=== fetch_unit_flat ===
**src/rtl/fetch_unit_if.sv**
```systemverilog
// fetch_unit_if -- instruction-fetch bus bundle.
//   master : the fetch unit (drives imem_addr, out_*, fetch_cnt, misalign_err)
//   slave  : memory + decode side (drives imem_rdata, redirect_*, out_ready)
// Signals:
//   imem_addr / imem_rdata      : combinational instruction memory read port
//   redirect_valid / redirect_pc: branch/jump redirect request and target
//   out_valid / out_ready       : IF/ID handshake
//   out_instr / out_pc / out_pc_plus4 : IF/ID payload
//   fetch_cnt                   : instructions accepted by decode
//   misalign_err                : sticky misaligned-redirect flag
interface fetch_unit_if #(
  parameter int W = 32
);
  logic [W-1:0] imem_addr;
  logic [W-1:0] imem_rdata;
  logic         redirect_valid;
  logic [W-1:0] redirect_pc;
  logic         out_valid;
  logic         out_ready;
  logic [W-1:0] out_instr;
  logic [W-1:0] out_pc;
  logic [W-1:0] out_pc_plus4;
  logic [W-1:0] fetch_cnt;
  logic         misalign_err;

  modport master (
    output imem_addr, out_valid, out_instr, out_pc, out_pc_plus4,
           fetch_cnt, misalign_err,
    input  imem_rdata, redirect_valid, redirect_pc, out_ready
  );

  modport slave (
    input  imem_addr, out_valid, out_instr, out_pc, out_pc_plus4,
           fetch_cnt, misalign_err,
    output imem_rdata, redirect_valid, redirect_pc, out_ready
  );
endinterface

```
**src/rtl/fetch_unit.sv**
```systemverilog
// fetch_unit -- single-stage instruction fetch with IF/ID register.
//   clk   : clock, rising edge
//   reset : asynchronous active-high reset
//   bus   : fetch_unit_if.master (memory port, redirect, IF/ID handshake,
//           fetch counter, misalign flag)
// Parameters: RESET_PC (first fetch address), PROG_VALUE (addr/instr width;
// must match the interface width).
// Optional feature: define FETCH_MISALIGN_TRAP_EN to trap misaligned
// redirects (flag + HALT); otherwise the low two target bits are dropped.
module fetch_unit #(
  parameter logic [31:0] RESET_PC   = 32'h0000_0000,
  parameter int          PROG_VALUE = 32
) (
  input  logic          clk,
  input  logic          reset,
  fetch_unit_if.master  bus
);
  localparam int W = PROG_VALUE;
  localparam logic [W-1:0] NOP = W'(32'h0000_0013);

  typedef enum logic [1:0] {BOOT, RUN, HALT} state_t;

  state_t       state_q;
  logic [W-1:0] pc_q;
  logic         out_valid_q;
  logic [W-1:0] out_instr_q, out_pc_q, out_pc_plus4_q;
  logic [W-1:0] cnt_q;
  logic [W-1:0] pc_plus4_d;

  assign pc_plus4_d = pc_q + W'(4);  // wraps modulo 2^W by construction

`ifdef FETCH_MISALIGN_TRAP_EN
  logic err_q;
  assign bus.misalign_err = err_q;
`else
  // Low target bits are discarded in this build.
  logic unused_redirect_lsb;
  assign unused_redirect_lsb = ^bus.redirect_pc[1:0];
  assign bus.misalign_err = 1'b0;
`endif

  always_ff @(posedge clk or posedge reset) begin
    if (reset) begin
      state_q        <= BOOT;
      pc_q           <= W'(RESET_PC);
      out_valid_q    <= 1'b0;
      out_instr_q    <= NOP;
      out_pc_q       <= '0;
      out_pc_plus4_q <= '0;
      cnt_q          <= '0;
`ifdef FETCH_MISALIGN_TRAP_EN
      err_q          <= 1'b0;
`endif
    end else begin
      // Counts every accepted handshake, redirect cycles included.
      if (out_valid_q && bus.out_ready) cnt_q <= cnt_q + W'(1);

      unique case (state_q)
        BOOT: state_q <= RUN;  // one bubble cycle, no fetch
        RUN: begin
          if (bus.redirect_valid) begin
            // Redirect wins over stall and fetch: flush IF/ID, capture nothing.
            out_valid_q <= 1'b0;
`ifdef FETCH_MISALIGN_TRAP_EN
            if (bus.redirect_pc[1:0] != 2'b00) begin
              err_q   <= 1'b1;
              state_q <= HALT;
            end else begin
              pc_q <= bus.redirect_pc;
            end
`else
            pc_q <= {bus.redirect_pc[W-1:2], 2'b00};
`endif
          end else if (!out_valid_q || bus.out_ready) begin
            out_instr_q    <= bus.imem_rdata;
            out_pc_q       <= pc_q;
            out_pc_plus4_q <= pc_plus4_d;
            out_valid_q    <= 1'b1;
            pc_q           <= pc_plus4_d;
          end
        end
        HALT: ;  // only reset leaves HALT
        default: state_q <= BOOT;
      endcase
    end
  end

  assign bus.imem_addr    = pc_q;
  assign bus.out_valid    = out_valid_q;
  assign bus.out_instr    = out_instr_q;
  assign bus.out_pc       = out_pc_q;
  assign bus.out_pc_plus4 = out_pc_plus4_q;
  assign bus.fetch_cnt    = cnt_q;
endmodule

```
**src/flat_wrapper.sv**
```systemverilog
// flat-port wrapper written by rule: the top's interface ports become plain ports
module fetch_unit_flat 
#(
  parameter logic [31:0] RESET_PC   = 32'h0000_0000,
  parameter int          PROG_VALUE = 32
)
  (clk, reset, bus_imem_addr, bus_out_valid, bus_out_instr, bus_out_pc, bus_out_pc_plus4, bus_fetch_cnt, bus_misalign_err, bus_imem_rdata, bus_redirect_valid, bus_redirect_pc, bus_out_ready);
  fetch_unit_if #(.W(32)) bus_i ();
  input  logic clk;
  input  logic reset;
  output wire logic [$bits(bus_i.imem_addr)-1:0] bus_imem_addr;
  output wire logic [$bits(bus_i.out_valid)-1:0] bus_out_valid;
  output wire logic [$bits(bus_i.out_instr)-1:0] bus_out_instr;
  output wire logic [$bits(bus_i.out_pc)-1:0] bus_out_pc;
  output wire logic [$bits(bus_i.out_pc_plus4)-1:0] bus_out_pc_plus4;
  output wire logic [$bits(bus_i.fetch_cnt)-1:0] bus_fetch_cnt;
  output wire logic [$bits(bus_i.misalign_err)-1:0] bus_misalign_err;
  input wire logic [$bits(bus_i.imem_rdata)-1:0] bus_imem_rdata;
  input wire logic [$bits(bus_i.redirect_valid)-1:0] bus_redirect_valid;
  input wire logic [$bits(bus_i.redirect_pc)-1:0] bus_redirect_pc;
  input wire logic [$bits(bus_i.out_ready)-1:0] bus_out_ready;
  assign bus_imem_addr = bus_i.imem_addr;
  assign bus_out_valid = bus_i.out_valid;
  assign bus_out_instr = bus_i.out_instr;
  assign bus_out_pc = bus_i.out_pc;
  assign bus_out_pc_plus4 = bus_i.out_pc_plus4;
  assign bus_fetch_cnt = bus_i.fetch_cnt;
  assign bus_misalign_err = bus_i.misalign_err;
  assign bus_i.imem_rdata = bus_imem_rdata;
  assign bus_i.redirect_valid = bus_redirect_valid;
  assign bus_i.redirect_pc = bus_redirect_pc;
  assign bus_i.out_ready = bus_out_ready;
  fetch_unit #(.RESET_PC(RESET_PC), .PROG_VALUE(PROG_VALUE)) u_core (.clk(clk), .reset(reset), .bus(bus_i));
endmodule
```
**config.mk**
```make
export PLATFORM = sky130hd
export DESIGN_NAME = fetch_unit_flat
export DESIGN_NICKNAME = d
export VERILOG_FILES = /design/src/rtl/fetch_unit_if.sv /design/src/rtl/fetch_unit.sv /design/src/flat_wrapper.sv
export SDC_FILE = /design/constraint.sdc
export NUM_CORES = 1
export LEC_CHECK = 0
export CORE_ASPECT_RATIO = 1.75
export CORE_MARGIN = 2
export CORE_UTILIZATION = 50
export DETAILED_ROUTE_END_ITERATION = 7
export PLACE_DENSITY = 0.89
export SLEW_MARGIN = 10
export SYNTH_ARGS = -nofsm -noshare
export SYNTH_HDL_FRONTEND = slang
export SYNTH_SLANG_ARGS = --single-unit
```
**constraint.sdc**
```tcl
create_clock -name clk -period 8.4 [get_ports clk]
set_input_delay 1.68 -clock clk [delete_from_list [all_inputs] [get_ports clk]]
set_output_delay 1.68 -clock clk [all_outputs]
set_load 0.02 [all_outputs]
```
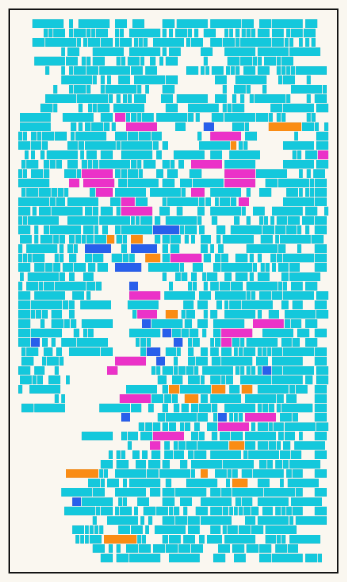
**Above:** fetch_unit_flat (cell sizes after repair).
- blue: drive 3 to 4 (cells 16)
- cyan: drive 1 or less (cells 926)
- magenta: drive 6 and up (cells 28)
- orange: drive 2 (cells 15)

==> results_slide.txt <==
Flow Results at a Glance

Yosys
  – Top cell area share: a little over half
  – Asr flop ratio synth: 100%
  – Yosys stat chip area: 7230 sq um
  – Simple-Gate Area Share: 24.5%
  – Compound Share, Synth: 9.19%

Status
  – Status: finished, final reports clean

CTS
  – Hold Buf Count CTS: 0
  – CTS buffer count: 17

Worst hold path
  – Hold Path Sink: u_core.bus.out_instr[4]

Finish
  – Clock buffers and inverters, area share: 5.66%
  – Area Overhead vs Synth: 38.5%
  – Max-area cell class: registers
  – Seq area share: 39.0%

Pwr
  – Comb group: 0.000705 W
  – Combinational fraction of design power: 28.7%
  – Clock Power: around 0.00074 W

STA
  – Fin Setup TNS: 0 ns
  – Peak Freq: around 250 MHz
  – Worst-Margin Slew: slightly below 0.9 ns

Global route
  – Gr usage total: between 20% and 30%

Floorplan
  – Starting density of the core: 50.8%
  – FP Rows: between 50 and 60
  – Core footprint: ~14000 sq um

Worst setup path
  – CP peak stage delay: about 0.66 ns
  – CP max FO: approximately 70
  – Worst endpoint required time: between 8 and 9 ns
  – Crit path kind: in2reg
  – R2R cell count: 6
  – Slowest cell on the critical path: buf_4
  – R2R Path Start: u_core.bus.out_valid

Route
  – Post-DRT Antenna Nets: 0
  – Met1 Wirelength: about 7600 microns
  – Iter 0 DRT Violations: ~500

Placed design
  – Inst Count DP: around 1100
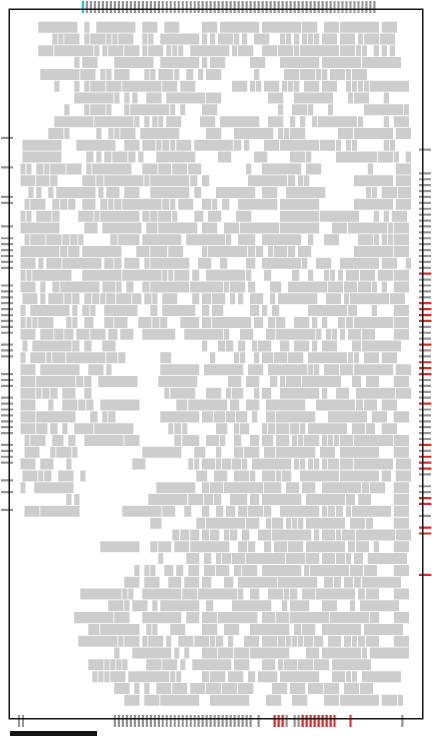
**Above:** fetch_unit_flat (I/O pins on the die edge).
Scale bar: 20 microns. Pins as bars across the die edge, other pins in gray.
- cyan: clk (pins 1; direction input; edge top)
- red: bus_fetch_cnt (pins 32; direction output; edge 19 right, 13 bottom)
Die Width: 94.9 microns
Port Buffer Count: 220
vertical die size: 163 microns

-- critical path, delay by kind of cell --
kind	cells	cell delay, ns
AND/OR/NAND/NOR	5	1.40
buffers and inverters	2	1.17
-- state kept, by name, summed over array words and instances (netlist names) --
register                 count
u_core.bus.out_pc           30
u_core.bus.imem_addr        30
u_core.bus.out_pc_plus4     30
u_core.bus.out_instr        32
u_core.bus.fetch_cnt        32
u_core.state_q               1
u_core.bus.out_valid         1

=== clk_mod_counter_flat ===
<file path="src/rtl/clk_pkg.sv">
// Shared constants and helpers for the modulo counter and its prescaler.
// Latency: n/a (definitions only).
// Backpressure: n/a.
package clk_pkg;

  localparam logic DIR_UP   = 1'b1;
  localparam logic DIR_DOWN = 1'b0;

  // Prescaler register width: clog2 of the division ratio, never below one bit.
  function automatic int calc_pw(input int prescale);
    return (prescale <= 2) ? 1 : $clog2(prescale);
  endfunction

endpackage

</file>
<file path="src/rtl/clk_mod_counter_if.sv">
// Control and status bundle between a counter client and clk_mod_counter.
// Latency: n/a (wires only).
// Backpressure: none; en gates progress, nothing stalls the client.
interface clk_mod_counter_if #(
  parameter int WIDTH = 32
);
  logic             en;
  logic             up;
  logic             load;
  logic [WIDTH-1:0] load_value;
  logic [WIDTH-1:0] mod_max;
  logic             flag_clr;
  logic [WIDTH-1:0] count;
  logic             tick;
  logic             tc;
  logic             wrap_flag;

  modport master (
    output en, up, load, load_value, mod_max, flag_clr,
    input  count, tick, tc, wrap_flag
  );

  modport slave (
    input  en, up, load, load_value, mod_max, flag_clr,
    output count, tick, tc, wrap_flag
  );
endinterface

</file>
<file path="src/rtl/clk_prescaler.sv">
// Divides the enable stream: tick once per PRESCALE enabled clocks.
// Latency: tick is combinational from en and the registered phase.
// Backpressure: none; phase holds while en is low, clr restarts it.
module clk_prescaler
  import clk_pkg::*;
#(
  parameter int PRESCALE = 1
) (
  input  logic clk,
  input  logic reset,
  input  logic en,
  input  logic clr,
  output logic tick
);
  localparam int PW = calc_pw(PRESCALE);
  localparam logic [PW-1:0] LAST = PW'(PRESCALE - 1);

  logic [PW-1:0] pre_q;
  logic [PW-1:0] pre_d;

  assign tick = en && (pre_q == LAST);

  // Next phase: restart on clr, advance on en, fold back to 0 on the tick.
  always_comb begin
    pre_d = pre_q;
    if (clr) begin
      pre_d = '0;
    end else if (en) begin
      pre_d = tick ? '0 : pre_q + PW'(1);
    end
  end

  // Phase register with synchronous reset.
  always_ff @(posedge clk) begin
    if (reset) begin
      pre_q <= '0;
    end else begin
      pre_q <= pre_d;
    end
  end
endmodule

</file>
<file path="src/rtl/clk_mod_counter.sv">
// Up/down modulo counter with prescaled enable, load, terminal-count pulse and sticky wrap flag.
// Latency: one clock from tick to count update; tc is registered alongside the wrapped count.
// Backpressure: none; priority per clock is reset, then load, then count step.
module clk_mod_counter
  import clk_pkg::*;
#(
  parameter int WIDTH    = 32,
  parameter int PRESCALE = 1
) (
  input  logic              clk,
  input  logic              reset,
  clk_mod_counter_if.slave  bus
);
  logic             tick;
  logic [WIDTH-1:0] count_q;
  logic [WIDTH-1:0] count_d;
  logic             tc_q;
  logic             flag_q;
  logic             wrap;

  // A load restarts the prescaler phase so the next step is a full period away.
  clk_prescaler #(
    .PRESCALE (PRESCALE)
  ) u_prescaler (
    .clk   (clk),
    .reset (reset),
    .en    (bus.en),
    .clr   (bus.load),
    .tick  (tick)
  );

  assign bus.tick      = tick;
  assign bus.count     = count_q;
  assign bus.tc        = tc_q;
  assign bus.wrap_flag = flag_q;

  // Step value: wrap at the modulus boundary; an out-of-range count going down snaps to mod_max.
  always_comb begin
    count_d = count_q;
    wrap    = 1'b0;
    if (tick) begin
      if (bus.up == DIR_UP) begin
        if (count_q >= bus.mod_max) begin
          count_d = '0;
          wrap    = 1'b1;
        end else begin
          count_d = count_q + WIDTH'(1);
        end
      end else begin
        if (count_q == '0) begin
          count_d = bus.mod_max;
          wrap    = 1'b1;
        end else if (count_q > bus.mod_max) begin
          count_d = bus.mod_max;
        end else begin
          count_d = count_q - WIDTH'(1);
        end
      end
    end
  end

  // State update: load overrides any tick; a wrap beats flag_clr on the sticky flag.
  always_ff @(posedge clk) begin
    if (reset) begin
      count_q <= '0;
      tc_q    <= 1'b0;
      flag_q  <= 1'b0;
    end else if (bus.load) begin
      count_q <= bus.load_value;
      tc_q    <= 1'b0;
      flag_q  <= flag_q & ~bus.flag_clr;
    end else begin
      count_q <= count_d;
      tc_q    <= wrap;
      flag_q  <= wrap | (flag_q & ~bus.flag_clr);
    end
  end
endmodule
</file>
<file path="src/flat_wrapper.sv">
// flat-port wrapper written by rule: the top's interface ports become plain ports
module clk_mod_counter_flat import clk_pkg::*;
#(
  parameter int WIDTH    = 32,
  parameter int PRESCALE = 1
)
  (clk, reset, bus_en, bus_up, bus_load, bus_load_value, bus_mod_max, bus_flag_clr, bus_count, bus_tick, bus_tc, bus_wrap_flag);
  clk_mod_counter_if #(.WIDTH(WIDTH)) bus_i ();
  input  logic clk;
  input  logic reset;
  input wire logic [$bits(bus_i.en)-1:0] bus_en;
  input wire logic [$bits(bus_i.up)-1:0] bus_up;
  input wire logic [$bits(bus_i.load)-1:0] bus_load;
  input wire logic [$bits(bus_i.load_value)-1:0] bus_load_value;
  input wire logic [$bits(bus_i.mod_max)-1:0] bus_mod_max;
  input wire logic [$bits(bus_i.flag_clr)-1:0] bus_flag_clr;
  output wire logic [$bits(bus_i.count)-1:0] bus_count;
  output wire logic [$bits(bus_i.tick)-1:0] bus_tick;
  output wire logic [$bits(bus_i.tc)-1:0] bus_tc;
  output wire logic [$bits(bus_i.wrap_flag)-1:0] bus_wrap_flag;
  assign bus_i.en = bus_en;
  assign bus_i.up = bus_up;
  assign bus_i.load = bus_load;
  assign bus_i.load_value = bus_load_value;
  assign bus_i.mod_max = bus_mod_max;
  assign bus_i.flag_clr = bus_flag_clr;
  assign bus_count = bus_i.count;
  assign bus_tick = bus_i.tick;
  assign bus_tc = bus_i.tc;
  assign bus_wrap_flag = bus_i.wrap_flag;
  clk_mod_counter #(.WIDTH(WIDTH), .PRESCALE(PRESCALE)) u_core (.clk(clk), .reset(reset), .bus(bus_i));
endmodule
</file>
<file path="config.mk">
export PLATFORM = sky130hd
export DESIGN_NAME = clk_mod_counter_flat
export DESIGN_NICKNAME = d
export VERILOG_FILES = /design/src/rtl/clk_pkg.sv /design/src/rtl/clk_mod_counter_if.sv /design/src/rtl/clk_prescaler.sv /design/src/rtl/clk_mod_counter.sv /design/src/flat_wrapper.sv
export SDC_FILE = /design/constraint.sdc
export NUM_CORES = 1
export LEC_CHECK = 0
export CAP_MARGIN = 20
export CORE_MARGIN = 5
export CORE_UTILIZATION = 51
export CTS_CLUSTER_DIAMETER = 150
export CTS_CLUSTER_SIZE = 16
export DETAILED_ROUTE_END_ITERATION = 8
export PLACE_DENSITY = 0.82
export SETUP_SLACK_MARGIN = 0.1
export SLEW_MARGIN = 20
export SYNTH_ARGS = -nofsm -noshare
export SYNTH_HDL_FRONTEND = slang
export SYNTH_SLANG_ARGS = --single-unit
</file>
<file path="constraint.sdc">
create_clock -name clk -period 3.9 [get_ports clk]
set_input_delay 0.585 -clock clk [delete_from_list [all_inputs] [get_ports clk]]
set_output_delay 0.585 -clock clk [all_outputs]
set_load 0.01 [all_outputs]
</file>
==> results_slide.txt <==
Flow Results at a Glance

Status
  – Status: finished, final reports clean

Floorplan
  – Area of the die: 10300 sq um
  – Die Width: 102 microns
  – Starting density of the core: ~52%

Worst hold path
  – Number of cells on the worst hold path: 1
  – Min-delay src: u_core.u_prescaler.pre_q

Route
  – Routed WL: roughly 16000 microns
  – Via count: approximately 5200
  – Routed WL per cell: around 20 microns
  – Drt drc: 0
  – Met1 Wirelength: between 6000 and 7000 microns
  – Post-DRT Antenna Nets: 0

Pwr
  – Combinational fraction of design power: between 40% and 50%
  – Comb group: between 0.0006 and 0.0007 W
  – Power per cell area: between 200 and 300 nW/um^2
  – Net Sw Frac: about two fifths
  – P_int: about 0.00089 W

Worst setup path
  – CP max FO: 15
  – Worst EP arrival: roughly 3.8 ns
  – Worst setup endpoint: u_core.bus.count[25]

STA
  – Final setup viols: 0
  – RSZ-0062 raised after global routing: no
  – Period utilization: a little over 90%
  – Max-slew headroom: 43.6%

Yosys
  – Cell variety after synth: about 60
  – Yosys stat chip area: around 4300 sq um
  – Post-synth EDFFs: 0
  – Yosys top cell by area: dfxtp_1

CTS
  – Hold Buf Count CTS: 0
  – PostCTS Resize Cnt: 0

Placed design
  – Inst Count DP: 799
  – HPWL after detailed placement: about 12000 microns
  – Setup slack at placement: -0.0919 ns

Global route
  – Met1 usage: approximately two fifths
  – Initial antenna violation count: 0
  – Vias in the first global route: a little over 5000
  – Gr usage total: a little under a third
  – Peak-usage layer in the global routing report: met2

Run
  – Stage-log warning count: 28
-- critical path, cell delays in order --
cell and delay (ns):
clkdlybuf4s50_1 0.51, inv_1 0.07, ha_1 0.30, nand4_1 0.13
nor4_1 0.45, nand4_1 0.21, a31oi_1 0.46, o22ai_2 0.22
and2_1 0.21, buf_4 0.20, a211o_1 0.26, a31oi_1 0.18
-- cell type report --
type / count / area share, %
multi-input combinational: 475 / 56.9
inverter: 56 / 3.80
tap: 105 / 2.37
timing repair buffer: 128 / 22.2
sequential: 35 / 12.7
clock buffer: 6 / 1.49
clock inverter: 2 / 0.633
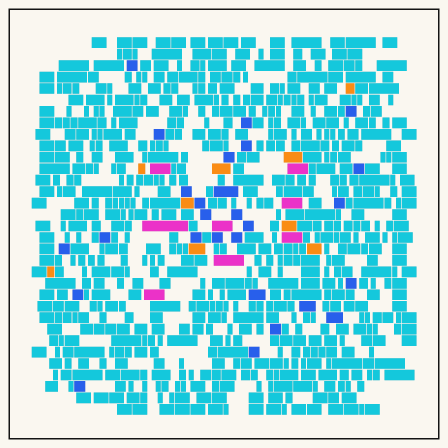
**Above:** clk_mod_counter_flat (cell sizes after repair).
- blue: drive 3 to 4 (cells 27)
- magenta: drive 6 and up (cells 8)
- orange: drive 2 (cells 9)
- cyan: drive 1 or less (cells 658)
Area Overhead vs Synth: 29.4%
Final Cell Area: 5540 sq um
final worst-path setup slack: 0.334 ns
nonclk buf count: 128

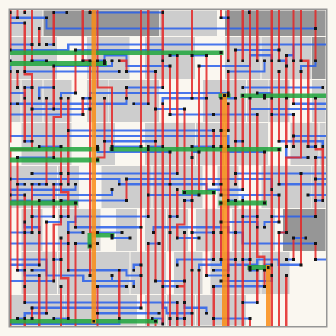
**Above:** clk_mod_counter_flat (zoomed window).
Window x 66 to 86, y 66 to 86 microns. Cells in gray, sequential cells in the stronger gray; small squares are vias.
- blue: met1
- green: met3
- orange: met4
- red: met2
- most frequent: nor2_1 (7), xnor2_1 (5), nand3_1 (4)
- netlist names of flops here include: u_core.bus.count (1), u_core.bus.tc (1)
- sequential cells in the window: 2
- cells with their middle in the window: 46

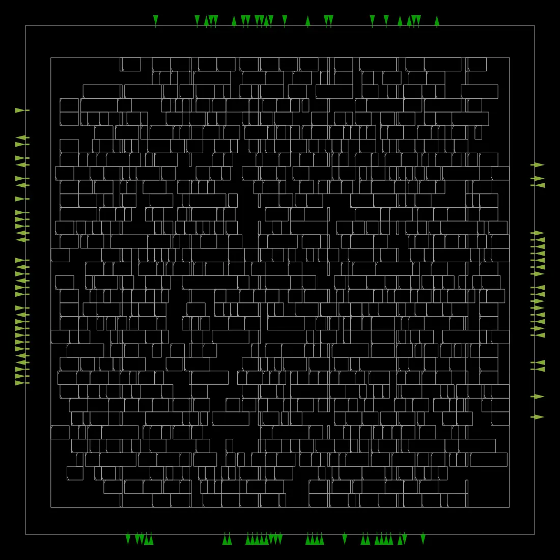
**Above:** clk_mod_counter_flat (cell placement).
Seq cells: 35
FP Rows: 33
fin cells: 807


=== div_samp ===
**config.mk**
```make
export PLATFORM = sky130hd
export DESIGN_NAME = div_samp
export DESIGN_NICKNAME = d
export VERILOG_FILES = /design/src/rtl/alu_pkg.sv /design/src/rtl/div_step.sv /design/src/rtl/div_samp.sv
export SDC_FILE = /design/constraint.sdc
export NUM_CORES = 1
export LEC_CHECK = 0
export ABC_AREA = 1
export CAP_MARGIN = 20
export CORE_MARGIN = 2
export CORE_UTILIZATION = 35
export CTS_BUF_LIST = sky130_fd_sc_hd__clkbuf_8
export DETAILED_ROUTE_END_ITERATION = 12
export GPL_ROUTABILITY_DRIVEN = 0
export PLACE_DENSITY = 0.54
export SYNTH_ARGS = -nofsm -noshare
export SYNTH_HDL_FRONTEND = slang
export SYNTH_HIERARCHICAL = 1
export SYNTH_SLANG_ARGS = --single-unit
```
**constraint.sdc**
```tcl
create_clock -name clk -period 3.2 [get_ports clk]
set_input_delay 0.64 -clock clk [delete_from_list [all_inputs] [get_ports clk]]
set_output_delay 0.64 -clock clk [all_outputs]
set_load 0.005 [all_outputs]
```
**src/rtl/alu_pkg.sv**
```systemverilog
// rtl/alu_pkg.sv - shared ALU constants: operand width, divider FSM encodings, step count
package alu_pkg;

  localparam int WIDTH = 4;

  localparam logic [1:0] S_IDLE = 2'd0;
  localparam logic [1:0] S_RUN  = 2'd1;
  localparam logic [1:0] S_DONE = 2'd2;

  localparam int DIV_STEPS = 2 * WIDTH;

endpackage

```
**src/rtl/div_step.sv**
```systemverilog
// rtl/div_step.sv - one combinational restoring-division step
module div_step #(
  parameter int WIDTH = alu_pkg::WIDTH
) (
  input  logic [WIDTH:0]   prem,
  input  logic             dvd_msb,
  input  logic [WIDTH-1:0] dvs,
  output logic [WIDTH:0]   prem_next,
  output logic             q_bit
);

  logic [WIDTH+1:0] shifted;
  logic [WIDTH+1:0] trial;

  // One guard bit above the shifted remainder makes the trial sign a plain borrow.
  always_comb begin
    shifted   = {prem, dvd_msb};
    trial     = shifted - {2'b00, dvs};
    q_bit     = ~trial[WIDTH+1];
    prem_next = q_bit ? trial[WIDTH:0] : shifted[WIDTH:0];
  end

endmodule

```
**src/rtl/div_samp.sv**
```systemverilog
// rtl/div_samp.sv - sequential restoring divider, 2*WIDTH-bit dividend by WIDTH-bit divisor
module div_samp
  import alu_pkg::*;
#(
  parameter int WIDTH = alu_pkg::WIDTH
) (
  input  logic               clk,
  input  logic               rst_n,
  input  logic               start,
  input  logic [2*WIDTH-1:0] Dvd_in,
  input  logic [WIDTH-1:0]   Dvs_in,
  output logic               busy,
  output logic               done,
  output logic [2*WIDTH-1:0] Quo,
  output logic [WIDTH-1:0]   Rem,
  output logic               Dz
);

  localparam int            CW   = $clog2(2 * WIDTH);
  localparam logic [CW-1:0] LAST = CW'(2 * WIDTH - 1);

  logic [1:0]         state;
  logic [CW-1:0]      cnt;
  logic [2*WIDTH-1:0] dvd_sr;
  logic [WIDTH-1:0]   dvs_r;
  logic [WIDTH:0]     prem;
  logic [WIDTH:0]     prem_next;
  logic               q_bit;

  div_step #(.WIDTH(WIDTH)) u_step (
    .prem      (prem),
    .dvd_msb   (dvd_sr[2*WIDTH-1]),
    .dvs       (dvs_r),
    .prem_next (prem_next),
    .q_bit     (q_bit)
  );

  // Quotient bits shift into the dividend register as dividend bits shift out.
  always_ff @(posedge clk or negedge rst_n) begin
    if (!rst_n) begin
      state  <= S_IDLE;
      cnt    <= '0;
      dvd_sr <= '0;
      dvs_r  <= '0;
      prem   <= '0;
      busy   <= 1'b0;
      done   <= 1'b0;
      Quo    <= '0;
      Rem    <= '0;
      Dz     <= 1'b0;
    end else begin
      case (state)
        S_IDLE: begin
          done <= 1'b0;
          if (start) begin
            dvd_sr <= Dvd_in;
            dvs_r  <= Dvs_in;
            prem   <= '0;
            cnt    <= '0;
            if (Dvs_in == '0) begin
              state <= S_DONE;
              done  <= 1'b1;
              Quo   <= '1;
              Rem   <= '0;
              Dz    <= 1'b1;
            end else begin
              state <= S_RUN;
              busy  <= 1'b1;
            end
          end
        end
        S_RUN: begin
          dvd_sr <= {dvd_sr[2*WIDTH-2:0], q_bit};
          prem   <= prem_next;
          cnt    <= cnt + 1'b1;
          if (cnt == LAST) begin
            state <= S_DONE;
            busy  <= 1'b0;
            done  <= 1'b1;
            Quo   <= {dvd_sr[2*WIDTH-2:0], q_bit};
            Rem   <= prem_next[WIDTH-1:0];
            Dz    <= 1'b0;
          end
        end
        S_DONE: begin
          state <= S_IDLE;
          done  <= 1'b0;
        end
        default: begin
          state <= S_IDLE;
          busy  <= 1'b0;
          done  <= 1'b0;
        end
      endcase
    end
  end

endmodule
```
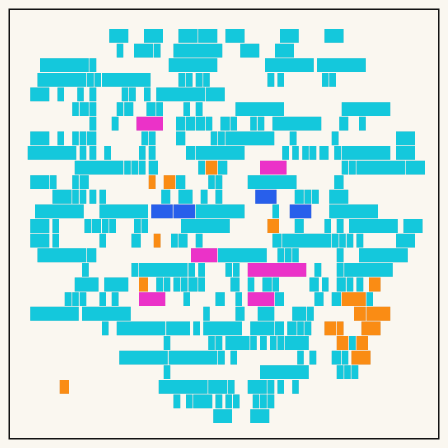
**Above:** div_samp (cell sizes after repair).
- magenta: drive 6 and up (cells 6)
- orange: drive 2 (cells 17)
- cyan: drive 1 or less (cells 264)
- blue: drive 3 to 4 (cells 4)

==> results_slide.txt <==
Flow Results at a Glance

Finish
  – Gate Area: 892 sq um
  – Logic share of the area: between 30% and 40%
  – Nonclk buf count: 29

STA
  – Final Slew Violations: 0
  – Clock period minus worst slack: ~1.8 ns
  – Peak Freq: around 540 MHz
  – RSZ-0062 raised after global routing: no

CTS
  – Clock Tree Buf Depth: 2

Global route
  – Peak-usage layer in the global routing report: met2
  – Initial antenna violation count: 0

Pwr
  – Leakage: 1.35 nW

Yosys
  – XOR Share, Synth: less than 1%
  – MUX area fraction: 0%
  – Dominant flop cell: dfrtp_1

Route
  – Routed WL per cell: approximately 11 microns

Worst setup path
  – Crit. Startpoint: Quo[6]
  – Crit path depth: 1
  – CP Capture Type: output pin

Status
  – Status: finished, final reports clean

Floorplan
  – Vertical die size: ~80 microns
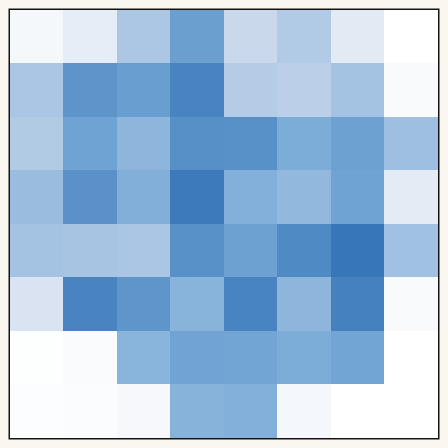
**Above:** div_samp (local utilization).
The die is cut into 8 by 8 equal tiles; white is low, dark blue is high, 0 to 100% covered.
- emptiest ninth of the die: lower left
- densest ninth of the die: center
- fullest tile: 72%
- mean over tiles: 37%
- nearly empty tiles: 11%

[per-stage QoR]
step	instance area (sq um)	hold WS, ns
floorplan	2000	0.344
global route	2430	0.500
detailed placement	2330	0.462
global placement	2330	0.461
finish	2430	0.446
CTS	2430	0.475
[cells by family (layout without fill, tap and decap cells)]
kind of cell | Yosys count | in the layout
AND-OR/OR-AND | 4 | 4
XOR/XNOR | 1 | 1
adder cells (fa/ha/maj) | 7 | 7
buffers and inverters | 41 | 72
flip-flops | 37 | 37
AND/OR/NAND/NOR | 170 | 170

=== queue_access_ctrl ===
<file path="config.mk">
export PLATFORM = sky130hd
export DESIGN_NAME = queue_access_ctrl
export DESIGN_NICKNAME = d
export VERILOG_FILES = /design/src/rtl/queue_ctrl_pkg.sv /design/src/rtl/rr_arbiter3.sv /design/src/rtl/queue_access_ctrl.sv
export SDC_FILE = /design/constraint.sdc
export NUM_CORES = 1
export LEC_CHECK = 0
export ABC_AREA = 1
export ABC_CLOCK_PERIOD_IN_PS = 2500
export CAP_MARGIN = 20
export CORE_MARGIN = 4
export CORE_UTILIZATION = 45
export DETAILED_ROUTE_END_ITERATION = 6
export HOLD_SLACK_MARGIN = 0.05
export MAX_ROUTING_LAYER = met4
export PLACE_DENSITY = 0.87
export SYNTH_ARGS = -nofsm -noshare
export SYNTH_HDL_FRONTEND = slang
export SYNTH_SLANG_ARGS = --single-unit
export TNS_END_PERCENT = 5
</file>
<file path="constraint.sdc">
create_clock -name Clk_i -period 2.5 [get_ports Clk_i]
set_input_delay 0.5 -clock Clk_i [delete_from_list [all_inputs] [get_ports Clk_i]]
set_output_delay 0.5 -clock Clk_i [all_outputs]
set_load 0.05 [all_outputs]
</file>
<file path="src/rtl/queue_ctrl_pkg.sv">
// Shared definitions for the queue access controller.
// Holds the FSM state encoding, the requester index constants used to
// address the one-hot grant vector, and the default sizing parameters.
package queue_ctrl_pkg;

  // Default sizing: byte-wide queue of 1024 entries, count wide enough for 0..1024
  localparam int DATA_W_DEF = 8;
  localparam int DEPTH_DEF  = 1024;
  localparam int CNT_W_DEF  = 11;

  // Two-state FSM, kept as plain constants so older tools can read it
  localparam logic ST_IDLE  = 1'b0;
  localparam logic ST_ISSUE = 1'b1;

  // Requester positions in the eligible/grant vectors and round-robin order
  localparam int         NUM_REQ = 3;
  localparam logic [1:0] REQ_WR0 = 2'd0;
  localparam logic [1:0] REQ_WR1 = 2'd1;
  localparam logic [1:0] REQ_RD  = 2'd2;

endpackage

</file>
<file path="src/rtl/rr_arbiter3.sv">
// Combinational three-way round-robin picker.
// Ports:
//   eligible_i - one bit per requester (wr0, wr1, rd) that may be served now
//   ptr_i      - requester index with highest priority this round
//   grant_o    - one-hot winner, all zero when nothing is eligible
//   any_o      - at least one requester is eligible
module rr_arbiter3
  import queue_ctrl_pkg::*;
(
  input  logic [NUM_REQ-1:0] eligible_i,
  input  logic [1:0]         ptr_i,
  output logic [NUM_REQ-1:0] grant_o,
  output logic               any_o
);

  assign any_o = |eligible_i;

  // Search starts at the pointer and wraps wr0 -> wr1 -> rd -> wr0.
  // The pointer never holds 3, so that value folds into the wr0-first order.
  always_comb begin
    grant_o = '0;
    case (ptr_i)
      REQ_WR1: begin
        if      (eligible_i[REQ_WR1]) grant_o[REQ_WR1] = 1'b1;
        else if (eligible_i[REQ_RD])  grant_o[REQ_RD]  = 1'b1;
        else if (eligible_i[REQ_WR0]) grant_o[REQ_WR0] = 1'b1;
      end
      REQ_RD: begin
        if      (eligible_i[REQ_RD])  grant_o[REQ_RD]  = 1'b1;
        else if (eligible_i[REQ_WR0]) grant_o[REQ_WR0] = 1'b1;
        else if (eligible_i[REQ_WR1]) grant_o[REQ_WR1] = 1'b1;
      end
      default: begin
        if      (eligible_i[REQ_WR0]) grant_o[REQ_WR0] = 1'b1;
        else if (eligible_i[REQ_WR1]) grant_o[REQ_WR1] = 1'b1;
        else if (eligible_i[REQ_RD])  grant_o[REQ_RD]  = 1'b1;
      end
    endcase
  end

endmodule

</file>
<file path="src/rtl/queue_access_ctrl.sv">
// Sequencing controller sharing one single-port byte queue between two
// writers and one reader, with round-robin arbitration and full/empty gating.
// Ports:
//   Clk_i, Rst_i            - clock (rising edge), async active-low reset
//   wrN_req_i/_data_i/_ack_o - writer N push handshake (N = 0, 1)
//   rd_req_i/rd_ack_o       - reader pop handshake
//   rd_data_o/rd_valid_o    - popped byte, valid one cycle after rd_ack_o
//   q_en_o/q_rw_o/q_data_o  - queue enable, op select (1=push) and write data
//   q_data_i/q_full_i/q_empty_i - queue read data and status flags
//   count_o                 - occupancy tracked by the controller
//   busy_o                  - high while an op is being issued
module queue_access_ctrl
  import queue_ctrl_pkg::*;
#(
  parameter int DATA_W = DATA_W_DEF,
  parameter int DEPTH  = DEPTH_DEF,
  parameter int CNT_W  = CNT_W_DEF
) (
  input  logic              Clk_i,
  input  logic              Rst_i,
  input  logic              wr0_req_i,
  input  logic [DATA_W-1:0] wr0_data_i,
  output logic              wr0_ack_o,
  input  logic              wr1_req_i,
  input  logic [DATA_W-1:0] wr1_data_i,
  output logic              wr1_ack_o,
  input  logic              rd_req_i,
  output logic              rd_ack_o,
  output logic [DATA_W-1:0] rd_data_o,
  output logic              rd_valid_o,
  output logic              q_en_o,
  output logic              q_rw_o,
  output logic [DATA_W-1:0] q_data_o,
  input  logic [DATA_W-1:0] q_data_i,
  input  logic              q_full_i,
  input  logic              q_empty_i,
  output logic [CNT_W-1:0]  count_o,
  output logic              busy_o
);

  logic               state_q,    state_d;
  logic [1:0]         ptr_q,      ptr_d;
  logic [NUM_REQ-1:0] winner_q,   winner_d;
  logic               q_rw_q,     q_rw_d;
  logic [DATA_W-1:0]  q_data_q,   q_data_d;
  logic [DATA_W-1:0]  rd_data_q,  rd_data_d;
  logic               rd_valid_q, rd_valid_d;
  logic [CNT_W-1:0]   count_q,    count_d;

  logic [NUM_REQ-1:0] eligible;
  logic [NUM_REQ-1:0] grant;
  logic               grant_any;
  logic               issuing;

  // Flags are only trusted in IDLE, where the previous op has fully settled
  assign eligible[REQ_WR0] = wr0_req_i & ~q_full_i;
  assign eligible[REQ_WR1] = wr1_req_i & ~q_full_i;
  assign eligible[REQ_RD]  = rd_req_i  & ~q_empty_i;

  rr_arbiter3 u_arb (
    .eligible_i (eligible),
    .ptr_i      (ptr_q),
    .grant_o    (grant),
    .any_o      (grant_any)
  );

  always_comb begin
    state_d    = state_q;
    ptr_d      = ptr_q;
    winner_d   = winner_q;
    q_rw_d     = q_rw_q;
    q_data_d   = q_data_q;
    rd_data_d  = rd_data_q;
    rd_valid_d = 1'b0;
    count_d    = count_q;
    case (state_q)
      ST_IDLE: begin
        if (grant_any) begin
          state_d  = ST_ISSUE;
          winner_d = grant;
          q_rw_d   = ~grant[REQ_RD];
          if (grant[REQ_WR0])      q_data_d = wr0_data_i;
          else if (grant[REQ_WR1]) q_data_d = wr1_data_i;
        end
      end
      default: begin
        state_d = ST_IDLE;
        // Next round starts just after the requester served now
        if (winner_q[REQ_WR0])      ptr_d = REQ_WR1;
        else if (winner_q[REQ_WR1]) ptr_d = REQ_RD;
        else                        ptr_d = REQ_WR0;
        if (q_rw_q) begin
          if (count_q < CNT_W'(DEPTH)) count_d = count_q + CNT_W'(1);
        end else begin
          rd_data_d  = q_data_i;
          rd_valid_d = 1'b1;
          if (count_q != '0) count_d = count_q - CNT_W'(1);
        end
      end
    endcase
  end

  always_ff @(posedge Clk_i or negedge Rst_i) begin
    if (!Rst_i) begin
      state_q    <= ST_IDLE;
      ptr_q      <= REQ_WR0;
      winner_q   <= '0;
      q_rw_q     <= 1'b0;
      q_data_q   <= '0;
      rd_data_q  <= '0;
      rd_valid_q <= 1'b0;
      count_q    <= '0;
    end else begin
      state_q    <= state_d;
      ptr_q      <= ptr_d;
      winner_q   <= winner_d;
      q_rw_q     <= q_rw_d;
      q_data_q   <= q_data_d;
      rd_data_q  <= rd_data_d;
      rd_valid_q <= rd_valid_d;
      count_q    <= count_d;
    end
  end

  // Acks are decoded from state so an async reset drops them at once
  assign issuing    = (state_q == ST_ISSUE);
  assign q_en_o     = issuing;
  assign busy_o     = issuing;
  assign wr0_ack_o  = issuing & winner_q[REQ_WR0];
  assign wr1_ack_o  = issuing & winner_q[REQ_WR1];
  assign rd_ack_o   = issuing & winner_q[REQ_RD];
  assign q_rw_o     = q_rw_q;
  assign q_data_o   = q_data_q;
  assign rd_data_o  = rd_data_q;
  assign rd_valid_o = rd_valid_q;
  assign count_o    = count_q;

endmodule
</file>
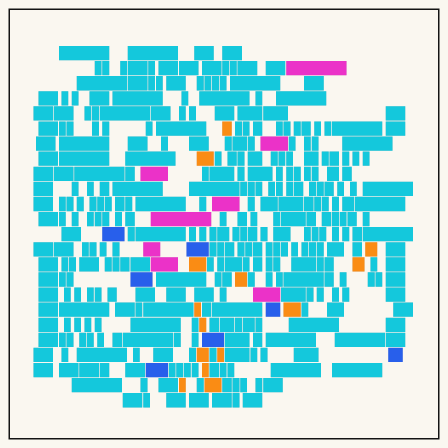
**Above:** queue_access_ctrl (cell sizes after repair).
- orange: drive 2 (cells 14)
- blue: drive 3 to 4 (cells 7)
- cyan: drive 1 or less (cells 339)
- magenta: drive 6 and up (cells 8)
Final Cell Area: 2980 sq um
nonclk buf count: 65
Area Overhead vs Synth: 38.6%
final worst-path setup slack: 0.220 ns

==> results_slide.txt <==
Flow Results at a Glance

Route
  – Iter 0 DRT Violations: between 100 and 150
  – Routed WL per cell: 12.3 microns
  – Routed WL: 5160 microns
  – 1st-pass router iterations: 4

Pwr
  – Max IR drop VDD: ~0.7 mV
  – Leakage: around 1.6 nW
  – Power per cell area: 1480 nW/um^2
  – Largest power group: combinational logic
  – Clock Power: 0.000611 W

Finish
  – Max-area cell class: logic gates
  – FF+latch area: about 880 sq um
  – Most frequent logic cells in the routed design: 138 x nand2_1, 64 x clkdlybuf4s50_1, 35 x dfrtp_1
  – Fin cells: 420
  – Commonest Layout Cell: nand2_1
  – Utilization after layout: 66.6%

Yosys
  – Adder share: ~7.3%
  – Compound Share, Synth: under 10%
  – Cell count after synthesis: a little under 300
  – Simple-Gate Area Share: between 30% and 40%
  – XOR Share, Synth: between 2 and 2.5%
  – Registers, synthesis: 35

Worst setup path
  – Worst endpoint required time: about 2.0 ns
  – R2R Path Start: q_rw_o
  – CP peak stage delay: about 0.8 ns
  – CP Cell Sequence: nand2_1 -> inv_1 -> clkdlybuf4s50_1
  – Worst setup endpoint: wr1_ack_o

STA
  – Skew final: ~0.0080 ns
  – Max-slew headroom: 63.6%
  – RSZ-0062 raised after global routing: no
  – Clock period minus worst slack: 2.28 ns
  – Period utilization: a little over 90%

Global route
  – Initial antenna violation count: 0
  – Largest net degree at the start of global routing: 36
  – Gr usage total: 18.8%
  – Vias in the first global route: 2020

CTS
  – Root Buffer: clkbuf_8
  – Late-Pin Clk Latency: between 0.2 and 0.3 ns

Floorplan
  – Core footprint: 4470 sq um

Status
  – Status: finished, final reports clean
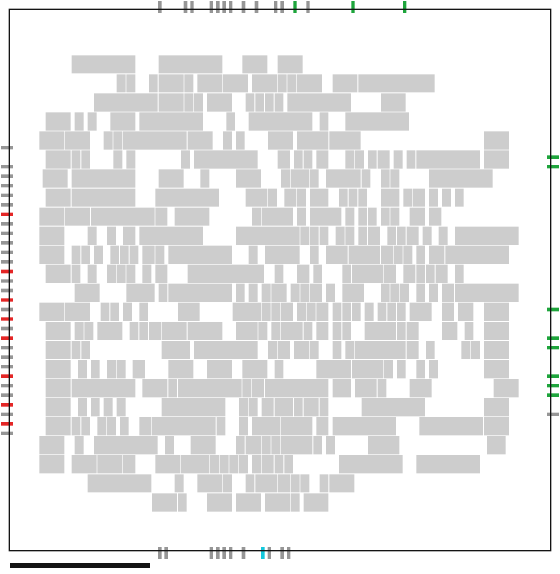
**Above:** queue_access_ctrl (I/O pins on the die edge).
Scale bar: 20 microns. Pins as bars across the die edge, other pins in gray.
- green: count_o (pins 11; direction output; edge 8 right, 3 top)
- red: wr1_data_i (pins 8; direction input; edge left)
- cyan: rd_ack_o (pins 1; direction output; edge bottom)
- all pins by edge: 30 left, 15 top, 11 bottom, 9 right
Port Buffer Count: 64
vertical die size: 77.1 microns
Die Width: 77.1 microns

==> layer usage <==
metal  up-vias  routed length, microns
met4         0                      60
met1       928                    2210
met5         -                       0
met2        64                    2530
met3         8                     362
li1       1067                       -
==> sequential cells by signal (all words and copies together), names as in the netlist <==
name        flops
ptr_q           2
rd_valid_o      1
winner_q        3
busy_o          1
q_rw_o          1
rd_data_o       8
count_o        11
q_data_o        8
==> worst max-delay path: cells and delay by family, from the launching register on <==
family / cells / cell delay, ns
and+or+nand+nor: 1 / 0.12
DFF: 1 / 0.51
buffers and inverters: 2 / 0.87

=== cpu_cycle_ctrl ===
### src/rtl/cpu_cycle_ctrl.sv
// cpu_cycle_ctrl: instruction-cycle sequencer (fetch/decode/exec/mem/wb) driving datapath strobes and the memory handshake.
// Optional build macro CYCLE_CTRL_RETIRE_CNT_EN adds a 32-bit retired-instruction counter; otherwise retired_cnt is tied to 0.
module cpu_cycle_ctrl #(
    parameter int ICYCLE_W    = 3,
    parameter int MEM_TIMEOUT = 15,
    parameter int TO_W        = 4
) (
    input  logic                clk,
    input  logic                reset,
    input  logic                start,
    input  logic                op_load,
    input  logic                op_store,
    input  logic                op_halt,
    input  logic                op_wb,
    input  logic                stall,
    input  logic                mem_ack,
    output logic                mem_req,
    output logic                mem_we,
    output logic                ir_load,
    output logic                alu_en,
    output logic                reg_we,
    output logic                pc_en,
    output logic                retire,
    output logic                halted,
    output logic                fault,
    output logic [ICYCLE_W-1:0] icycle,
    output logic [31:0]         retired_cnt
);

    typedef enum logic [2:0] {
        FETCH  = 3'd0,
        DECODE = 3'd1,
        EXEC   = 3'd2,
        MEM    = 3'd3,
        WB     = 3'd4,
        HALT   = 3'd5,
        FAULT  = 3'd6
    } state_t;

    localparam bit              TO_EN   = MEM_TIMEOUT != 0;
    localparam logic [TO_W-1:0] TO_LAST = TO_W'(TO_EN ? MEM_TIMEOUT - 1 : 0);

    state_t          state, state_nx;
    logic [TO_W-1:0] to_cnt, to_cnt_nx;
    logic            is_store, mem_phase, timed_out;

    // a simultaneous load+store is a load, so a store needs op_load low
    assign is_store  = op_store & ~op_load;
    assign mem_phase = (state == FETCH) || (state == MEM);
    // this is the last permitted request cycle; an ack in it still wins
    assign timed_out = TO_EN && (to_cnt == TO_LAST) && !mem_ack;

    assign mem_req = mem_phase;
    assign mem_we  = (state == MEM) && is_store;
    assign halted  = state == HALT;
    assign fault   = state == FAULT;
    assign icycle  = ICYCLE_W'(state);

    // state register and request-timeout counter
    always_ff @(posedge clk or negedge reset) begin
        if (!reset) begin
            state  <= HALT;
            to_cnt <= '0;
        end else begin
            state  <= state_nx;
            to_cnt <= to_cnt_nx;
        end
    end

    // next state and strobes; stall freezes DECODE/EXEC/WB and kills their strobes
    always_comb begin
        state_nx = state;
        ir_load  = 1'b0;
        alu_en   = 1'b0;
        reg_we   = 1'b0;
        pc_en    = 1'b0;
        retire   = 1'b0;
        case (state)
            HALT: state_nx = start ? FETCH : HALT;
            FETCH: begin
                if (mem_ack) begin
                    ir_load  = 1'b1;
                    state_nx = DECODE;
                end else if (timed_out) begin
                    state_nx = FAULT;
                end
            end
            DECODE: begin
                if (!stall) begin
                    retire   = op_halt;
                    state_nx = op_halt ? HALT : EXEC;
                end
            end
            EXEC: begin
                if (!stall) begin
                    alu_en = 1'b1;
                    if (op_load || op_store) begin
                        state_nx = MEM;
                    end else if (op_wb) begin
                        state_nx = WB;
                    end else begin
                        pc_en    = 1'b1;
                        retire   = 1'b1;
                        state_nx = FETCH;
                    end
                end
            end
            MEM: begin
                if (mem_ack) begin
                    pc_en    = is_store;
                    retire   = is_store;
                    state_nx = is_store ? FETCH : WB;
                end else if (timed_out) begin
                    state_nx = FAULT;
                end
            end
            WB: begin
                if (!stall) begin
                    reg_we   = 1'b1;
                    pc_en    = 1'b1;
                    retire   = 1'b1;
                    state_nx = FETCH;
                end
            end
            default: state_nx = FAULT;
        endcase
    end

    // counter restarts on any transition and counts unacknowledged request cycles
    always_comb begin
        to_cnt_nx = to_cnt;
        if (state_nx != state) to_cnt_nx = '0;
        else if (mem_phase && !mem_ack) to_cnt_nx = to_cnt + 1'b1;
    end

`ifdef CYCLE_CTRL_RETIRE_CNT_EN
    logic [31:0] ret_q;

    // retired-instruction count, wraps naturally at 2^32
    always_ff @(posedge clk or negedge reset) begin
        if (!reset) ret_q <= '0;
        else if (retire) ret_q <= ret_q + 32'd1;
    end

    assign retired_cnt = ret_q;
`else
    assign retired_cnt = 32'd0;
`endif

endmodule
### config.mk
export PLATFORM = sky130hd
export DESIGN_NAME = cpu_cycle_ctrl
export DESIGN_NICKNAME = d
export VERILOG_FILES = /design/src/rtl/cpu_cycle_ctrl.sv
export SDC_FILE = /design/constraint.sdc
export NUM_CORES = 1
export LEC_CHECK = 0
export CELL_PAD_IN_SITES_DETAIL_PLACEMENT = 0
export CELL_PAD_IN_SITES_GLOBAL_PLACEMENT = 2
export CORE_AREA = 2 2 83 61
export DETAILED_ROUTE_END_ITERATION = 7
export DIE_AREA = 0 0 85 63
export PLACE_DENSITY_LB_ADDON = 0.1
export SYNTH_ARGS = -nofsm -noshare
export SYNTH_HDL_FRONTEND = slang
export SYNTH_SLANG_ARGS = --single-unit
### constraint.sdc
create_clock -name clk -period 4.7 [get_ports clk]
set_clock_uncertainty 0.1 [all_clocks]
set_input_delay 0.94 -clock clk [delete_from_list [all_inputs] [get_ports clk]]
set_output_delay 0.94 -clock clk [all_outputs]
set_load 0.05 [all_outputs]
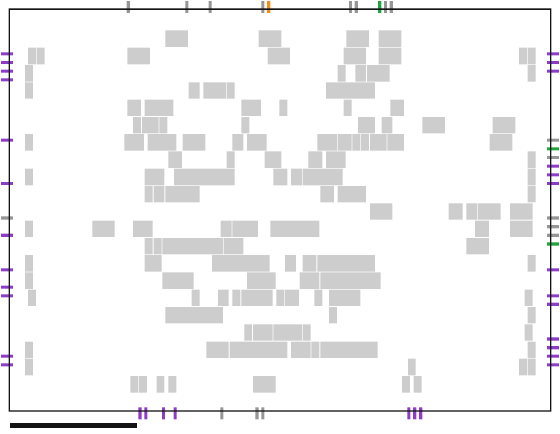
**Above:** cpu_cycle_ctrl (I/O pins on the die edge).
Scale bar: 20 microns. Pins as bars across the die edge, other pins in gray.
- orange: op_store (pins 1; direction input; edge top)
- purple: retired_cnt (pins 32; direction output; edge 13 right, 12 left, 7 bottom)
- green: icycle (pins 3; direction output; edge 2 right, 1 top)

==> results_slide.txt <==
Flow Results at a Glance

Yosys
  – Dominant flop cell: dfrtp_1
  – MUX area fraction: approximately 1.0%
  – Post-synthesis average cell area: around 8.3 sq um
  – # Cells Yosys: 117
  – Simple-Gate Area Share: between 20% and 30%

STA
  – Fin Setup TNS: 0 ns
  – Max-slew headroom: 57.6%
  – Period utilization: between 80% and 90%

Finish
  – Area Overhead vs Synth: 17.5%
  – Multi-input comb cells: a little under 100
  – Utilization after layout: approximately 25%
  – Fin nets: 146
  – Seq area share: about 16%
  – Ant. Diodes: 0
  – Fraction of layout cells with a size suffix above 1: ~13%
  – Fin cells: approximately 190
  – FF+latch area: 178 sq um

Placed design
  – HPWL after detailed placement: 1730 microns

Route
  – DR top layer: met3
  – WL met3: roughly 140 microns

CTS
  – # clock sinks: 7
  – Clock Tree Buf Depth: 2
  – Late-Pin Clk Latency: about 0.22 ns

Pwr
  – Leakage: 0.466 nW
  – Combinational fraction of design power: between 60 and 70%
  – Total power: 0.000700 W

Worst setup path
  – Worst EP arrival: 2.99 ns
  – CP most frequent cell: clkdlybuf4s50_1
  – Worst path buffer plus inverter count: 3

Status
  – Status: finished, final reports clean
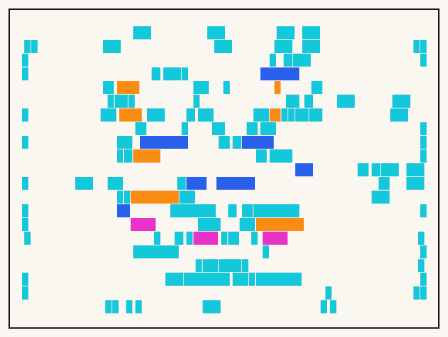
**Above:** cpu_cycle_ctrl (cell sizes after repair).
- orange: drive 2 (cells 7)
- blue: drive 3 to 4 (cells 7)
- magenta: drive 6 and up (cells 3)
- cyan: drive 1 or less (cells 117)

[final timing paths]
check / depth (start not counted) / start / slack [ns] / to
hold / removal: 2 / to_cnt[3] / 0.47 / to_cnt[3]
min in group asynchronous: 1 / reset / 0.88 / to_cnt[0]
hold reg to reg: 2 / to_cnt[3] / 0.47 / to_cnt[3]
setup / recovery: 8 / stall / 0.67 / retire
setup reg to reg: 7 / icycle[1] / 2.67 / to_cnt[3]
max in group asynchronous: 1 / reset / 3.32 / icycle[0]
[state kept, by name, indices dropped and copies added (netlist names)]
name and cells:
to_cnt 4, icycle 3

=== led_code_scheduler_flat ===
**led_code_scheduler_flat: zoomed window**

Window x 54 to 74, y 55 to 75 microns. Cells in gray, sequential cells in the stronger gray; small squares are vias.
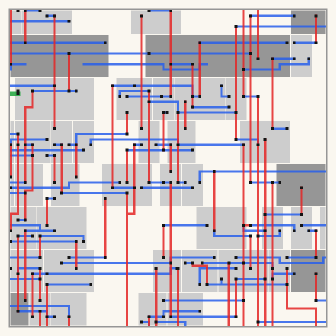
**led_code_scheduler_flat: local utilization**

The die is cut into 8 by 9 equal tiles; white is low, dark blue is high, 0 to 100% covered.
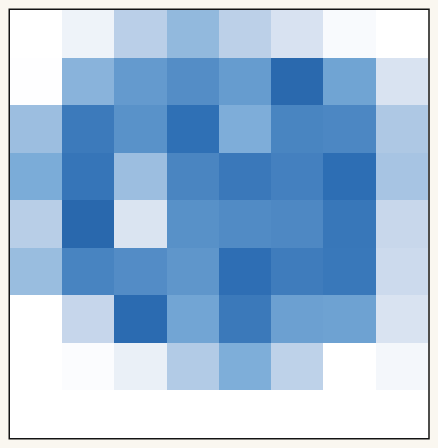
[config.mk]
export PLATFORM = sky130hd
export DESIGN_NAME = led_code_scheduler_flat
export DESIGN_NICKNAME = d
export VERILOG_FILES = /design/src/rtl/led_code_if.sv /design/src/rtl/led_code_scheduler.sv /design/src/flat_wrapper.sv
export SDC_FILE = /design/constraint.sdc
export NUM_CORES = 1
export LEC_CHECK = 0
export CAP_MARGIN = 10
export CORE_AREA = 4 4 81 83
export CTS_CLUSTER_DIAMETER = 50
export CTS_CLUSTER_SIZE = 28
export DETAILED_ROUTE_END_ITERATION = 16
export DIE_AREA = 0 0 85 87
export PLACE_DENSITY = 0.69
export SKIP_LAST_GASP = 1
export SYNTH_ARGS = -nofsm -noshare
export SYNTH_HDL_FRONTEND = slang
export SYNTH_SLANG_ARGS = --single-unit
[constraint.sdc]
create_clock -name clk -period 6.3 [get_ports clk]
set_input_delay 1.575 -clock clk [delete_from_list [all_inputs] [get_ports clk]]
set_output_delay 1.575 -clock clk [all_outputs]
set_load 0.02 [all_outputs]
[src/rtl/led_code_if.sv]
// Requester/LED bundle for the blink-code scheduler.
// master: drives req/code; slave: drives ack/busy/led/led1.
interface led_code_if;
    logic [3:0]  req;
    logic [15:0] code;
    logic [3:0]  ack;
    logic        busy;
    logic        led;
    logic        led1;

    modport master (
        output req,
        output code,
        input  ack,
        input  busy,
        input  led,
        input  led1
    );

    modport slave (
        input  req,
        input  code,
        output ack,
        output busy,
        output led,
        output led1
    );
endinterface

[src/rtl/led_code_scheduler.sv]
// Round-robin blink-code scheduler owning the two user LEDs.
// Ports: clk, rst_n (async low), bus (slave: req/code in, ack/busy/led/led1 out).
module led_code_scheduler #(
    parameter int TICK_DIV  = 1_200_000,
    parameter int ON_TICKS  = 3,
    parameter int OFF_TICKS = 3,
    parameter int GAP_TICKS = 10
) (
    input  logic       clk,
    input  logic       rst_n,
    led_code_if.slave  bus
);

    localparam int PW = (TICK_DIV > 1) ? $clog2(TICK_DIV) : 1;
    localparam logic [PW-1:0] PRE_MAX = PW'(TICK_DIV - 1);

    typedef enum logic [2:0] {
        S_IDLE,
        S_ON,
        S_OFF,
        S_GAP,
        S_ACK
    } state_e;

    state_e        state_q, state_d;
    logic [PW-1:0] pre_q, pre_d;
    logic [7:0]    tick_q, tick_d;
    logic [3:0]    remain_q, remain_d;
    logic [1:0]    last_q, last_d;
    logic [3:0]    ack_q, ack_d;
    logic          busy_q, busy_d;
    logic          led_q, led_d;

    logic [7:0]    phase_len;
    logic          tick_end;
    logic          phase_end;

    logic          gnt_vld;
    logic [1:0]    gnt_idx;
    logic [1:0]    cand;
    logic [3:0]    gnt_code;

    // Phase length in ticks for the current state.
    always_comb begin
        phase_len = 8'd1;
        unique case (state_q)
            S_ON:    phase_len = 8'(ON_TICKS);
            S_OFF:   phase_len = 8'(OFF_TICKS);
            S_GAP:   phase_len = 8'(GAP_TICKS);
            default: phase_len = 8'd1;
        endcase
    end

    assign tick_end  = (pre_q == PRE_MAX);
    assign phase_end = tick_end && (tick_q == phase_len - 8'd1);

    // Search last+1 .. last+4; the i=4 step revisits last, so a
    // requester just served only wins when nobody else is asking.
    always_comb begin
        gnt_vld = 1'b0;
        gnt_idx = last_q;
        cand    = last_q;
        for (int i = 1; i <= 4; i++) begin
            cand = last_q + 2'(i);
            if (!gnt_vld && bus.req[cand]) begin
                gnt_vld = 1'b1;
                gnt_idx = cand;
            end
        end
    end

    assign gnt_code = bus.code[{gnt_idx, 2'b00} +: 4];

    always_comb begin
        state_d  = state_q;
        remain_d = remain_q;
        last_d   = last_q;
        if (tick_end) begin
            pre_d  = '0;
            tick_d = tick_q + 8'd1;
        end else begin
            pre_d  = pre_q + 1'b1;
            tick_d = tick_q;
        end

        unique case (state_q)
            S_IDLE: begin
                if (gnt_vld) begin
                    last_d   = gnt_idx;
                    remain_d = gnt_code;
                    state_d  = (gnt_code == 4'd0) ? S_ACK : S_ON;
                end
            end
            S_ON: begin
                if (phase_end) begin
                    remain_d = remain_q - 4'd1;
                    state_d  = (remain_q == 4'd1) ? S_GAP : S_OFF;
                end
            end
            S_OFF: begin
                if (phase_end) begin
                    state_d = S_ON;
                end
            end
            S_GAP: begin
                if (phase_end) begin
                    state_d = S_ACK;
                end
            end
            S_ACK: begin
                state_d = S_IDLE;
            end
            default: begin
                state_d = S_IDLE;
            end
        endcase

        // Timing restarts on every state entry; idle keeps it parked.
        if (state_d != state_q || state_q == S_IDLE) begin
            pre_d  = '0;
            tick_d = '0;
        end

        // Outputs are registered copies of the next state.
        busy_d = (state_d != S_IDLE);
        led_d  = (state_d == S_ON);
        ack_d  = (state_d == S_ACK) ? (4'b0001 << last_d) : 4'b0000;
    end

    always_ff @(posedge clk or negedge rst_n) begin
        if (!rst_n) begin
            state_q  <= S_IDLE;
            pre_q    <= '0;
            tick_q   <= '0;
            remain_q <= '0;
            last_q   <= 2'd3;
            ack_q    <= '0;
            busy_q   <= 1'b0;
            led_q    <= 1'b0;
        end else begin
            state_q  <= state_d;
            pre_q    <= pre_d;
            tick_q   <= tick_d;
            remain_q <= remain_d;
            last_q   <= last_d;
            ack_q    <= ack_d;
            busy_q   <= busy_d;
            led_q    <= led_d;
        end
    end

    assign bus.ack  = ack_q;
    assign bus.busy = busy_q;
    assign bus.led  = led_q;
    assign bus.led1 = busy_q;

endmodule

[src/flat_wrapper.sv]
// flat-port wrapper written by rule: the top's interface ports become plain ports
module led_code_scheduler_flat 
#(
    parameter int TICK_DIV  = 1_200_000,
    parameter int ON_TICKS  = 3,
    parameter int OFF_TICKS = 3,
    parameter int GAP_TICKS = 10
)
  (clk, rst_n, bus_req, bus_code, bus_ack, bus_busy, bus_led, bus_led1);
  led_code_if bus_i ();
  input  logic clk;
  input  logic rst_n;
  input wire logic [$bits(bus_i.req)-1:0] bus_req;
  input wire logic [$bits(bus_i.code)-1:0] bus_code;
  output wire logic [$bits(bus_i.ack)-1:0] bus_ack;
  output wire logic [$bits(bus_i.busy)-1:0] bus_busy;
  output wire logic [$bits(bus_i.led)-1:0] bus_led;
  output wire logic [$bits(bus_i.led1)-1:0] bus_led1;
  assign bus_i.req = bus_req;
  assign bus_i.code = bus_code;
  assign bus_ack = bus_i.ack;
  assign bus_busy = bus_i.busy;
  assign bus_led = bus_i.led;
  assign bus_led1 = bus_i.led1;
  led_code_scheduler #(.TICK_DIV(TICK_DIV), .ON_TICKS(ON_TICKS), .OFF_TICKS(OFF_TICKS), .GAP_TICKS(GAP_TICKS)) u_core (.clk(clk), .rst_n(rst_n), .bus(bus_i));
endmodule
==> results_slide.txt <==
Flow Results at a Glance

STA
  – Final hold violation count: 0
  – Max-slew headroom: a little over a third
  – Worst-Margin Slew: ~0.96 ns
  – Min Hold Slack: ~0.51 ns

Global route
  – Peak-usage layer in the global routing report: met2

Worst hold path
  – HP Class: reg2reg

CTS
  – Hold Buf Count CTS: 0

Pwr
  – P_int: ~0.0006 W
  – Flop pwr share: a little over two fifths
  – Comb group: 0.000331 W
  – Clock power frac: 22.6%
  – Power per cell area: 316 nW/um^2

Yosys
  – # Cells Yosys: about 270
  – Post-Syn Nets: a little under 300

Route
  – Iter 0 DRT Violations: ~90

Floorplan
  – Area of the die: between 7000 and 8000 sq um
  – FP Rows: 28

Worst setup path
  – R2R cell count: 6

Finish
  – Ant. Diodes: 0

Status
  – Status: finished, final reports clean

Placed design
  – Placed cell area: 2830 sq um
  – HPWL after detailed placement: between 3000 and 4000 microns
Notes on 'zoomed window' of led_code_scheduler_flat above:
- blue: met1
- green: met3
- red: met2
- cells with their middle in the window: 37
- most frequent: nor2_1 (9), xnor2_1 (4)
- sequential cells in the window: 2
- netlist names of flops here include: u_core.pre_q (2)

Notes on 'local utilization' of led_code_scheduler_flat above:
- nearly empty tiles: 21%
- emptiest ninth of the die: lower left
- mean over tiles: 39%
- fullest tile: 78%
- tiles over 75% full: 5.6%

==> layout make-up <==
cell class                      instances  area [sq um]
Tap cell                               75          93.8
Inverter                                7          26.3
Clock buffer                            6          72.6
Timing Repair Buffer                   28           275
Fill cell                             546          2910
Multi-Input combinational cell        206          1330
Sequential cell                        44          1100
Clock inverter                          2          35.0
==> logic make-up after synthesis <==
logic type	Yosys count	synth area share, %
simple gates	120	24.3
compound gates	49	14.4
flops	44	43.6
xor+xnor	26	8.99
buf+inv	20	3.85
mux	7	2.96
fa+ha+maj	4	1.98

=== idct_one_dimensional ===
**idct_one_dimensional: zoomed window**

Window x 249 to 269, y 185 to 205 microns. Cells in gray, sequential cells in the stronger gray; small squares are vias.
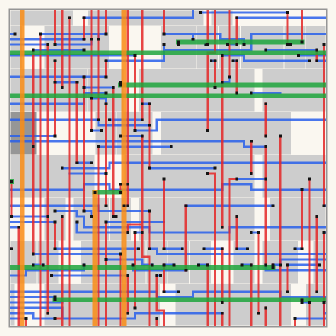
**idct_one_dimensional: cell placement**

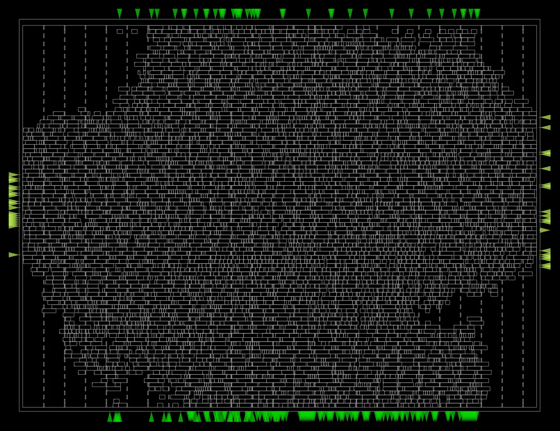
===== config.mk =====
export PLATFORM = sky130hd
export DESIGN_NAME = idct_one_dimensional
export DESIGN_NICKNAME = d
export VERILOG_FILES = /design/src/rtl/idct_one_dimensional.sv
export SDC_FILE = /design/constraint.sdc
export NUM_CORES = 2
export LEC_CHECK = 0
export CORE_ASPECT_RATIO = 0.75
export CORE_MARGIN = 2
export CORE_UTILIZATION = 58
export CTS_CLUSTER_DIAMETER = 60
export CTS_CLUSTER_SIZE = 16
export DETAILED_ROUTE_END_ITERATION = 8
export PLACE_DENSITY = 0.8
export SYNTH_ARGS = -nofsm -noshare
export SYNTH_HDL_FRONTEND = slang
export SYNTH_SLANG_ARGS = --single-unit

===== constraint.sdc =====
create_clock -name sys_clk -period 10.19 [get_ports sys_clk]
set_input_delay 3.057 -clock sys_clk [delete_from_list [all_inputs] [get_ports sys_clk]]
set_output_delay 3.057 -clock sys_clk [all_outputs]
set_load 0.01 [all_outputs]

===== src/rtl/idct_one_dimensional.sv =====
// 8-point 1-D inverse DCT: even/odd butterfly with 8 constant multipliers, one
// output pair per cycle over 4 cycles, results published atomically with data_en.
module idct_one_dimensional #(
  parameter int DW   = 12,
  parameter int CW   = 13,
  parameter int FRAC = 12
) (
  input  logic              sys_clk,
  input  logic              sys_rst_n,
  input  logic              start,
  input  logic [8*DW-1:0]   IDCT_data_in,
  output logic              ready,
  output logic [DW-1:0]     IDCT_data_o_x0,
  output logic [DW-1:0]     IDCT_data_o_x1,
  output logic [DW-1:0]     IDCT_data_o_x2,
  output logic [DW-1:0]     IDCT_data_o_x3,
  output logic [DW-1:0]     IDCT_data_o_x4,
  output logic [DW-1:0]     IDCT_data_o_x5,
  output logic [DW-1:0]     IDCT_data_o_x6,
  output logic [DW-1:0]     IDCT_data_o_x7,
  output logic              data_en
);

  localparam int PW = DW + CW;   // product width
  localparam int SW = PW + 2;    // E/O sum width
  localparam int RW = SW + 1;    // E+-O width

  localparam logic signed [CW-1:0] C4   = CW'(1448);
  localparam logic signed [RW-1:0] MAXV = RW'((2 ** (DW - 1)) - 1);
  localparam logic signed [RW-1:0] MINV = RW'(-(2 ** (DW - 1)));
  localparam logic signed [RW-1:0] HALF = RW'(2 ** (FRAC - 1));

  typedef enum logic [1:0] {
    IDLE,
    CALC,
    DONE
  } state_t;

  state_t                state;
  logic [1:0]            n;
  logic signed [DW-1:0]  coef     [8];
  logic signed [DW-1:0]  work_buf [8];
  logic signed [DW-1:0]  out_r    [8];

  logic signed [CW-1:0]  a2, a4, a6, b1, b3, b5, b7;
  logic signed [PW-1:0]  p0, p2, p4, p6, p1, p3, p5, p7;
  logic signed [SW-1:0]  e_sum, o_sum;
  logic signed [RW-1:0]  sum_pos, sum_neg;
  logic signed [DW-1:0]  x_pos, x_neg;
  logic [2:0]            lo_idx, hi_idx;

  function automatic logic signed [DW-1:0] round_sat(input logic signed [RW-1:0] v);
    logic signed [RW-1:0] r;
    r = (v + HALF) >>> FRAC;
    if (r > MAXV)      r = MAXV;
    else if (r < MINV) r = MINV;
    return r[DW-1:0];
  endfunction

  always_comb begin
    a2 = '0; a4 = '0; a6 = '0;
    b1 = '0; b3 = '0; b5 = '0; b7 = '0;
    case (n)
      2'd0: begin
        a2 = CW'(1892);  a4 = CW'(1448);  a6 = CW'(784);
        b1 = CW'(2009);  b3 = CW'(1703);  b5 = CW'(1138);  b7 = CW'(400);
      end
      2'd1: begin
        a2 = CW'(784);   a4 = CW'(-1448); a6 = CW'(-1892);
        b1 = CW'(1703);  b3 = CW'(-400);  b5 = CW'(-2009); b7 = CW'(-1138);
      end
      2'd2: begin
        a2 = CW'(-784);  a4 = CW'(-1448); a6 = CW'(1892);
        b1 = CW'(1138);  b3 = CW'(-2009); b5 = CW'(400);   b7 = CW'(1703);
      end
      2'd3: begin
        a2 = CW'(-1892); a4 = CW'(1448);  a6 = CW'(-784);
        b1 = CW'(400);   b3 = CW'(-1138); b5 = CW'(1703);  b7 = CW'(-2009);
      end
      default: ;
    endcase
  end

  always_comb begin
    p0 = PW'(coef[0]) * PW'(C4);
    p2 = PW'(coef[2]) * PW'(a2);
    p4 = PW'(coef[4]) * PW'(a4);
    p6 = PW'(coef[6]) * PW'(a6);
    p1 = PW'(coef[1]) * PW'(b1);
    p3 = PW'(coef[3]) * PW'(b3);
    p5 = PW'(coef[5]) * PW'(b5);
    p7 = PW'(coef[7]) * PW'(b7);
    e_sum   = SW'(p0) + SW'(p2) + SW'(p4) + SW'(p6);
    o_sum   = SW'(p1) + SW'(p3) + SW'(p5) + SW'(p7);
    sum_pos = RW'(e_sum) + RW'(o_sum);
    sum_neg = RW'(e_sum) - RW'(o_sum);
    x_pos   = round_sat(sum_pos);
    x_neg   = round_sat(sum_neg);
    lo_idx  = {1'b0, n};
    hi_idx  = 3'd7 - {1'b0, n};
  end

  always_ff @(posedge sys_clk or negedge sys_rst_n) begin
    if (!sys_rst_n) begin
      state   <= IDLE;
      ready   <= 1'b1;
      data_en <= 1'b0;
      n       <= '0;
      for (int unsigned i = 0; i < 8; i++) begin
        coef[i]     <= '0;
        work_buf[i] <= '0;
        out_r[i]    <= '0;
      end
    end else begin
      data_en <= 1'b0;
      case (state)
        IDLE: begin
          if (start) begin
            for (int unsigned k = 0; k < 8; k++) coef[k] <= IDCT_data_in[DW*k +: DW];
            n     <= '0;
            ready <= 1'b0;
            state <= CALC;
          end
        end
        CALC: begin
          work_buf[lo_idx] <= x_pos;
          work_buf[hi_idx] <= x_neg;
          n                <= n + 2'd1;
          if (n == 2'd3) begin
            // Final pair bypasses the buffer so all eight outputs change together.
            for (int unsigned i = 0; i < 8; i++) out_r[i] <= work_buf[i];
            out_r[3] <= x_pos;
            out_r[4] <= x_neg;
            data_en  <= 1'b1;
            state    <= DONE;
          end
        end
        DONE: begin
          ready <= 1'b1;
          state <= IDLE;
        end
        default: begin
          ready <= 1'b1;
          state <= IDLE;
        end
      endcase
    end
  end

  assign IDCT_data_o_x0 = out_r[0];
  assign IDCT_data_o_x1 = out_r[1];
  assign IDCT_data_o_x2 = out_r[2];
  assign IDCT_data_o_x3 = out_r[3];
  assign IDCT_data_o_x4 = out_r[4];
  assign IDCT_data_o_x5 = out_r[5];
  assign IDCT_data_o_x6 = out_r[6];
  assign IDCT_data_o_x7 = out_r[7];

endmodule


==> results_slide.txt <==
Flow Results at a Glance

Status
  – Failing checks: setup timing
  – Status: complete, but fails checks

Global route
  – Global routing usage on met2: a little over half
  – Initial antenna violation count: 6
  – Vias in the first global route: between 40000 and 50000
  – Largest net degree at the start of global routing: roughly 100

Finish
  – CLK BUF: 42
  – Fin cells: ~7000
  – Fraction of layout cells with a size suffix above 1: between 10% and 20%

CTS
  – Reg clk slew, reported paths: 0.07 ns
  – CTS buffer count: 37

Yosys
  – Most frequent cells after synthesis: 1390 x inv_1, 1102 x fa_1, 504 x ha_1
  – Comb area leader: adder cells

STA
  – Final setup viols: approximately 96
  – Final worst-path setup slack: -0.685 ns

Worst setup path
  – Worst endpoint required time: ~11 ns

Route
  – Drt drc: 0
About 'zoomed window' of idct_one_dimensional:
- orange: met4
- red: met2
- green: met3
- blue: met1
- cells with their middle in the window: 32
- sequential cells in the window: 0
- most frequent: inv_1 (13), fa_1 (7), and2_1 (3)

About 'cell placement' of idct_one_dimensional:
tap cells: 1140
core footprint: 86100 sq um
Seq cells: 270

[layer usage]
| metal | wire length, microns | share of wire, % |
|---|---|---|
| met1 | 57000 | 38 |
| met3 | 15000 | 10 |
| met4 | 6620 | 4.5 |
| met5 | 40 | 0.027 |
| met2 | 69800 | 47 |
[worst reg2reg max path: cells and delay by family (launching register included)]
family / cells / cell delay [ns]
adders and majority gates: 13 / 5.48
AOI/OAI and AO/OA: 10 / 2.27
buffers and inverters: 13 / 1.32
and+or+nand+nor: 6 / 1.00
DFF: 1 / 0.44
xor gates and xnor gates: 1 / 0.27

=== dmr_handshake_join ===
[src/rtl/dmr_handshake_join.sv]
// dmr_handshake_join: joins NUM_IN lock-stepped producer streams into one checked, registered stream
module dmr_handshake_join #(
  parameter type T = logic,
  parameter int NUM_IN = 2,
  parameter int CntWidth = 8
) (
  input  logic                clk_i,
  input  logic                rst_ni,
  input  logic                enable_i,
  input  logic                error_before_i,
  input  logic                error_after_i,
  output logic                error_o,
  input  logic                cnt_clear_i,
  output logic [CntWidth-1:0] err_cnt_o,
  input  logic [NUM_IN-1:0]   valid_i,
  output logic [NUM_IN-1:0]   ready_o,
  input  T [NUM_IN-1:0]       data_i,
  output logic                valid_o,
  input  logic                ready_i,
  output T                    data_o
);
  logic full_q;
  T data_q;
  logic [CntWidth-1:0] cnt_q;
  logic all_v, any_v, match, accept, drain;
  assign all_v = &valid_i;
  assign any_v = |valid_i;
  always_comb begin
    match = all_v;
    for (int k = 1; k < NUM_IN; k++) match = match & (data_i[k] == data_i[0]);
  end
  assign error_o = enable_i & ~error_before_i & ((any_v & ~all_v) | (all_v & ~match));
  assign accept = ~full_q & (enable_i ? match & ~error_before_i : valid_i[0]);
  assign ready_o = enable_i ? {NUM_IN{accept}} : {{(NUM_IN-1){1'b0}}, ~full_q};
  // a consumer-side error keeps the entry so the same transaction is replayed
  assign drain = full_q & ready_i & ~(enable_i & error_after_i);
  always_ff @(posedge clk_i or negedge rst_ni) begin
    if (!rst_ni) begin
      full_q <= 1'b0;
      data_q <= '0;
    end else if (accept) begin
      full_q <= 1'b1;
      data_q <= data_i[0];
    end else if (drain) begin
      full_q <= 1'b0;
    end
  end
  always_ff @(posedge clk_i or negedge rst_ni) begin
    if (!rst_ni) cnt_q <= '0;
    else if (cnt_clear_i) cnt_q <= '0;
    else if (error_o && !(&cnt_q)) cnt_q <= cnt_q + 1'b1;
  end
  assign valid_o = full_q;
  assign data_o = data_q;
  assign err_cnt_o = cnt_q;
endmodule

[config.mk]
export PLATFORM = sky130hd
export DESIGN_NAME = dmr_handshake_join
export DESIGN_NICKNAME = d
export VERILOG_FILES = /design/src/rtl/dmr_handshake_join.sv
export SDC_FILE = /design/constraint.sdc
export NUM_CORES = 1
export LEC_CHECK = 0
export CAP_MARGIN = 20
export CORE_UTILIZATION = 44
export CTS_CLUSTER_SIZE = 12
export DETAILED_ROUTE_END_ITERATION = 16
export MAX_ROUTING_LAYER = met4
export PLACE_DENSITY = 0.91
export SLEW_MARGIN = 5
export SYNTH_ARGS = -nofsm -noshare
export SYNTH_HDL_FRONTEND = slang
export SYNTH_SLANG_ARGS = --single-unit
[constraint.sdc]
create_clock -name clk_i -period 3.1 [get_ports clk_i]
set_clock_uncertainty 0.2 [all_clocks]
set_input_delay 0.62 -clock clk_i [delete_from_list [all_inputs] [get_ports clk_i]]
set_output_delay 0.62 -clock clk_i [all_outputs]
set_load 0.01 [all_outputs]
==> results_slide.txt <==
Flow Results at a Glance

Status
  – Status: finished, final reports clean

Yosys
  – Area of the mapped netlist: approximately 600 sq um
  – MUX area fraction: approximately 11%
  – Most frequent cells after synthesis: 10 x dfrtp_1, 8 x nand2_1, 6 x a21oi_1
  – Registers, synthesis: 10
  – Asr flop ratio synth: 100%

Pwr
  – Sequential power: about 0.00014 W
  – Clock power frac: between 30% and 40%
  – Combinational fraction of design power: a little over a fifth
  – Clock Power: about 0.00012 W
  – Flop pwr share: about 43%

Route
  – Vias per cell: around 5.8
  – Drt drc: 0
  – Routed WL: approximately 1500 microns

Placed design
  – Setup slack at placement: -0.171 ns

Worst setup path
  – CP top delay family: buffers and inverters
  – CP peak stage delay: around 0.56 ns
  – CP Cell Sequence: clkdlybuf4s50_1 -> inv_1 -> or4_1 -> a21oi_1 -> dlygate4sd2_1
  – Slowest cell on the critical path: or4_1

CTS
  – Clock Tree Buf Depth: 2
  – CTS H-tree lvls: 1
  – CTS buffer count: 3

Finish
  – CLK BUF: 4
  – Data buffer area share: between 20% and 30%
  – Gate Area: ~340 sq um
  – Area Overhead vs Synth: 53.4%
  – Commonest Layout Cell: clkdlybuf4s50_1

Global route
  – Vias in the first global route: 595
  – Gr usage total: about a quarter

Worst hold path
  – Hold Path Sink: data_o

Floorplan
  – Die Width: between 30 and 40 microns

STA
  – Max-slew headroom: between 60% and 70%
## sequential cells by signal (all words and copies together) (netlist names)
signal / cells
data_o: 1
err_cnt_o: 8
valid_o: 1
## routing by layer
| layer | GRT usage, % | vias up | wire, microns | share of wire, % |
|---|---|---|---|---|
| met5 | - | - | 0 | 0 |
| met4 | 6.03 | 0 | 14 | 0.93 |
| met3 | 8.67 | 2 | 84 | 5.6 |
| met2 | 42.9 | 29 | 753 | 50 |
| met1 | 27.0 | 311 | 655 | 43 |
| li1 | - | 308 | - | - |
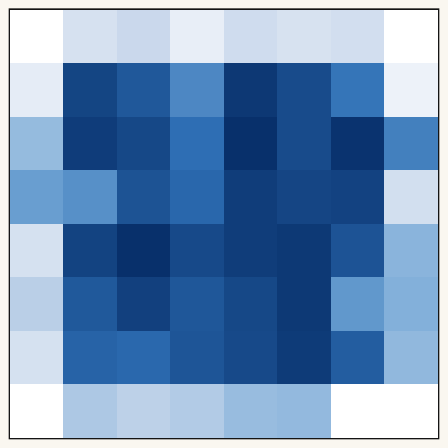
**Above:** dmr_handshake_join (local utilization).
The die is cut into 8 by 8 equal tiles; white is low, dark blue is high, 0 to 100% covered.
- mean over tiles: 60%
- densest ninth of the die: center
- fullest tile: 100%
- tiles over 75% full: 48%
- nearly empty tiles: 7.8%
starting density of the core: 50.9%
utilization after layout: 78.2%
core footprint: 1190 sq um

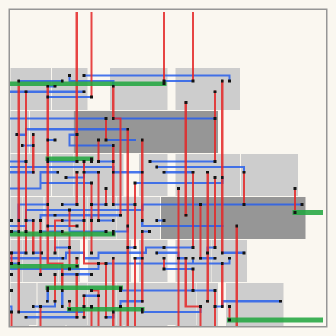
**Above:** dmr_handshake_join (zoomed window).
Window x 19 to 39, y 19 to 39 microns. Cells in gray, sequential cells in the stronger gray; small squares are vias.
- green: met3
- red: met2
- blue: met1
- cells with their middle in the window: 30
- netlist names of flops here include: err_cnt_o (2)
- most frequent: clkdlybuf4s50_1 (5), a21oi_1 (3)
- sequential cells in the window: 2

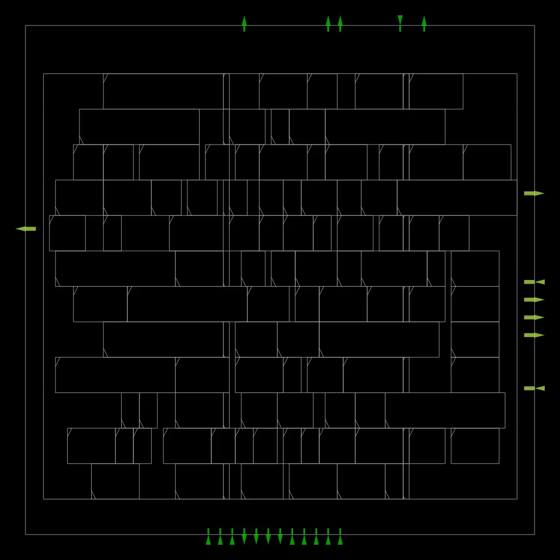
**Above:** dmr_handshake_join (cell placement).
number of fill cells: 81
Seq area share: 27.0%
Seq cells: 10
FP Rows: 12
fin cells: 113


=== sync_word_memory_flat ===
**sync_word_memory_flat: I/O pins on the die edge**

Scale bar: 100 microns. Pins as bars across the die edge, other pins in gray.
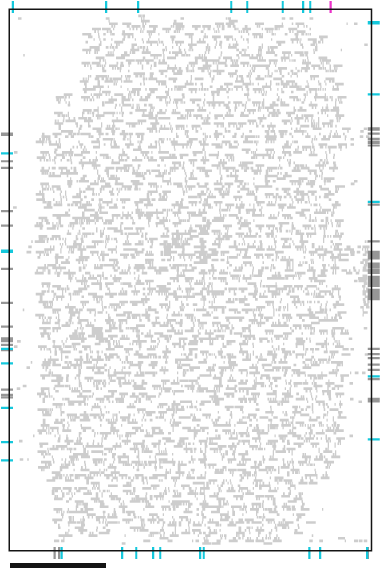
$ cat config.mk
export PLATFORM = sky130hd
export DESIGN_NAME = sync_word_memory_flat
export DESIGN_NICKNAME = d
export VERILOG_FILES = /design/src/rtl/sync_word_memory_if.sv /design/src/rtl/sync_word_memory.sv /design/src/flat_wrapper.sv
export SDC_FILE = /design/constraint.sdc
export NUM_CORES = 2
export LEC_CHECK = 0
export ABC_AREA = 1
export CORE_ASPECT_RATIO = 1.5
export CORE_UTILIZATION = 25
export CTS_BUF_LIST = sky130_fd_sc_hd__clkbuf_4
export CTS_CLUSTER_DIAMETER = 40
export DETAILED_ROUTE_END_ITERATION = 10
export GPL_TIMING_DRIVEN = 0
export PLACE_DENSITY = 0.35
export REMOVE_ABC_BUFFERS = 1
export SLEW_MARGIN = 15
export SYNTH_ARGS = -nofsm -noshare
export SYNTH_HDL_FRONTEND = slang
export SYNTH_SLANG_ARGS = --single-unit
$ cat constraint.sdc
create_clock -name clk_i -period 65.6 [get_ports clk_i]
set_clock_uncertainty 0.05 [all_clocks]
set_input_delay 13.12 -clock clk_i [delete_from_list [all_inputs] [get_ports clk_i]]
set_output_delay 13.12 -clock clk_i [all_outputs]
set_load 0.01 [all_outputs]
$ cat src/rtl/sync_word_memory_if.sv
// Access bus for sync_word_memory: word address, chip select, write enable,
// write data and registered read data.
interface sync_word_memory_if;
    logic [31:0] addr_i;
    logic        cs;
    logic        we;
    logic [31:0] data_i;
    logic [31:0] data_o;

    modport master (
        output addr_i,
        output cs,
        output we,
        output data_i,
        input  data_o
    );

    modport slave (
        input  addr_i,
        input  cs,
        input  we,
        input  data_i,
        output data_o
    );
endinterface

$ cat src/rtl/sync_word_memory.sv
// Single-port word-addressed RAM with one registered access per clock edge,
// write-first read data and an asynchronous reset that clears the whole array.
module sync_word_memory #(
    parameter int unsigned size = 32
) (
    input  logic                 clk_i,
    input  logic                 rst_i,
    sync_word_memory_if.slave    bus
);

    localparam int unsigned AW     = (size > 1) ? $clog2(size) : 1;
    localparam logic [31:0] SIZE_W = 32'(size);

    logic [31:0]   memory [0:size-1];
    logic [31:0]   data_q;
    logic [31:0]   data_d;
    logic          wr_en;
    logic          rd_en;
    logic          in_range;
    logic [AW-1:0] idx;

    // An unknown cs or we makes both enables false, so nothing happens.
    always_comb begin
        wr_en    = bus.cs && bus.we;
        rd_en    = bus.cs && !bus.we;
        in_range = (bus.addr_i < SIZE_W);
        idx      = bus.addr_i[AW-1:0];
    end

    // Out-of-range writes are dropped entirely and leave data_o untouched.
    always_comb begin
        data_d = data_q;
        if (wr_en) begin
            if (in_range) begin
                data_d = bus.data_i;
            end
        end else if (rd_en) begin
            data_d = in_range ? memory[idx] : 32'd0;
        end
    end

    always_ff @(posedge clk_i or posedge rst_i) begin
        if (rst_i) begin
            data_q <= 32'd0;
            for (int i = 0; i < int'(size); i++) begin
                memory[i] <= 32'd0;
            end
        end else begin
            data_q <= data_d;
            if (wr_en && in_range) begin
                memory[idx] <= bus.data_i;
            end
        end
    end

    assign bus.data_o = data_q;

endmodule

$ cat src/flat_wrapper.sv
// flat-port wrapper written by rule: the top's interface ports become plain ports
module sync_word_memory_flat 
#(
    parameter int unsigned size = 32
)
  (clk_i, rst_i, bus_addr_i, bus_cs, bus_we, bus_data_i, bus_data_o);
  sync_word_memory_if bus_i ();
  input  logic clk_i;
  input  logic rst_i;
  input wire logic [$bits(bus_i.addr_i)-1:0] bus_addr_i;
  input wire logic [$bits(bus_i.cs)-1:0] bus_cs;
  input wire logic [$bits(bus_i.we)-1:0] bus_we;
  input wire logic [$bits(bus_i.data_i)-1:0] bus_data_i;
  output wire logic [$bits(bus_i.data_o)-1:0] bus_data_o;
  assign bus_i.addr_i = bus_addr_i;
  assign bus_i.cs = bus_cs;
  assign bus_i.we = bus_we;
  assign bus_i.data_i = bus_data_i;
  assign bus_data_o = bus_i.data_o;
  sync_word_memory #(.size(size)) u_core (.clk_i(clk_i), .rst_i(rst_i), .bus(bus_i));
endmodule
==> results_slide.txt <==
Flow Results at a Glance

Run
  – Max Cap Viol: 0

CTS
  – Number of setup buffers added after CTS: 0
  – Reg clk slew, reported paths: approximately 0.060 ns
  – PostCTS Resize Cnt: 0
  – Late-Pin Clk Latency: roughly 1.1 ns

Worst hold path
  – HP Class: reg2reg

Finish
  – Fin cells: 10100
  – Most frequent logic cells in the routed design: 3144 x nand2_1, 1056 x dfrtp_1, 769 x inv_1
  – Multi-input comb cells: between 4000 and 5000
  – Fin nets: slightly above 7000
  – Seq cells: ~1100
  – Max-area cell class: registers
  – Utilization after layout: between 20% and 30%

Worst setup path
  – R2R Path Start: u_core.memory[318]
  – Crit. Startpoint: bus_addr_i[1]
  – Reg2Reg Capture Point: u_core.bus.data_o[30]

STA
  – Final setup viols: 0

Global route
  – First-pass GRT wire length: 290000 microns
  – Initial antenna violation count: 8
  – Total gr overflow: 0

Yosys
  – Cell variety after synth: 24

Pwr
  – Leakage: between 20 and 30 nW

Route
  – Post-DRT Antenna Nets: 0
  – Iter 0 DRT Violations: 3043

Status
  – Status: finished, final reports clean
About 'I/O pins on the die edge' of sync_word_memory_flat:
- cyan: bus_data_i (pins 32; direction input; edge 10 bottom, 8 left, 8 top, 6 right)
- magenta: clk_i (pins 1; direction input; edge top)
- all pins by edge: 53 right, 25 left, 13 bottom, 9 top

[report_power, final]
part	leakage [nW]	internal [W]	switching, W	total, W
Clock	2.24	0.000329	0.000304	0.000633
Sequential	14.7	0.000654	0.00000295	0.000657
Combinational	12.5	0.0000369	0.0000856	0.000123
Total	29.5	0.00102	0.000392	0.00141
[logic make-up (layout without fill, tap and decap cells)]
family,after synthesis,after routing,synth area share (%)
flip-flops,1056,1056,51.0
other,0,8,0
AND/OR/NAND/NOR,3725,3725,27.9
AND-OR/OR-AND,1152,1152,11.3
buffers and inverters,1273,1459,9.85

=== scaled_addsub_pipe ===
**src/rtl/scaled_addsub_pipe.sv**
```systemverilog
// ---------------------------------------------------------------------------
// scaled_addsub_pipe
//
// Purpose:
//   Three-stage pipelined adder/subtractor for scaled signed numbers.
//   Each operand word is {scale, mantissa}, where the value is
//   mantissa * 2^scale. The operand with the smaller scale is shifted left
//   so both share the larger scale. The two aligned values are then added
//   or subtracted at full aligned width. Finally the result is range-checked
//   against a MANT_W-bit mantissa and packed back into {scale, mantissa}.
//
//   Stages:
//     S1 align      : sign-extend, shift the smaller-scale operand, take max scale
//     S2 add/sub    : SUM_W-bit two's-complement add/sub with signed overflow
//     S3 range/pack : invalid flag, packed result, error counter
//
//   Flow control:
//     The only back-pressure source is a held, unconsumed result
//     (stall = out_valid && !out_ready). A stall freezes every stage.
//     Empty slots (bubbles) are not collapsed.
//
// Configuration:
//   SADD_SATURATE_EN - when defined, the mantissa of an invalid result is
//                      clamped to the most positive or most negative
//                      mantissa, following the sign of the true sum.
//                      When undefined, the mantissa is truncated.
//
// Parameters:
//   MANT_W  - signed mantissa width
//   SCALE_W - unsigned scale-factor width
//
// Ports:
//   clk       in   clock
//   rst       in   synchronous active-high reset
//   in_valid  in   operand pair presented
//   in_ready  out  pipeline accepts the pair this cycle
//   in1, in2  in   {scale, signed mantissa} operands
//   sub       in   1: in1 - in2, 0: in1 + in2 (travels with its operands)
//   out_valid out  result held on out / invalid
//   out_ready in   consumer takes the result
//   out       out  {result scale, result mantissa}
//   invalid   out  result not representable (qualified by out_valid)
//   err_cnt   out  saturating count of delivered invalid results
// ---------------------------------------------------------------------------
module scaled_addsub_pipe #(
    parameter int MANT_W  = 13,
    parameter int SCALE_W = 3
) (
    input  logic                        clk,
    input  logic                        rst,
    input  logic                        in_valid,
    output logic                        in_ready,
    input  logic [MANT_W+SCALE_W-1:0]   in1,
    input  logic [MANT_W+SCALE_W-1:0]   in2,
    input  logic                        sub,
    output logic                        out_valid,
    input  logic                        out_ready,
    output logic [MANT_W+SCALE_W-1:0]   out,
    output logic                        invalid,
    output logic [7:0]                  err_cnt
);

    localparam int W     = MANT_W + SCALE_W;
    // The widest shift is 2^SCALE_W - 1, so this width holds any aligned
    // operand without loss.
    localparam int SUM_W = MANT_W + (32'sd1 <<< SCALE_W) - 32'sd1;
    localparam int EXT_W = SUM_W - MANT_W;

    // True when every bit from the top of the sum down to the mantissa
    // sign bit agrees, i.e. the value fits in a MANT_W-bit signed mantissa.
    function automatic logic fits_mantissa(input logic [SUM_W-1:0] s);
        logic [EXT_W:0] top;
        top = s[SUM_W-1:MANT_W-1];
        return (&top) | (~|top);
    endfunction

    // Sign-extend a mantissa to the aligned width.
    function automatic logic [SUM_W-1:0] sext(input logic [MANT_W-1:0] m);
        return {{EXT_W{m[MANT_W-1]}}, m};
    endfunction

    // ------------------------------------------------------------------
    // Flow control
    // ------------------------------------------------------------------
    logic stall_s;
    logic adv_s;

    // Output registers, exposed through the output ports.
    logic             out_valid_r;
    logic [W-1:0]     out_r;
    logic             invalid_r;
    logic [7:0]       err_cnt_r;

    assign stall_s   = out_valid_r & ~out_ready;
    assign adv_s     = ~stall_s;
    assign in_ready  = adv_s;

    assign out_valid = out_valid_r;
    assign out       = out_r;
    assign invalid   = invalid_r;
    assign err_cnt   = err_cnt_r;

    // ------------------------------------------------------------------
    // S1: alignment
    // ------------------------------------------------------------------
    logic [SCALE_W-1:0] sc1_s;
    logic [SCALE_W-1:0] sc2_s;
    logic [SCALE_W-1:0] diff_s;
    logic [SCALE_W-1:0] scale_nxt_s;
    logic [SUM_W-1:0]   e1_s;
    logic [SUM_W-1:0]   e2_s;
    logic [SUM_W-1:0]   a_nxt_s;
    logic [SUM_W-1:0]   b_nxt_s;

    assign sc1_s = in1[W-1:MANT_W];
    assign sc2_s = in2[W-1:MANT_W];
    assign e1_s  = sext(in1[MANT_W-1:0]);
    assign e2_s  = sext(in2[MANT_W-1:0]);

    // Shift the smaller-scale operand up to the larger scale; ties shift by zero.
    always_comb begin
        diff_s      = {SCALE_W{1'b0}};
        scale_nxt_s = {SCALE_W{1'b0}};
        a_nxt_s     = {SUM_W{1'b0}};
        b_nxt_s     = {SUM_W{1'b0}};
        if (sc1_s >= sc2_s) begin
            diff_s      = sc1_s - sc2_s;
            scale_nxt_s = sc1_s;
            a_nxt_s     = e1_s;
            b_nxt_s     = e2_s << diff_s;
        end else begin
            diff_s      = sc2_s - sc1_s;
            scale_nxt_s = sc2_s;
            a_nxt_s     = e1_s << diff_s;
            b_nxt_s     = e2_s;
        end
    end

    logic               s1_valid_r;
    logic [SUM_W-1:0]   s1_a_r;
    logic [SUM_W-1:0]   s1_b_r;
    logic [SCALE_W-1:0] s1_scale_r;
    logic               s1_sub_r;

    // S1 register: capture the aligned beat when the pipeline advances.
    always_ff @(posedge clk) begin
        if (rst) begin
            s1_valid_r <= 1'b0;
            s1_a_r     <= {SUM_W{1'b0}};
            s1_b_r     <= {SUM_W{1'b0}};
            s1_scale_r <= {SCALE_W{1'b0}};
            s1_sub_r   <= 1'b0;
        end else if (adv_s) begin
            s1_valid_r <= in_valid;
            if (in_valid) begin
                s1_a_r     <= a_nxt_s;
                s1_b_r     <= b_nxt_s;
                s1_scale_r <= scale_nxt_s;
                s1_sub_r   <= sub;
            end
        end
    end

    // ------------------------------------------------------------------
    // S2: add / subtract with signed overflow
    // ------------------------------------------------------------------
    logic [SUM_W-1:0] sum_s;
    logic             v_s;

    // Full-width add or subtract. Overflow occurs when the result sign
    // disagrees with the operands: like signs for add, unlike for subtract.
    always_comb begin
        sum_s = {SUM_W{1'b0}};
        v_s   = 1'b0;
        if (s1_sub_r) begin
            sum_s = s1_a_r - s1_b_r;
            v_s   = (s1_a_r[SUM_W-1] != s1_b_r[SUM_W-1]) &&
                    (sum_s[SUM_W-1] != s1_a_r[SUM_W-1]);
        end else begin
            sum_s = s1_a_r + s1_b_r;
            v_s   = (s1_a_r[SUM_W-1] == s1_b_r[SUM_W-1]) &&
                    (sum_s[SUM_W-1] != s1_a_r[SUM_W-1]);
        end
    end

    logic               s2_valid_r;
    logic [SUM_W-1:0]   s2_sum_r;
    logic               s2_v_r;
    logic [SCALE_W-1:0] s2_scale_r;

    // S2 register: capture sum, overflow and scale of the S1 beat.
    always_ff @(posedge clk) begin
        if (rst) begin
            s2_valid_r <= 1'b0;
            s2_sum_r   <= {SUM_W{1'b0}};
            s2_v_r     <= 1'b0;
            s2_scale_r <= {SCALE_W{1'b0}};
        end else if (adv_s) begin
            s2_valid_r <= s1_valid_r;
            if (s1_valid_r) begin
                s2_sum_r   <= sum_s;
                s2_v_r     <= v_s;
                s2_scale_r <= s1_scale_r;
            end
        end
    end

    // ------------------------------------------------------------------
    // S3: range check and pack
    // ------------------------------------------------------------------
    logic              inv_nxt_s;
    logic [MANT_W-1:0] mant_nxt_s;

`ifdef SADD_SATURATE_EN
    localparam logic [MANT_W-1:0] MANT_MAX = {1'b0, {(MANT_W-1){1'b1}}};
    localparam logic [MANT_W-1:0] MANT_MIN = {1'b1, {(MANT_W-1){1'b0}}};

    logic true_neg_s;

    // After adder overflow the wrapped sign bit is inverted from the true sign.
    assign true_neg_s = s2_v_r ? ~s2_sum_r[SUM_W-1] : s2_sum_r[SUM_W-1];

    // Range check; clamp an unrepresentable result toward the sign of the true sum.
    always_comb begin
        inv_nxt_s  = s2_v_r | ~fits_mantissa(s2_sum_r);
        mant_nxt_s = s2_sum_r[MANT_W-1:0];
        if (inv_nxt_s) begin
            if (true_neg_s) begin
                mant_nxt_s = MANT_MIN;
            end else begin
                mant_nxt_s = MANT_MAX;
            end
        end else begin
            mant_nxt_s = s2_sum_r[MANT_W-1:0];
        end
    end
`else
    // Range check; an unrepresentable result keeps its low mantissa bits.
    always_comb begin
        inv_nxt_s  = s2_v_r | ~fits_mantissa(s2_sum_r);
        mant_nxt_s = s2_sum_r[MANT_W-1:0];
    end
`endif

    // S3 / output register: results are held stable while stalled.
    always_ff @(posedge clk) begin
        if (rst) begin
            out_valid_r <= 1'b0;
            out_r       <= {W{1'b0}};
            invalid_r   <= 1'b0;
        end else if (adv_s) begin
            out_valid_r <= s2_valid_r;
            if (s2_valid_r) begin
                out_r     <= {s2_scale_r, mant_nxt_s};
                invalid_r <= inv_nxt_s;
            end
        end
    end

    // Error counter: count each delivered invalid result, stopping at 255.
    always_ff @(posedge clk) begin
        if (rst) begin
            err_cnt_r <= 8'd0;
        end else if (out_valid_r && out_ready && invalid_r && (err_cnt_r != 8'hFF)) begin
            err_cnt_r <= err_cnt_r + 8'd1;
        end
    end

endmodule

```
**config.mk**
```make
export PLATFORM = sky130hd
export DESIGN_NAME = scaled_addsub_pipe
export DESIGN_NICKNAME = d
export VERILOG_FILES = /design/src/rtl/scaled_addsub_pipe.sv
export SDC_FILE = /design/constraint.sdc
export NUM_CORES = 1
export LEC_CHECK = 0
export ABC_CLOCK_PERIOD_IN_PS = 2950
export CORE_MARGIN = 5
export CORE_UTILIZATION = 40
export CTS_CLUSTER_SIZE = 12
export DETAILED_ROUTE_END_ITERATION = 16
export HOLD_SLACK_MARGIN = 0.06
export PLACE_DENSITY = 0.7
export SYNTH_ARGS = -nofsm -noshare
export SYNTH_HDL_FRONTEND = slang
export SYNTH_SLANG_ARGS = --single-unit
```
**constraint.sdc**
```tcl
create_clock -name clk -period 2.95 [get_ports clk]
set_input_delay 0.7375 -clock clk [delete_from_list [all_inputs] [get_ports clk]]
set_output_delay 0.7375 -clock clk [all_outputs]
set_load 0.01 [all_outputs]
```
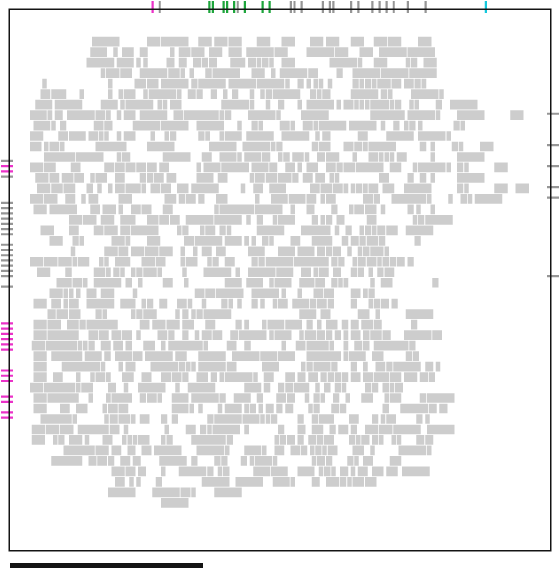
**Above:** scaled_addsub_pipe (I/O pins on the die edge).
Scale bar: 50 microns. Pins as bars across the die edge, other pins in gray.
- magenta: in1 (pins 16; direction input; edge 15 left, 1 top)
- cyan: clk (pins 1; direction input; edge top)
- green: err_cnt (pins 8; direction output; edge top)
- all pins by edge: 32 left, 26 top, 6 right
Port Buffer Count: 63
Die Width: 140 microns
vertical die size: 140 microns

==> results_slide.txt <==
Flow Results at a Glance

Yosys
  – Registers, synthesis: 96
  – Yosys warning tally: 0
  – Comb area leader: AND-OR/OR-AND gates
  – Most frequent cells after synthesis: 128 x nand2_1, 101 x a21oi_1, 96 x dfxtp_1, 96 x nor2_1, 47 x clkbuf_1
  – Count leader, synth: nand2_1
  – MUX area fraction: around 7.5%

Global route
  – GR Util met3: about 3.2%
  – Met1 usage: between 20% and 30%
  – Peak-usage layer in the global routing report: met2
  – Largest net degree at the start of global routing: between 80 and 90

STA
  – RSZ-0062 raised after global routing: yes
  – Final Slew Violations: 0
  – Fin Setup TNS: 0 ns
  – Final hold violation count: 0
  – Max-slew headroom: 41.9%
  – Min Hold Slack: around 0.45 ns

Finish
  – Number of fill cells: 1619
  – Most frequent logic cells in the routed design: 126 x nand2_1, 98 x a21oi_1, 96 x dfxtp_1
  – Utilization after layout: 50.9%

Placed design
  – Placed cell area: around 8000 sq um
  – HPWL after detailed placement: 14500 microns

Pwr
  – P_int: about 0.0027 W
  – Total power: roughly 0.0042 W
  – Power per cell area: between 400 and 500 nW/um^2
  – Combinational fraction of design power: roughly 37%
  – Clock power frac: ~28%
  – Clock Power: 0.00116 W

Worst setup path
  – R2r setup slk: between 0.15 and 0.2 ns
  – Crit path kind: in2reg
  – Worst path buffer plus inverter count: 4
  – CP Cell Sequence: dlygate4sd2_1 -> inv_1 -> ha_1 -> inv_1 -> fa_2 -> buf_12 -> mux4_2 -> nor2_1 -> a211oi_1 -> a211oi_2 -> nor3_1
  – CP top delay family: adder cells
  – Slowest cell on the critical path: fa_2
  – CP peak stage delay: between 0.6 and 0.7 ns
  – Startpoint types: primary input

Route
  – 1st-pass router iterations: 5
  – Via count: 6617
  – DR top layer: met4

Status
  – Status: finished, final reports clean

Run
  – Max Cap Viol: 0

Floorplan
  – Area of the die: between 15000 and 20000 sq um
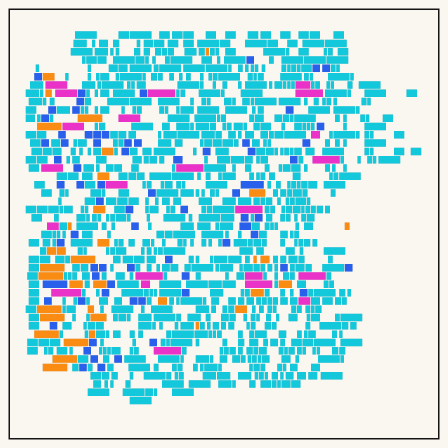
**Above:** scaled_addsub_pipe (cell sizes after repair).
- magenta: drive 6 and up (cells 22)
- orange: drive 2 (cells 35)
- blue: drive 3 to 4 (cells 72)
- cyan: drive 1 or less (cells 859)
nonclk buf count: 138
final worst-path setup slack: 0.0582 ns

[final cells by class]
type / count / area share [%]
Clock buffer: 10 / 2.83
Clock inverter: 6 / 0.726
Inverter: 49 / 2.18
Multi-Input combinational cell: 689 / 53.0
Sequential cell: 96 / 22.8
Tap cell: 220 / 3.26
Timing Repair Buffer: 138 / 15.2
[timing repair]
| action | CTS | global route |
|---|---|---|
| setup buffers | 2 | 0 |
| resized | 12 | 7 |
| pin swaps | 2 | 4 |
| gates cloned | 1 | 0 |
| setup endpoints to repair | 16 | 8 |


==> gallery <==
Local utilization.
image #1
The die is cut into 34 by 26 equal tiles; white is low, dark blue is high, 0 to 100% covered.
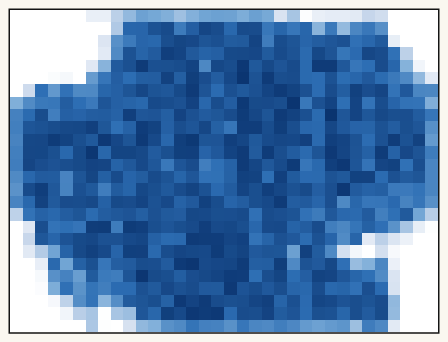
image #2
The die is cut into 9 by 16 equal tiles; white is low, dark blue is high, 0 to 100% covered.
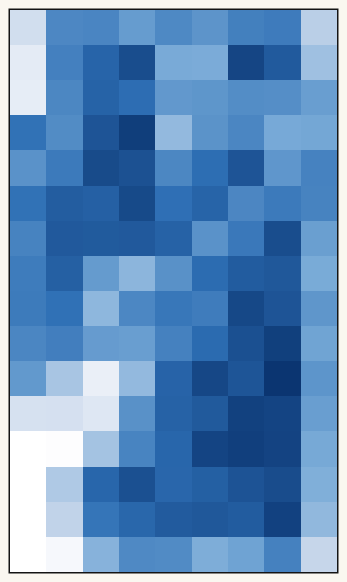
image #3
The die is cut into 8 by 6 equal tiles; white is low, dark blue is high, 0 to 100% covered.
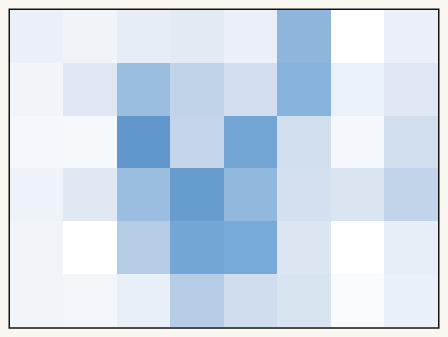
image #4
The die is cut into 10 by 10 equal tiles; white is low, dark blue is high, 0 to 100% covered.
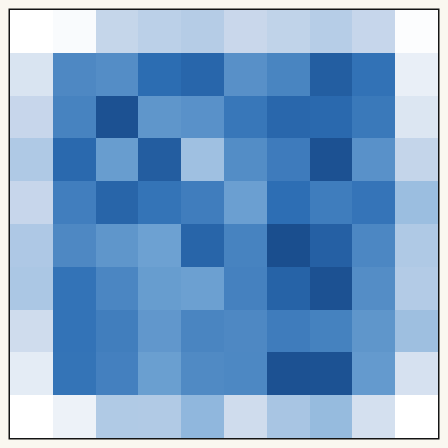
image #5
The die is cut into 8 by 8 equal tiles; white is low, dark blue is high, 0 to 100% covered.
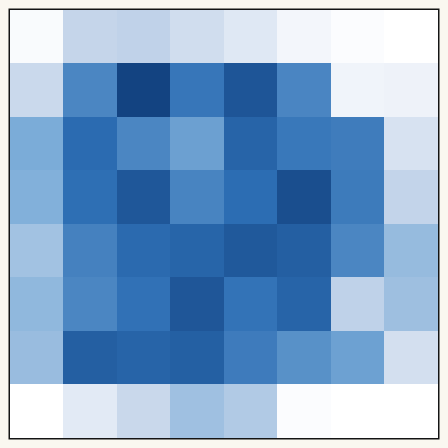
image #6
The die is cut into 14 by 14 equal tiles; white is low, dark blue is high, 0 to 100% covered.
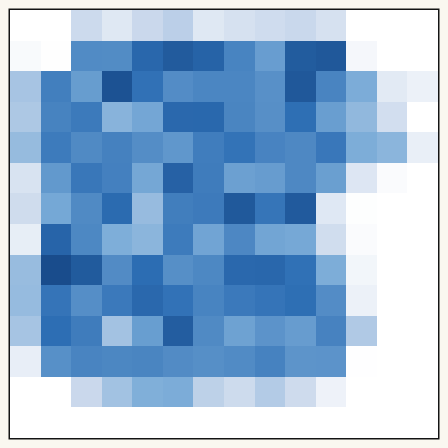
- image #6 = scaled_addsub_pipe
- image #3 = cpu_cycle_ctrl
- image #4 = clk_mod_counter_flat
- image #1 = idct_one_dimensional
- image #5 = queue_access_ctrl
- image #2 = fetch_unit_flat
The one with the lowest utilization is image #3.

Key to image #6:
- fullest tile: 89%
- mean over tiles: 42%
- nearly empty tiles: 22%
- emptiest ninth of the die: lower right


==> gallery <==
Cell placement.
(a)
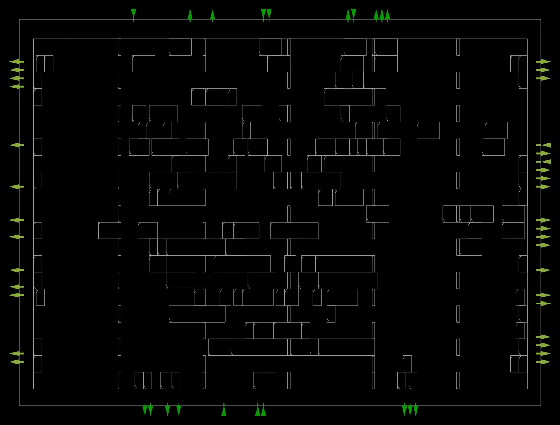
(b)
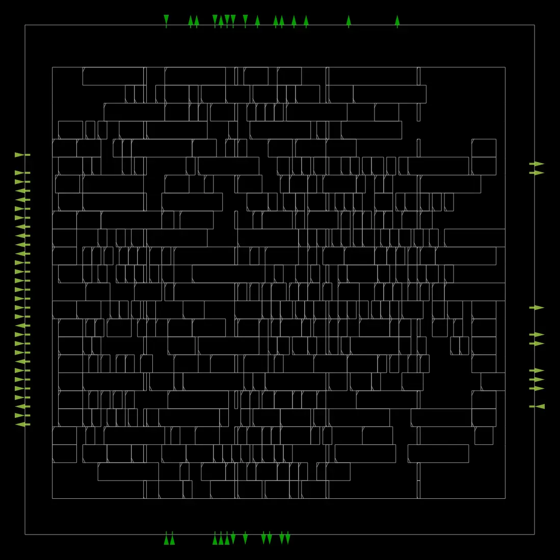
(c)
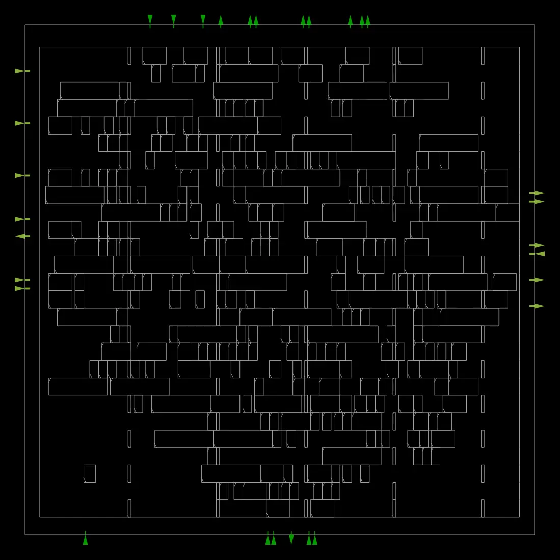
(d)
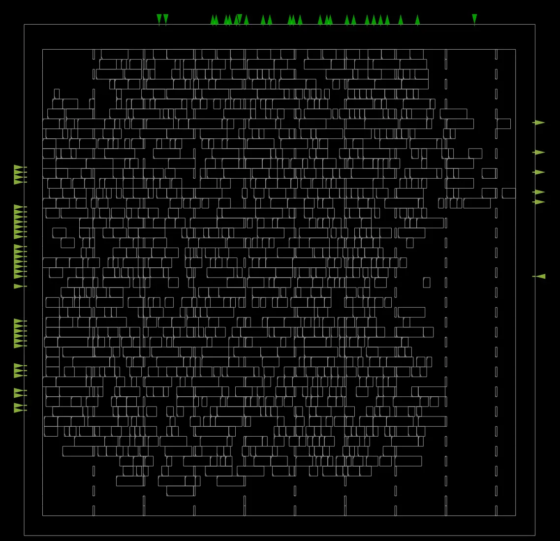
(e)
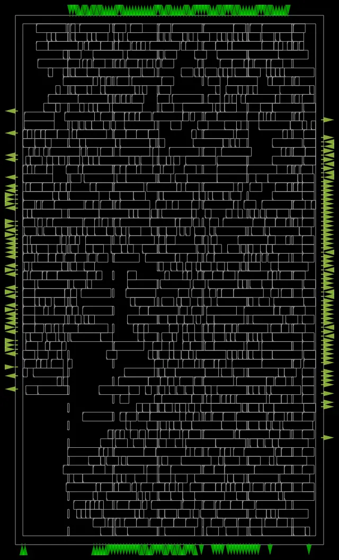
(f)
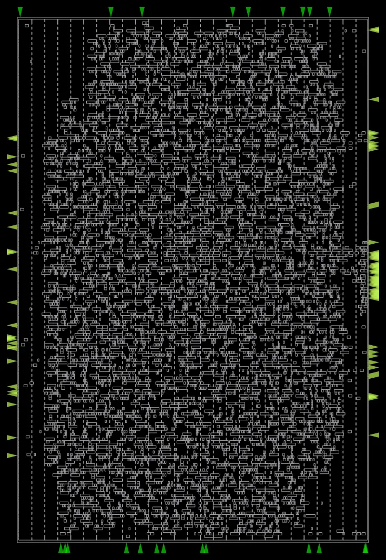
For cpu_cycle_ctrl, see (a).
For div_samp, see (c).
For sync_word_memory_flat, see (f).
For scaled_addsub_pipe, see (d).
For queue_access_ctrl, see (b).
For fetch_unit_flat, see (e).

Power is estimated from default activity; no workload was simulated.
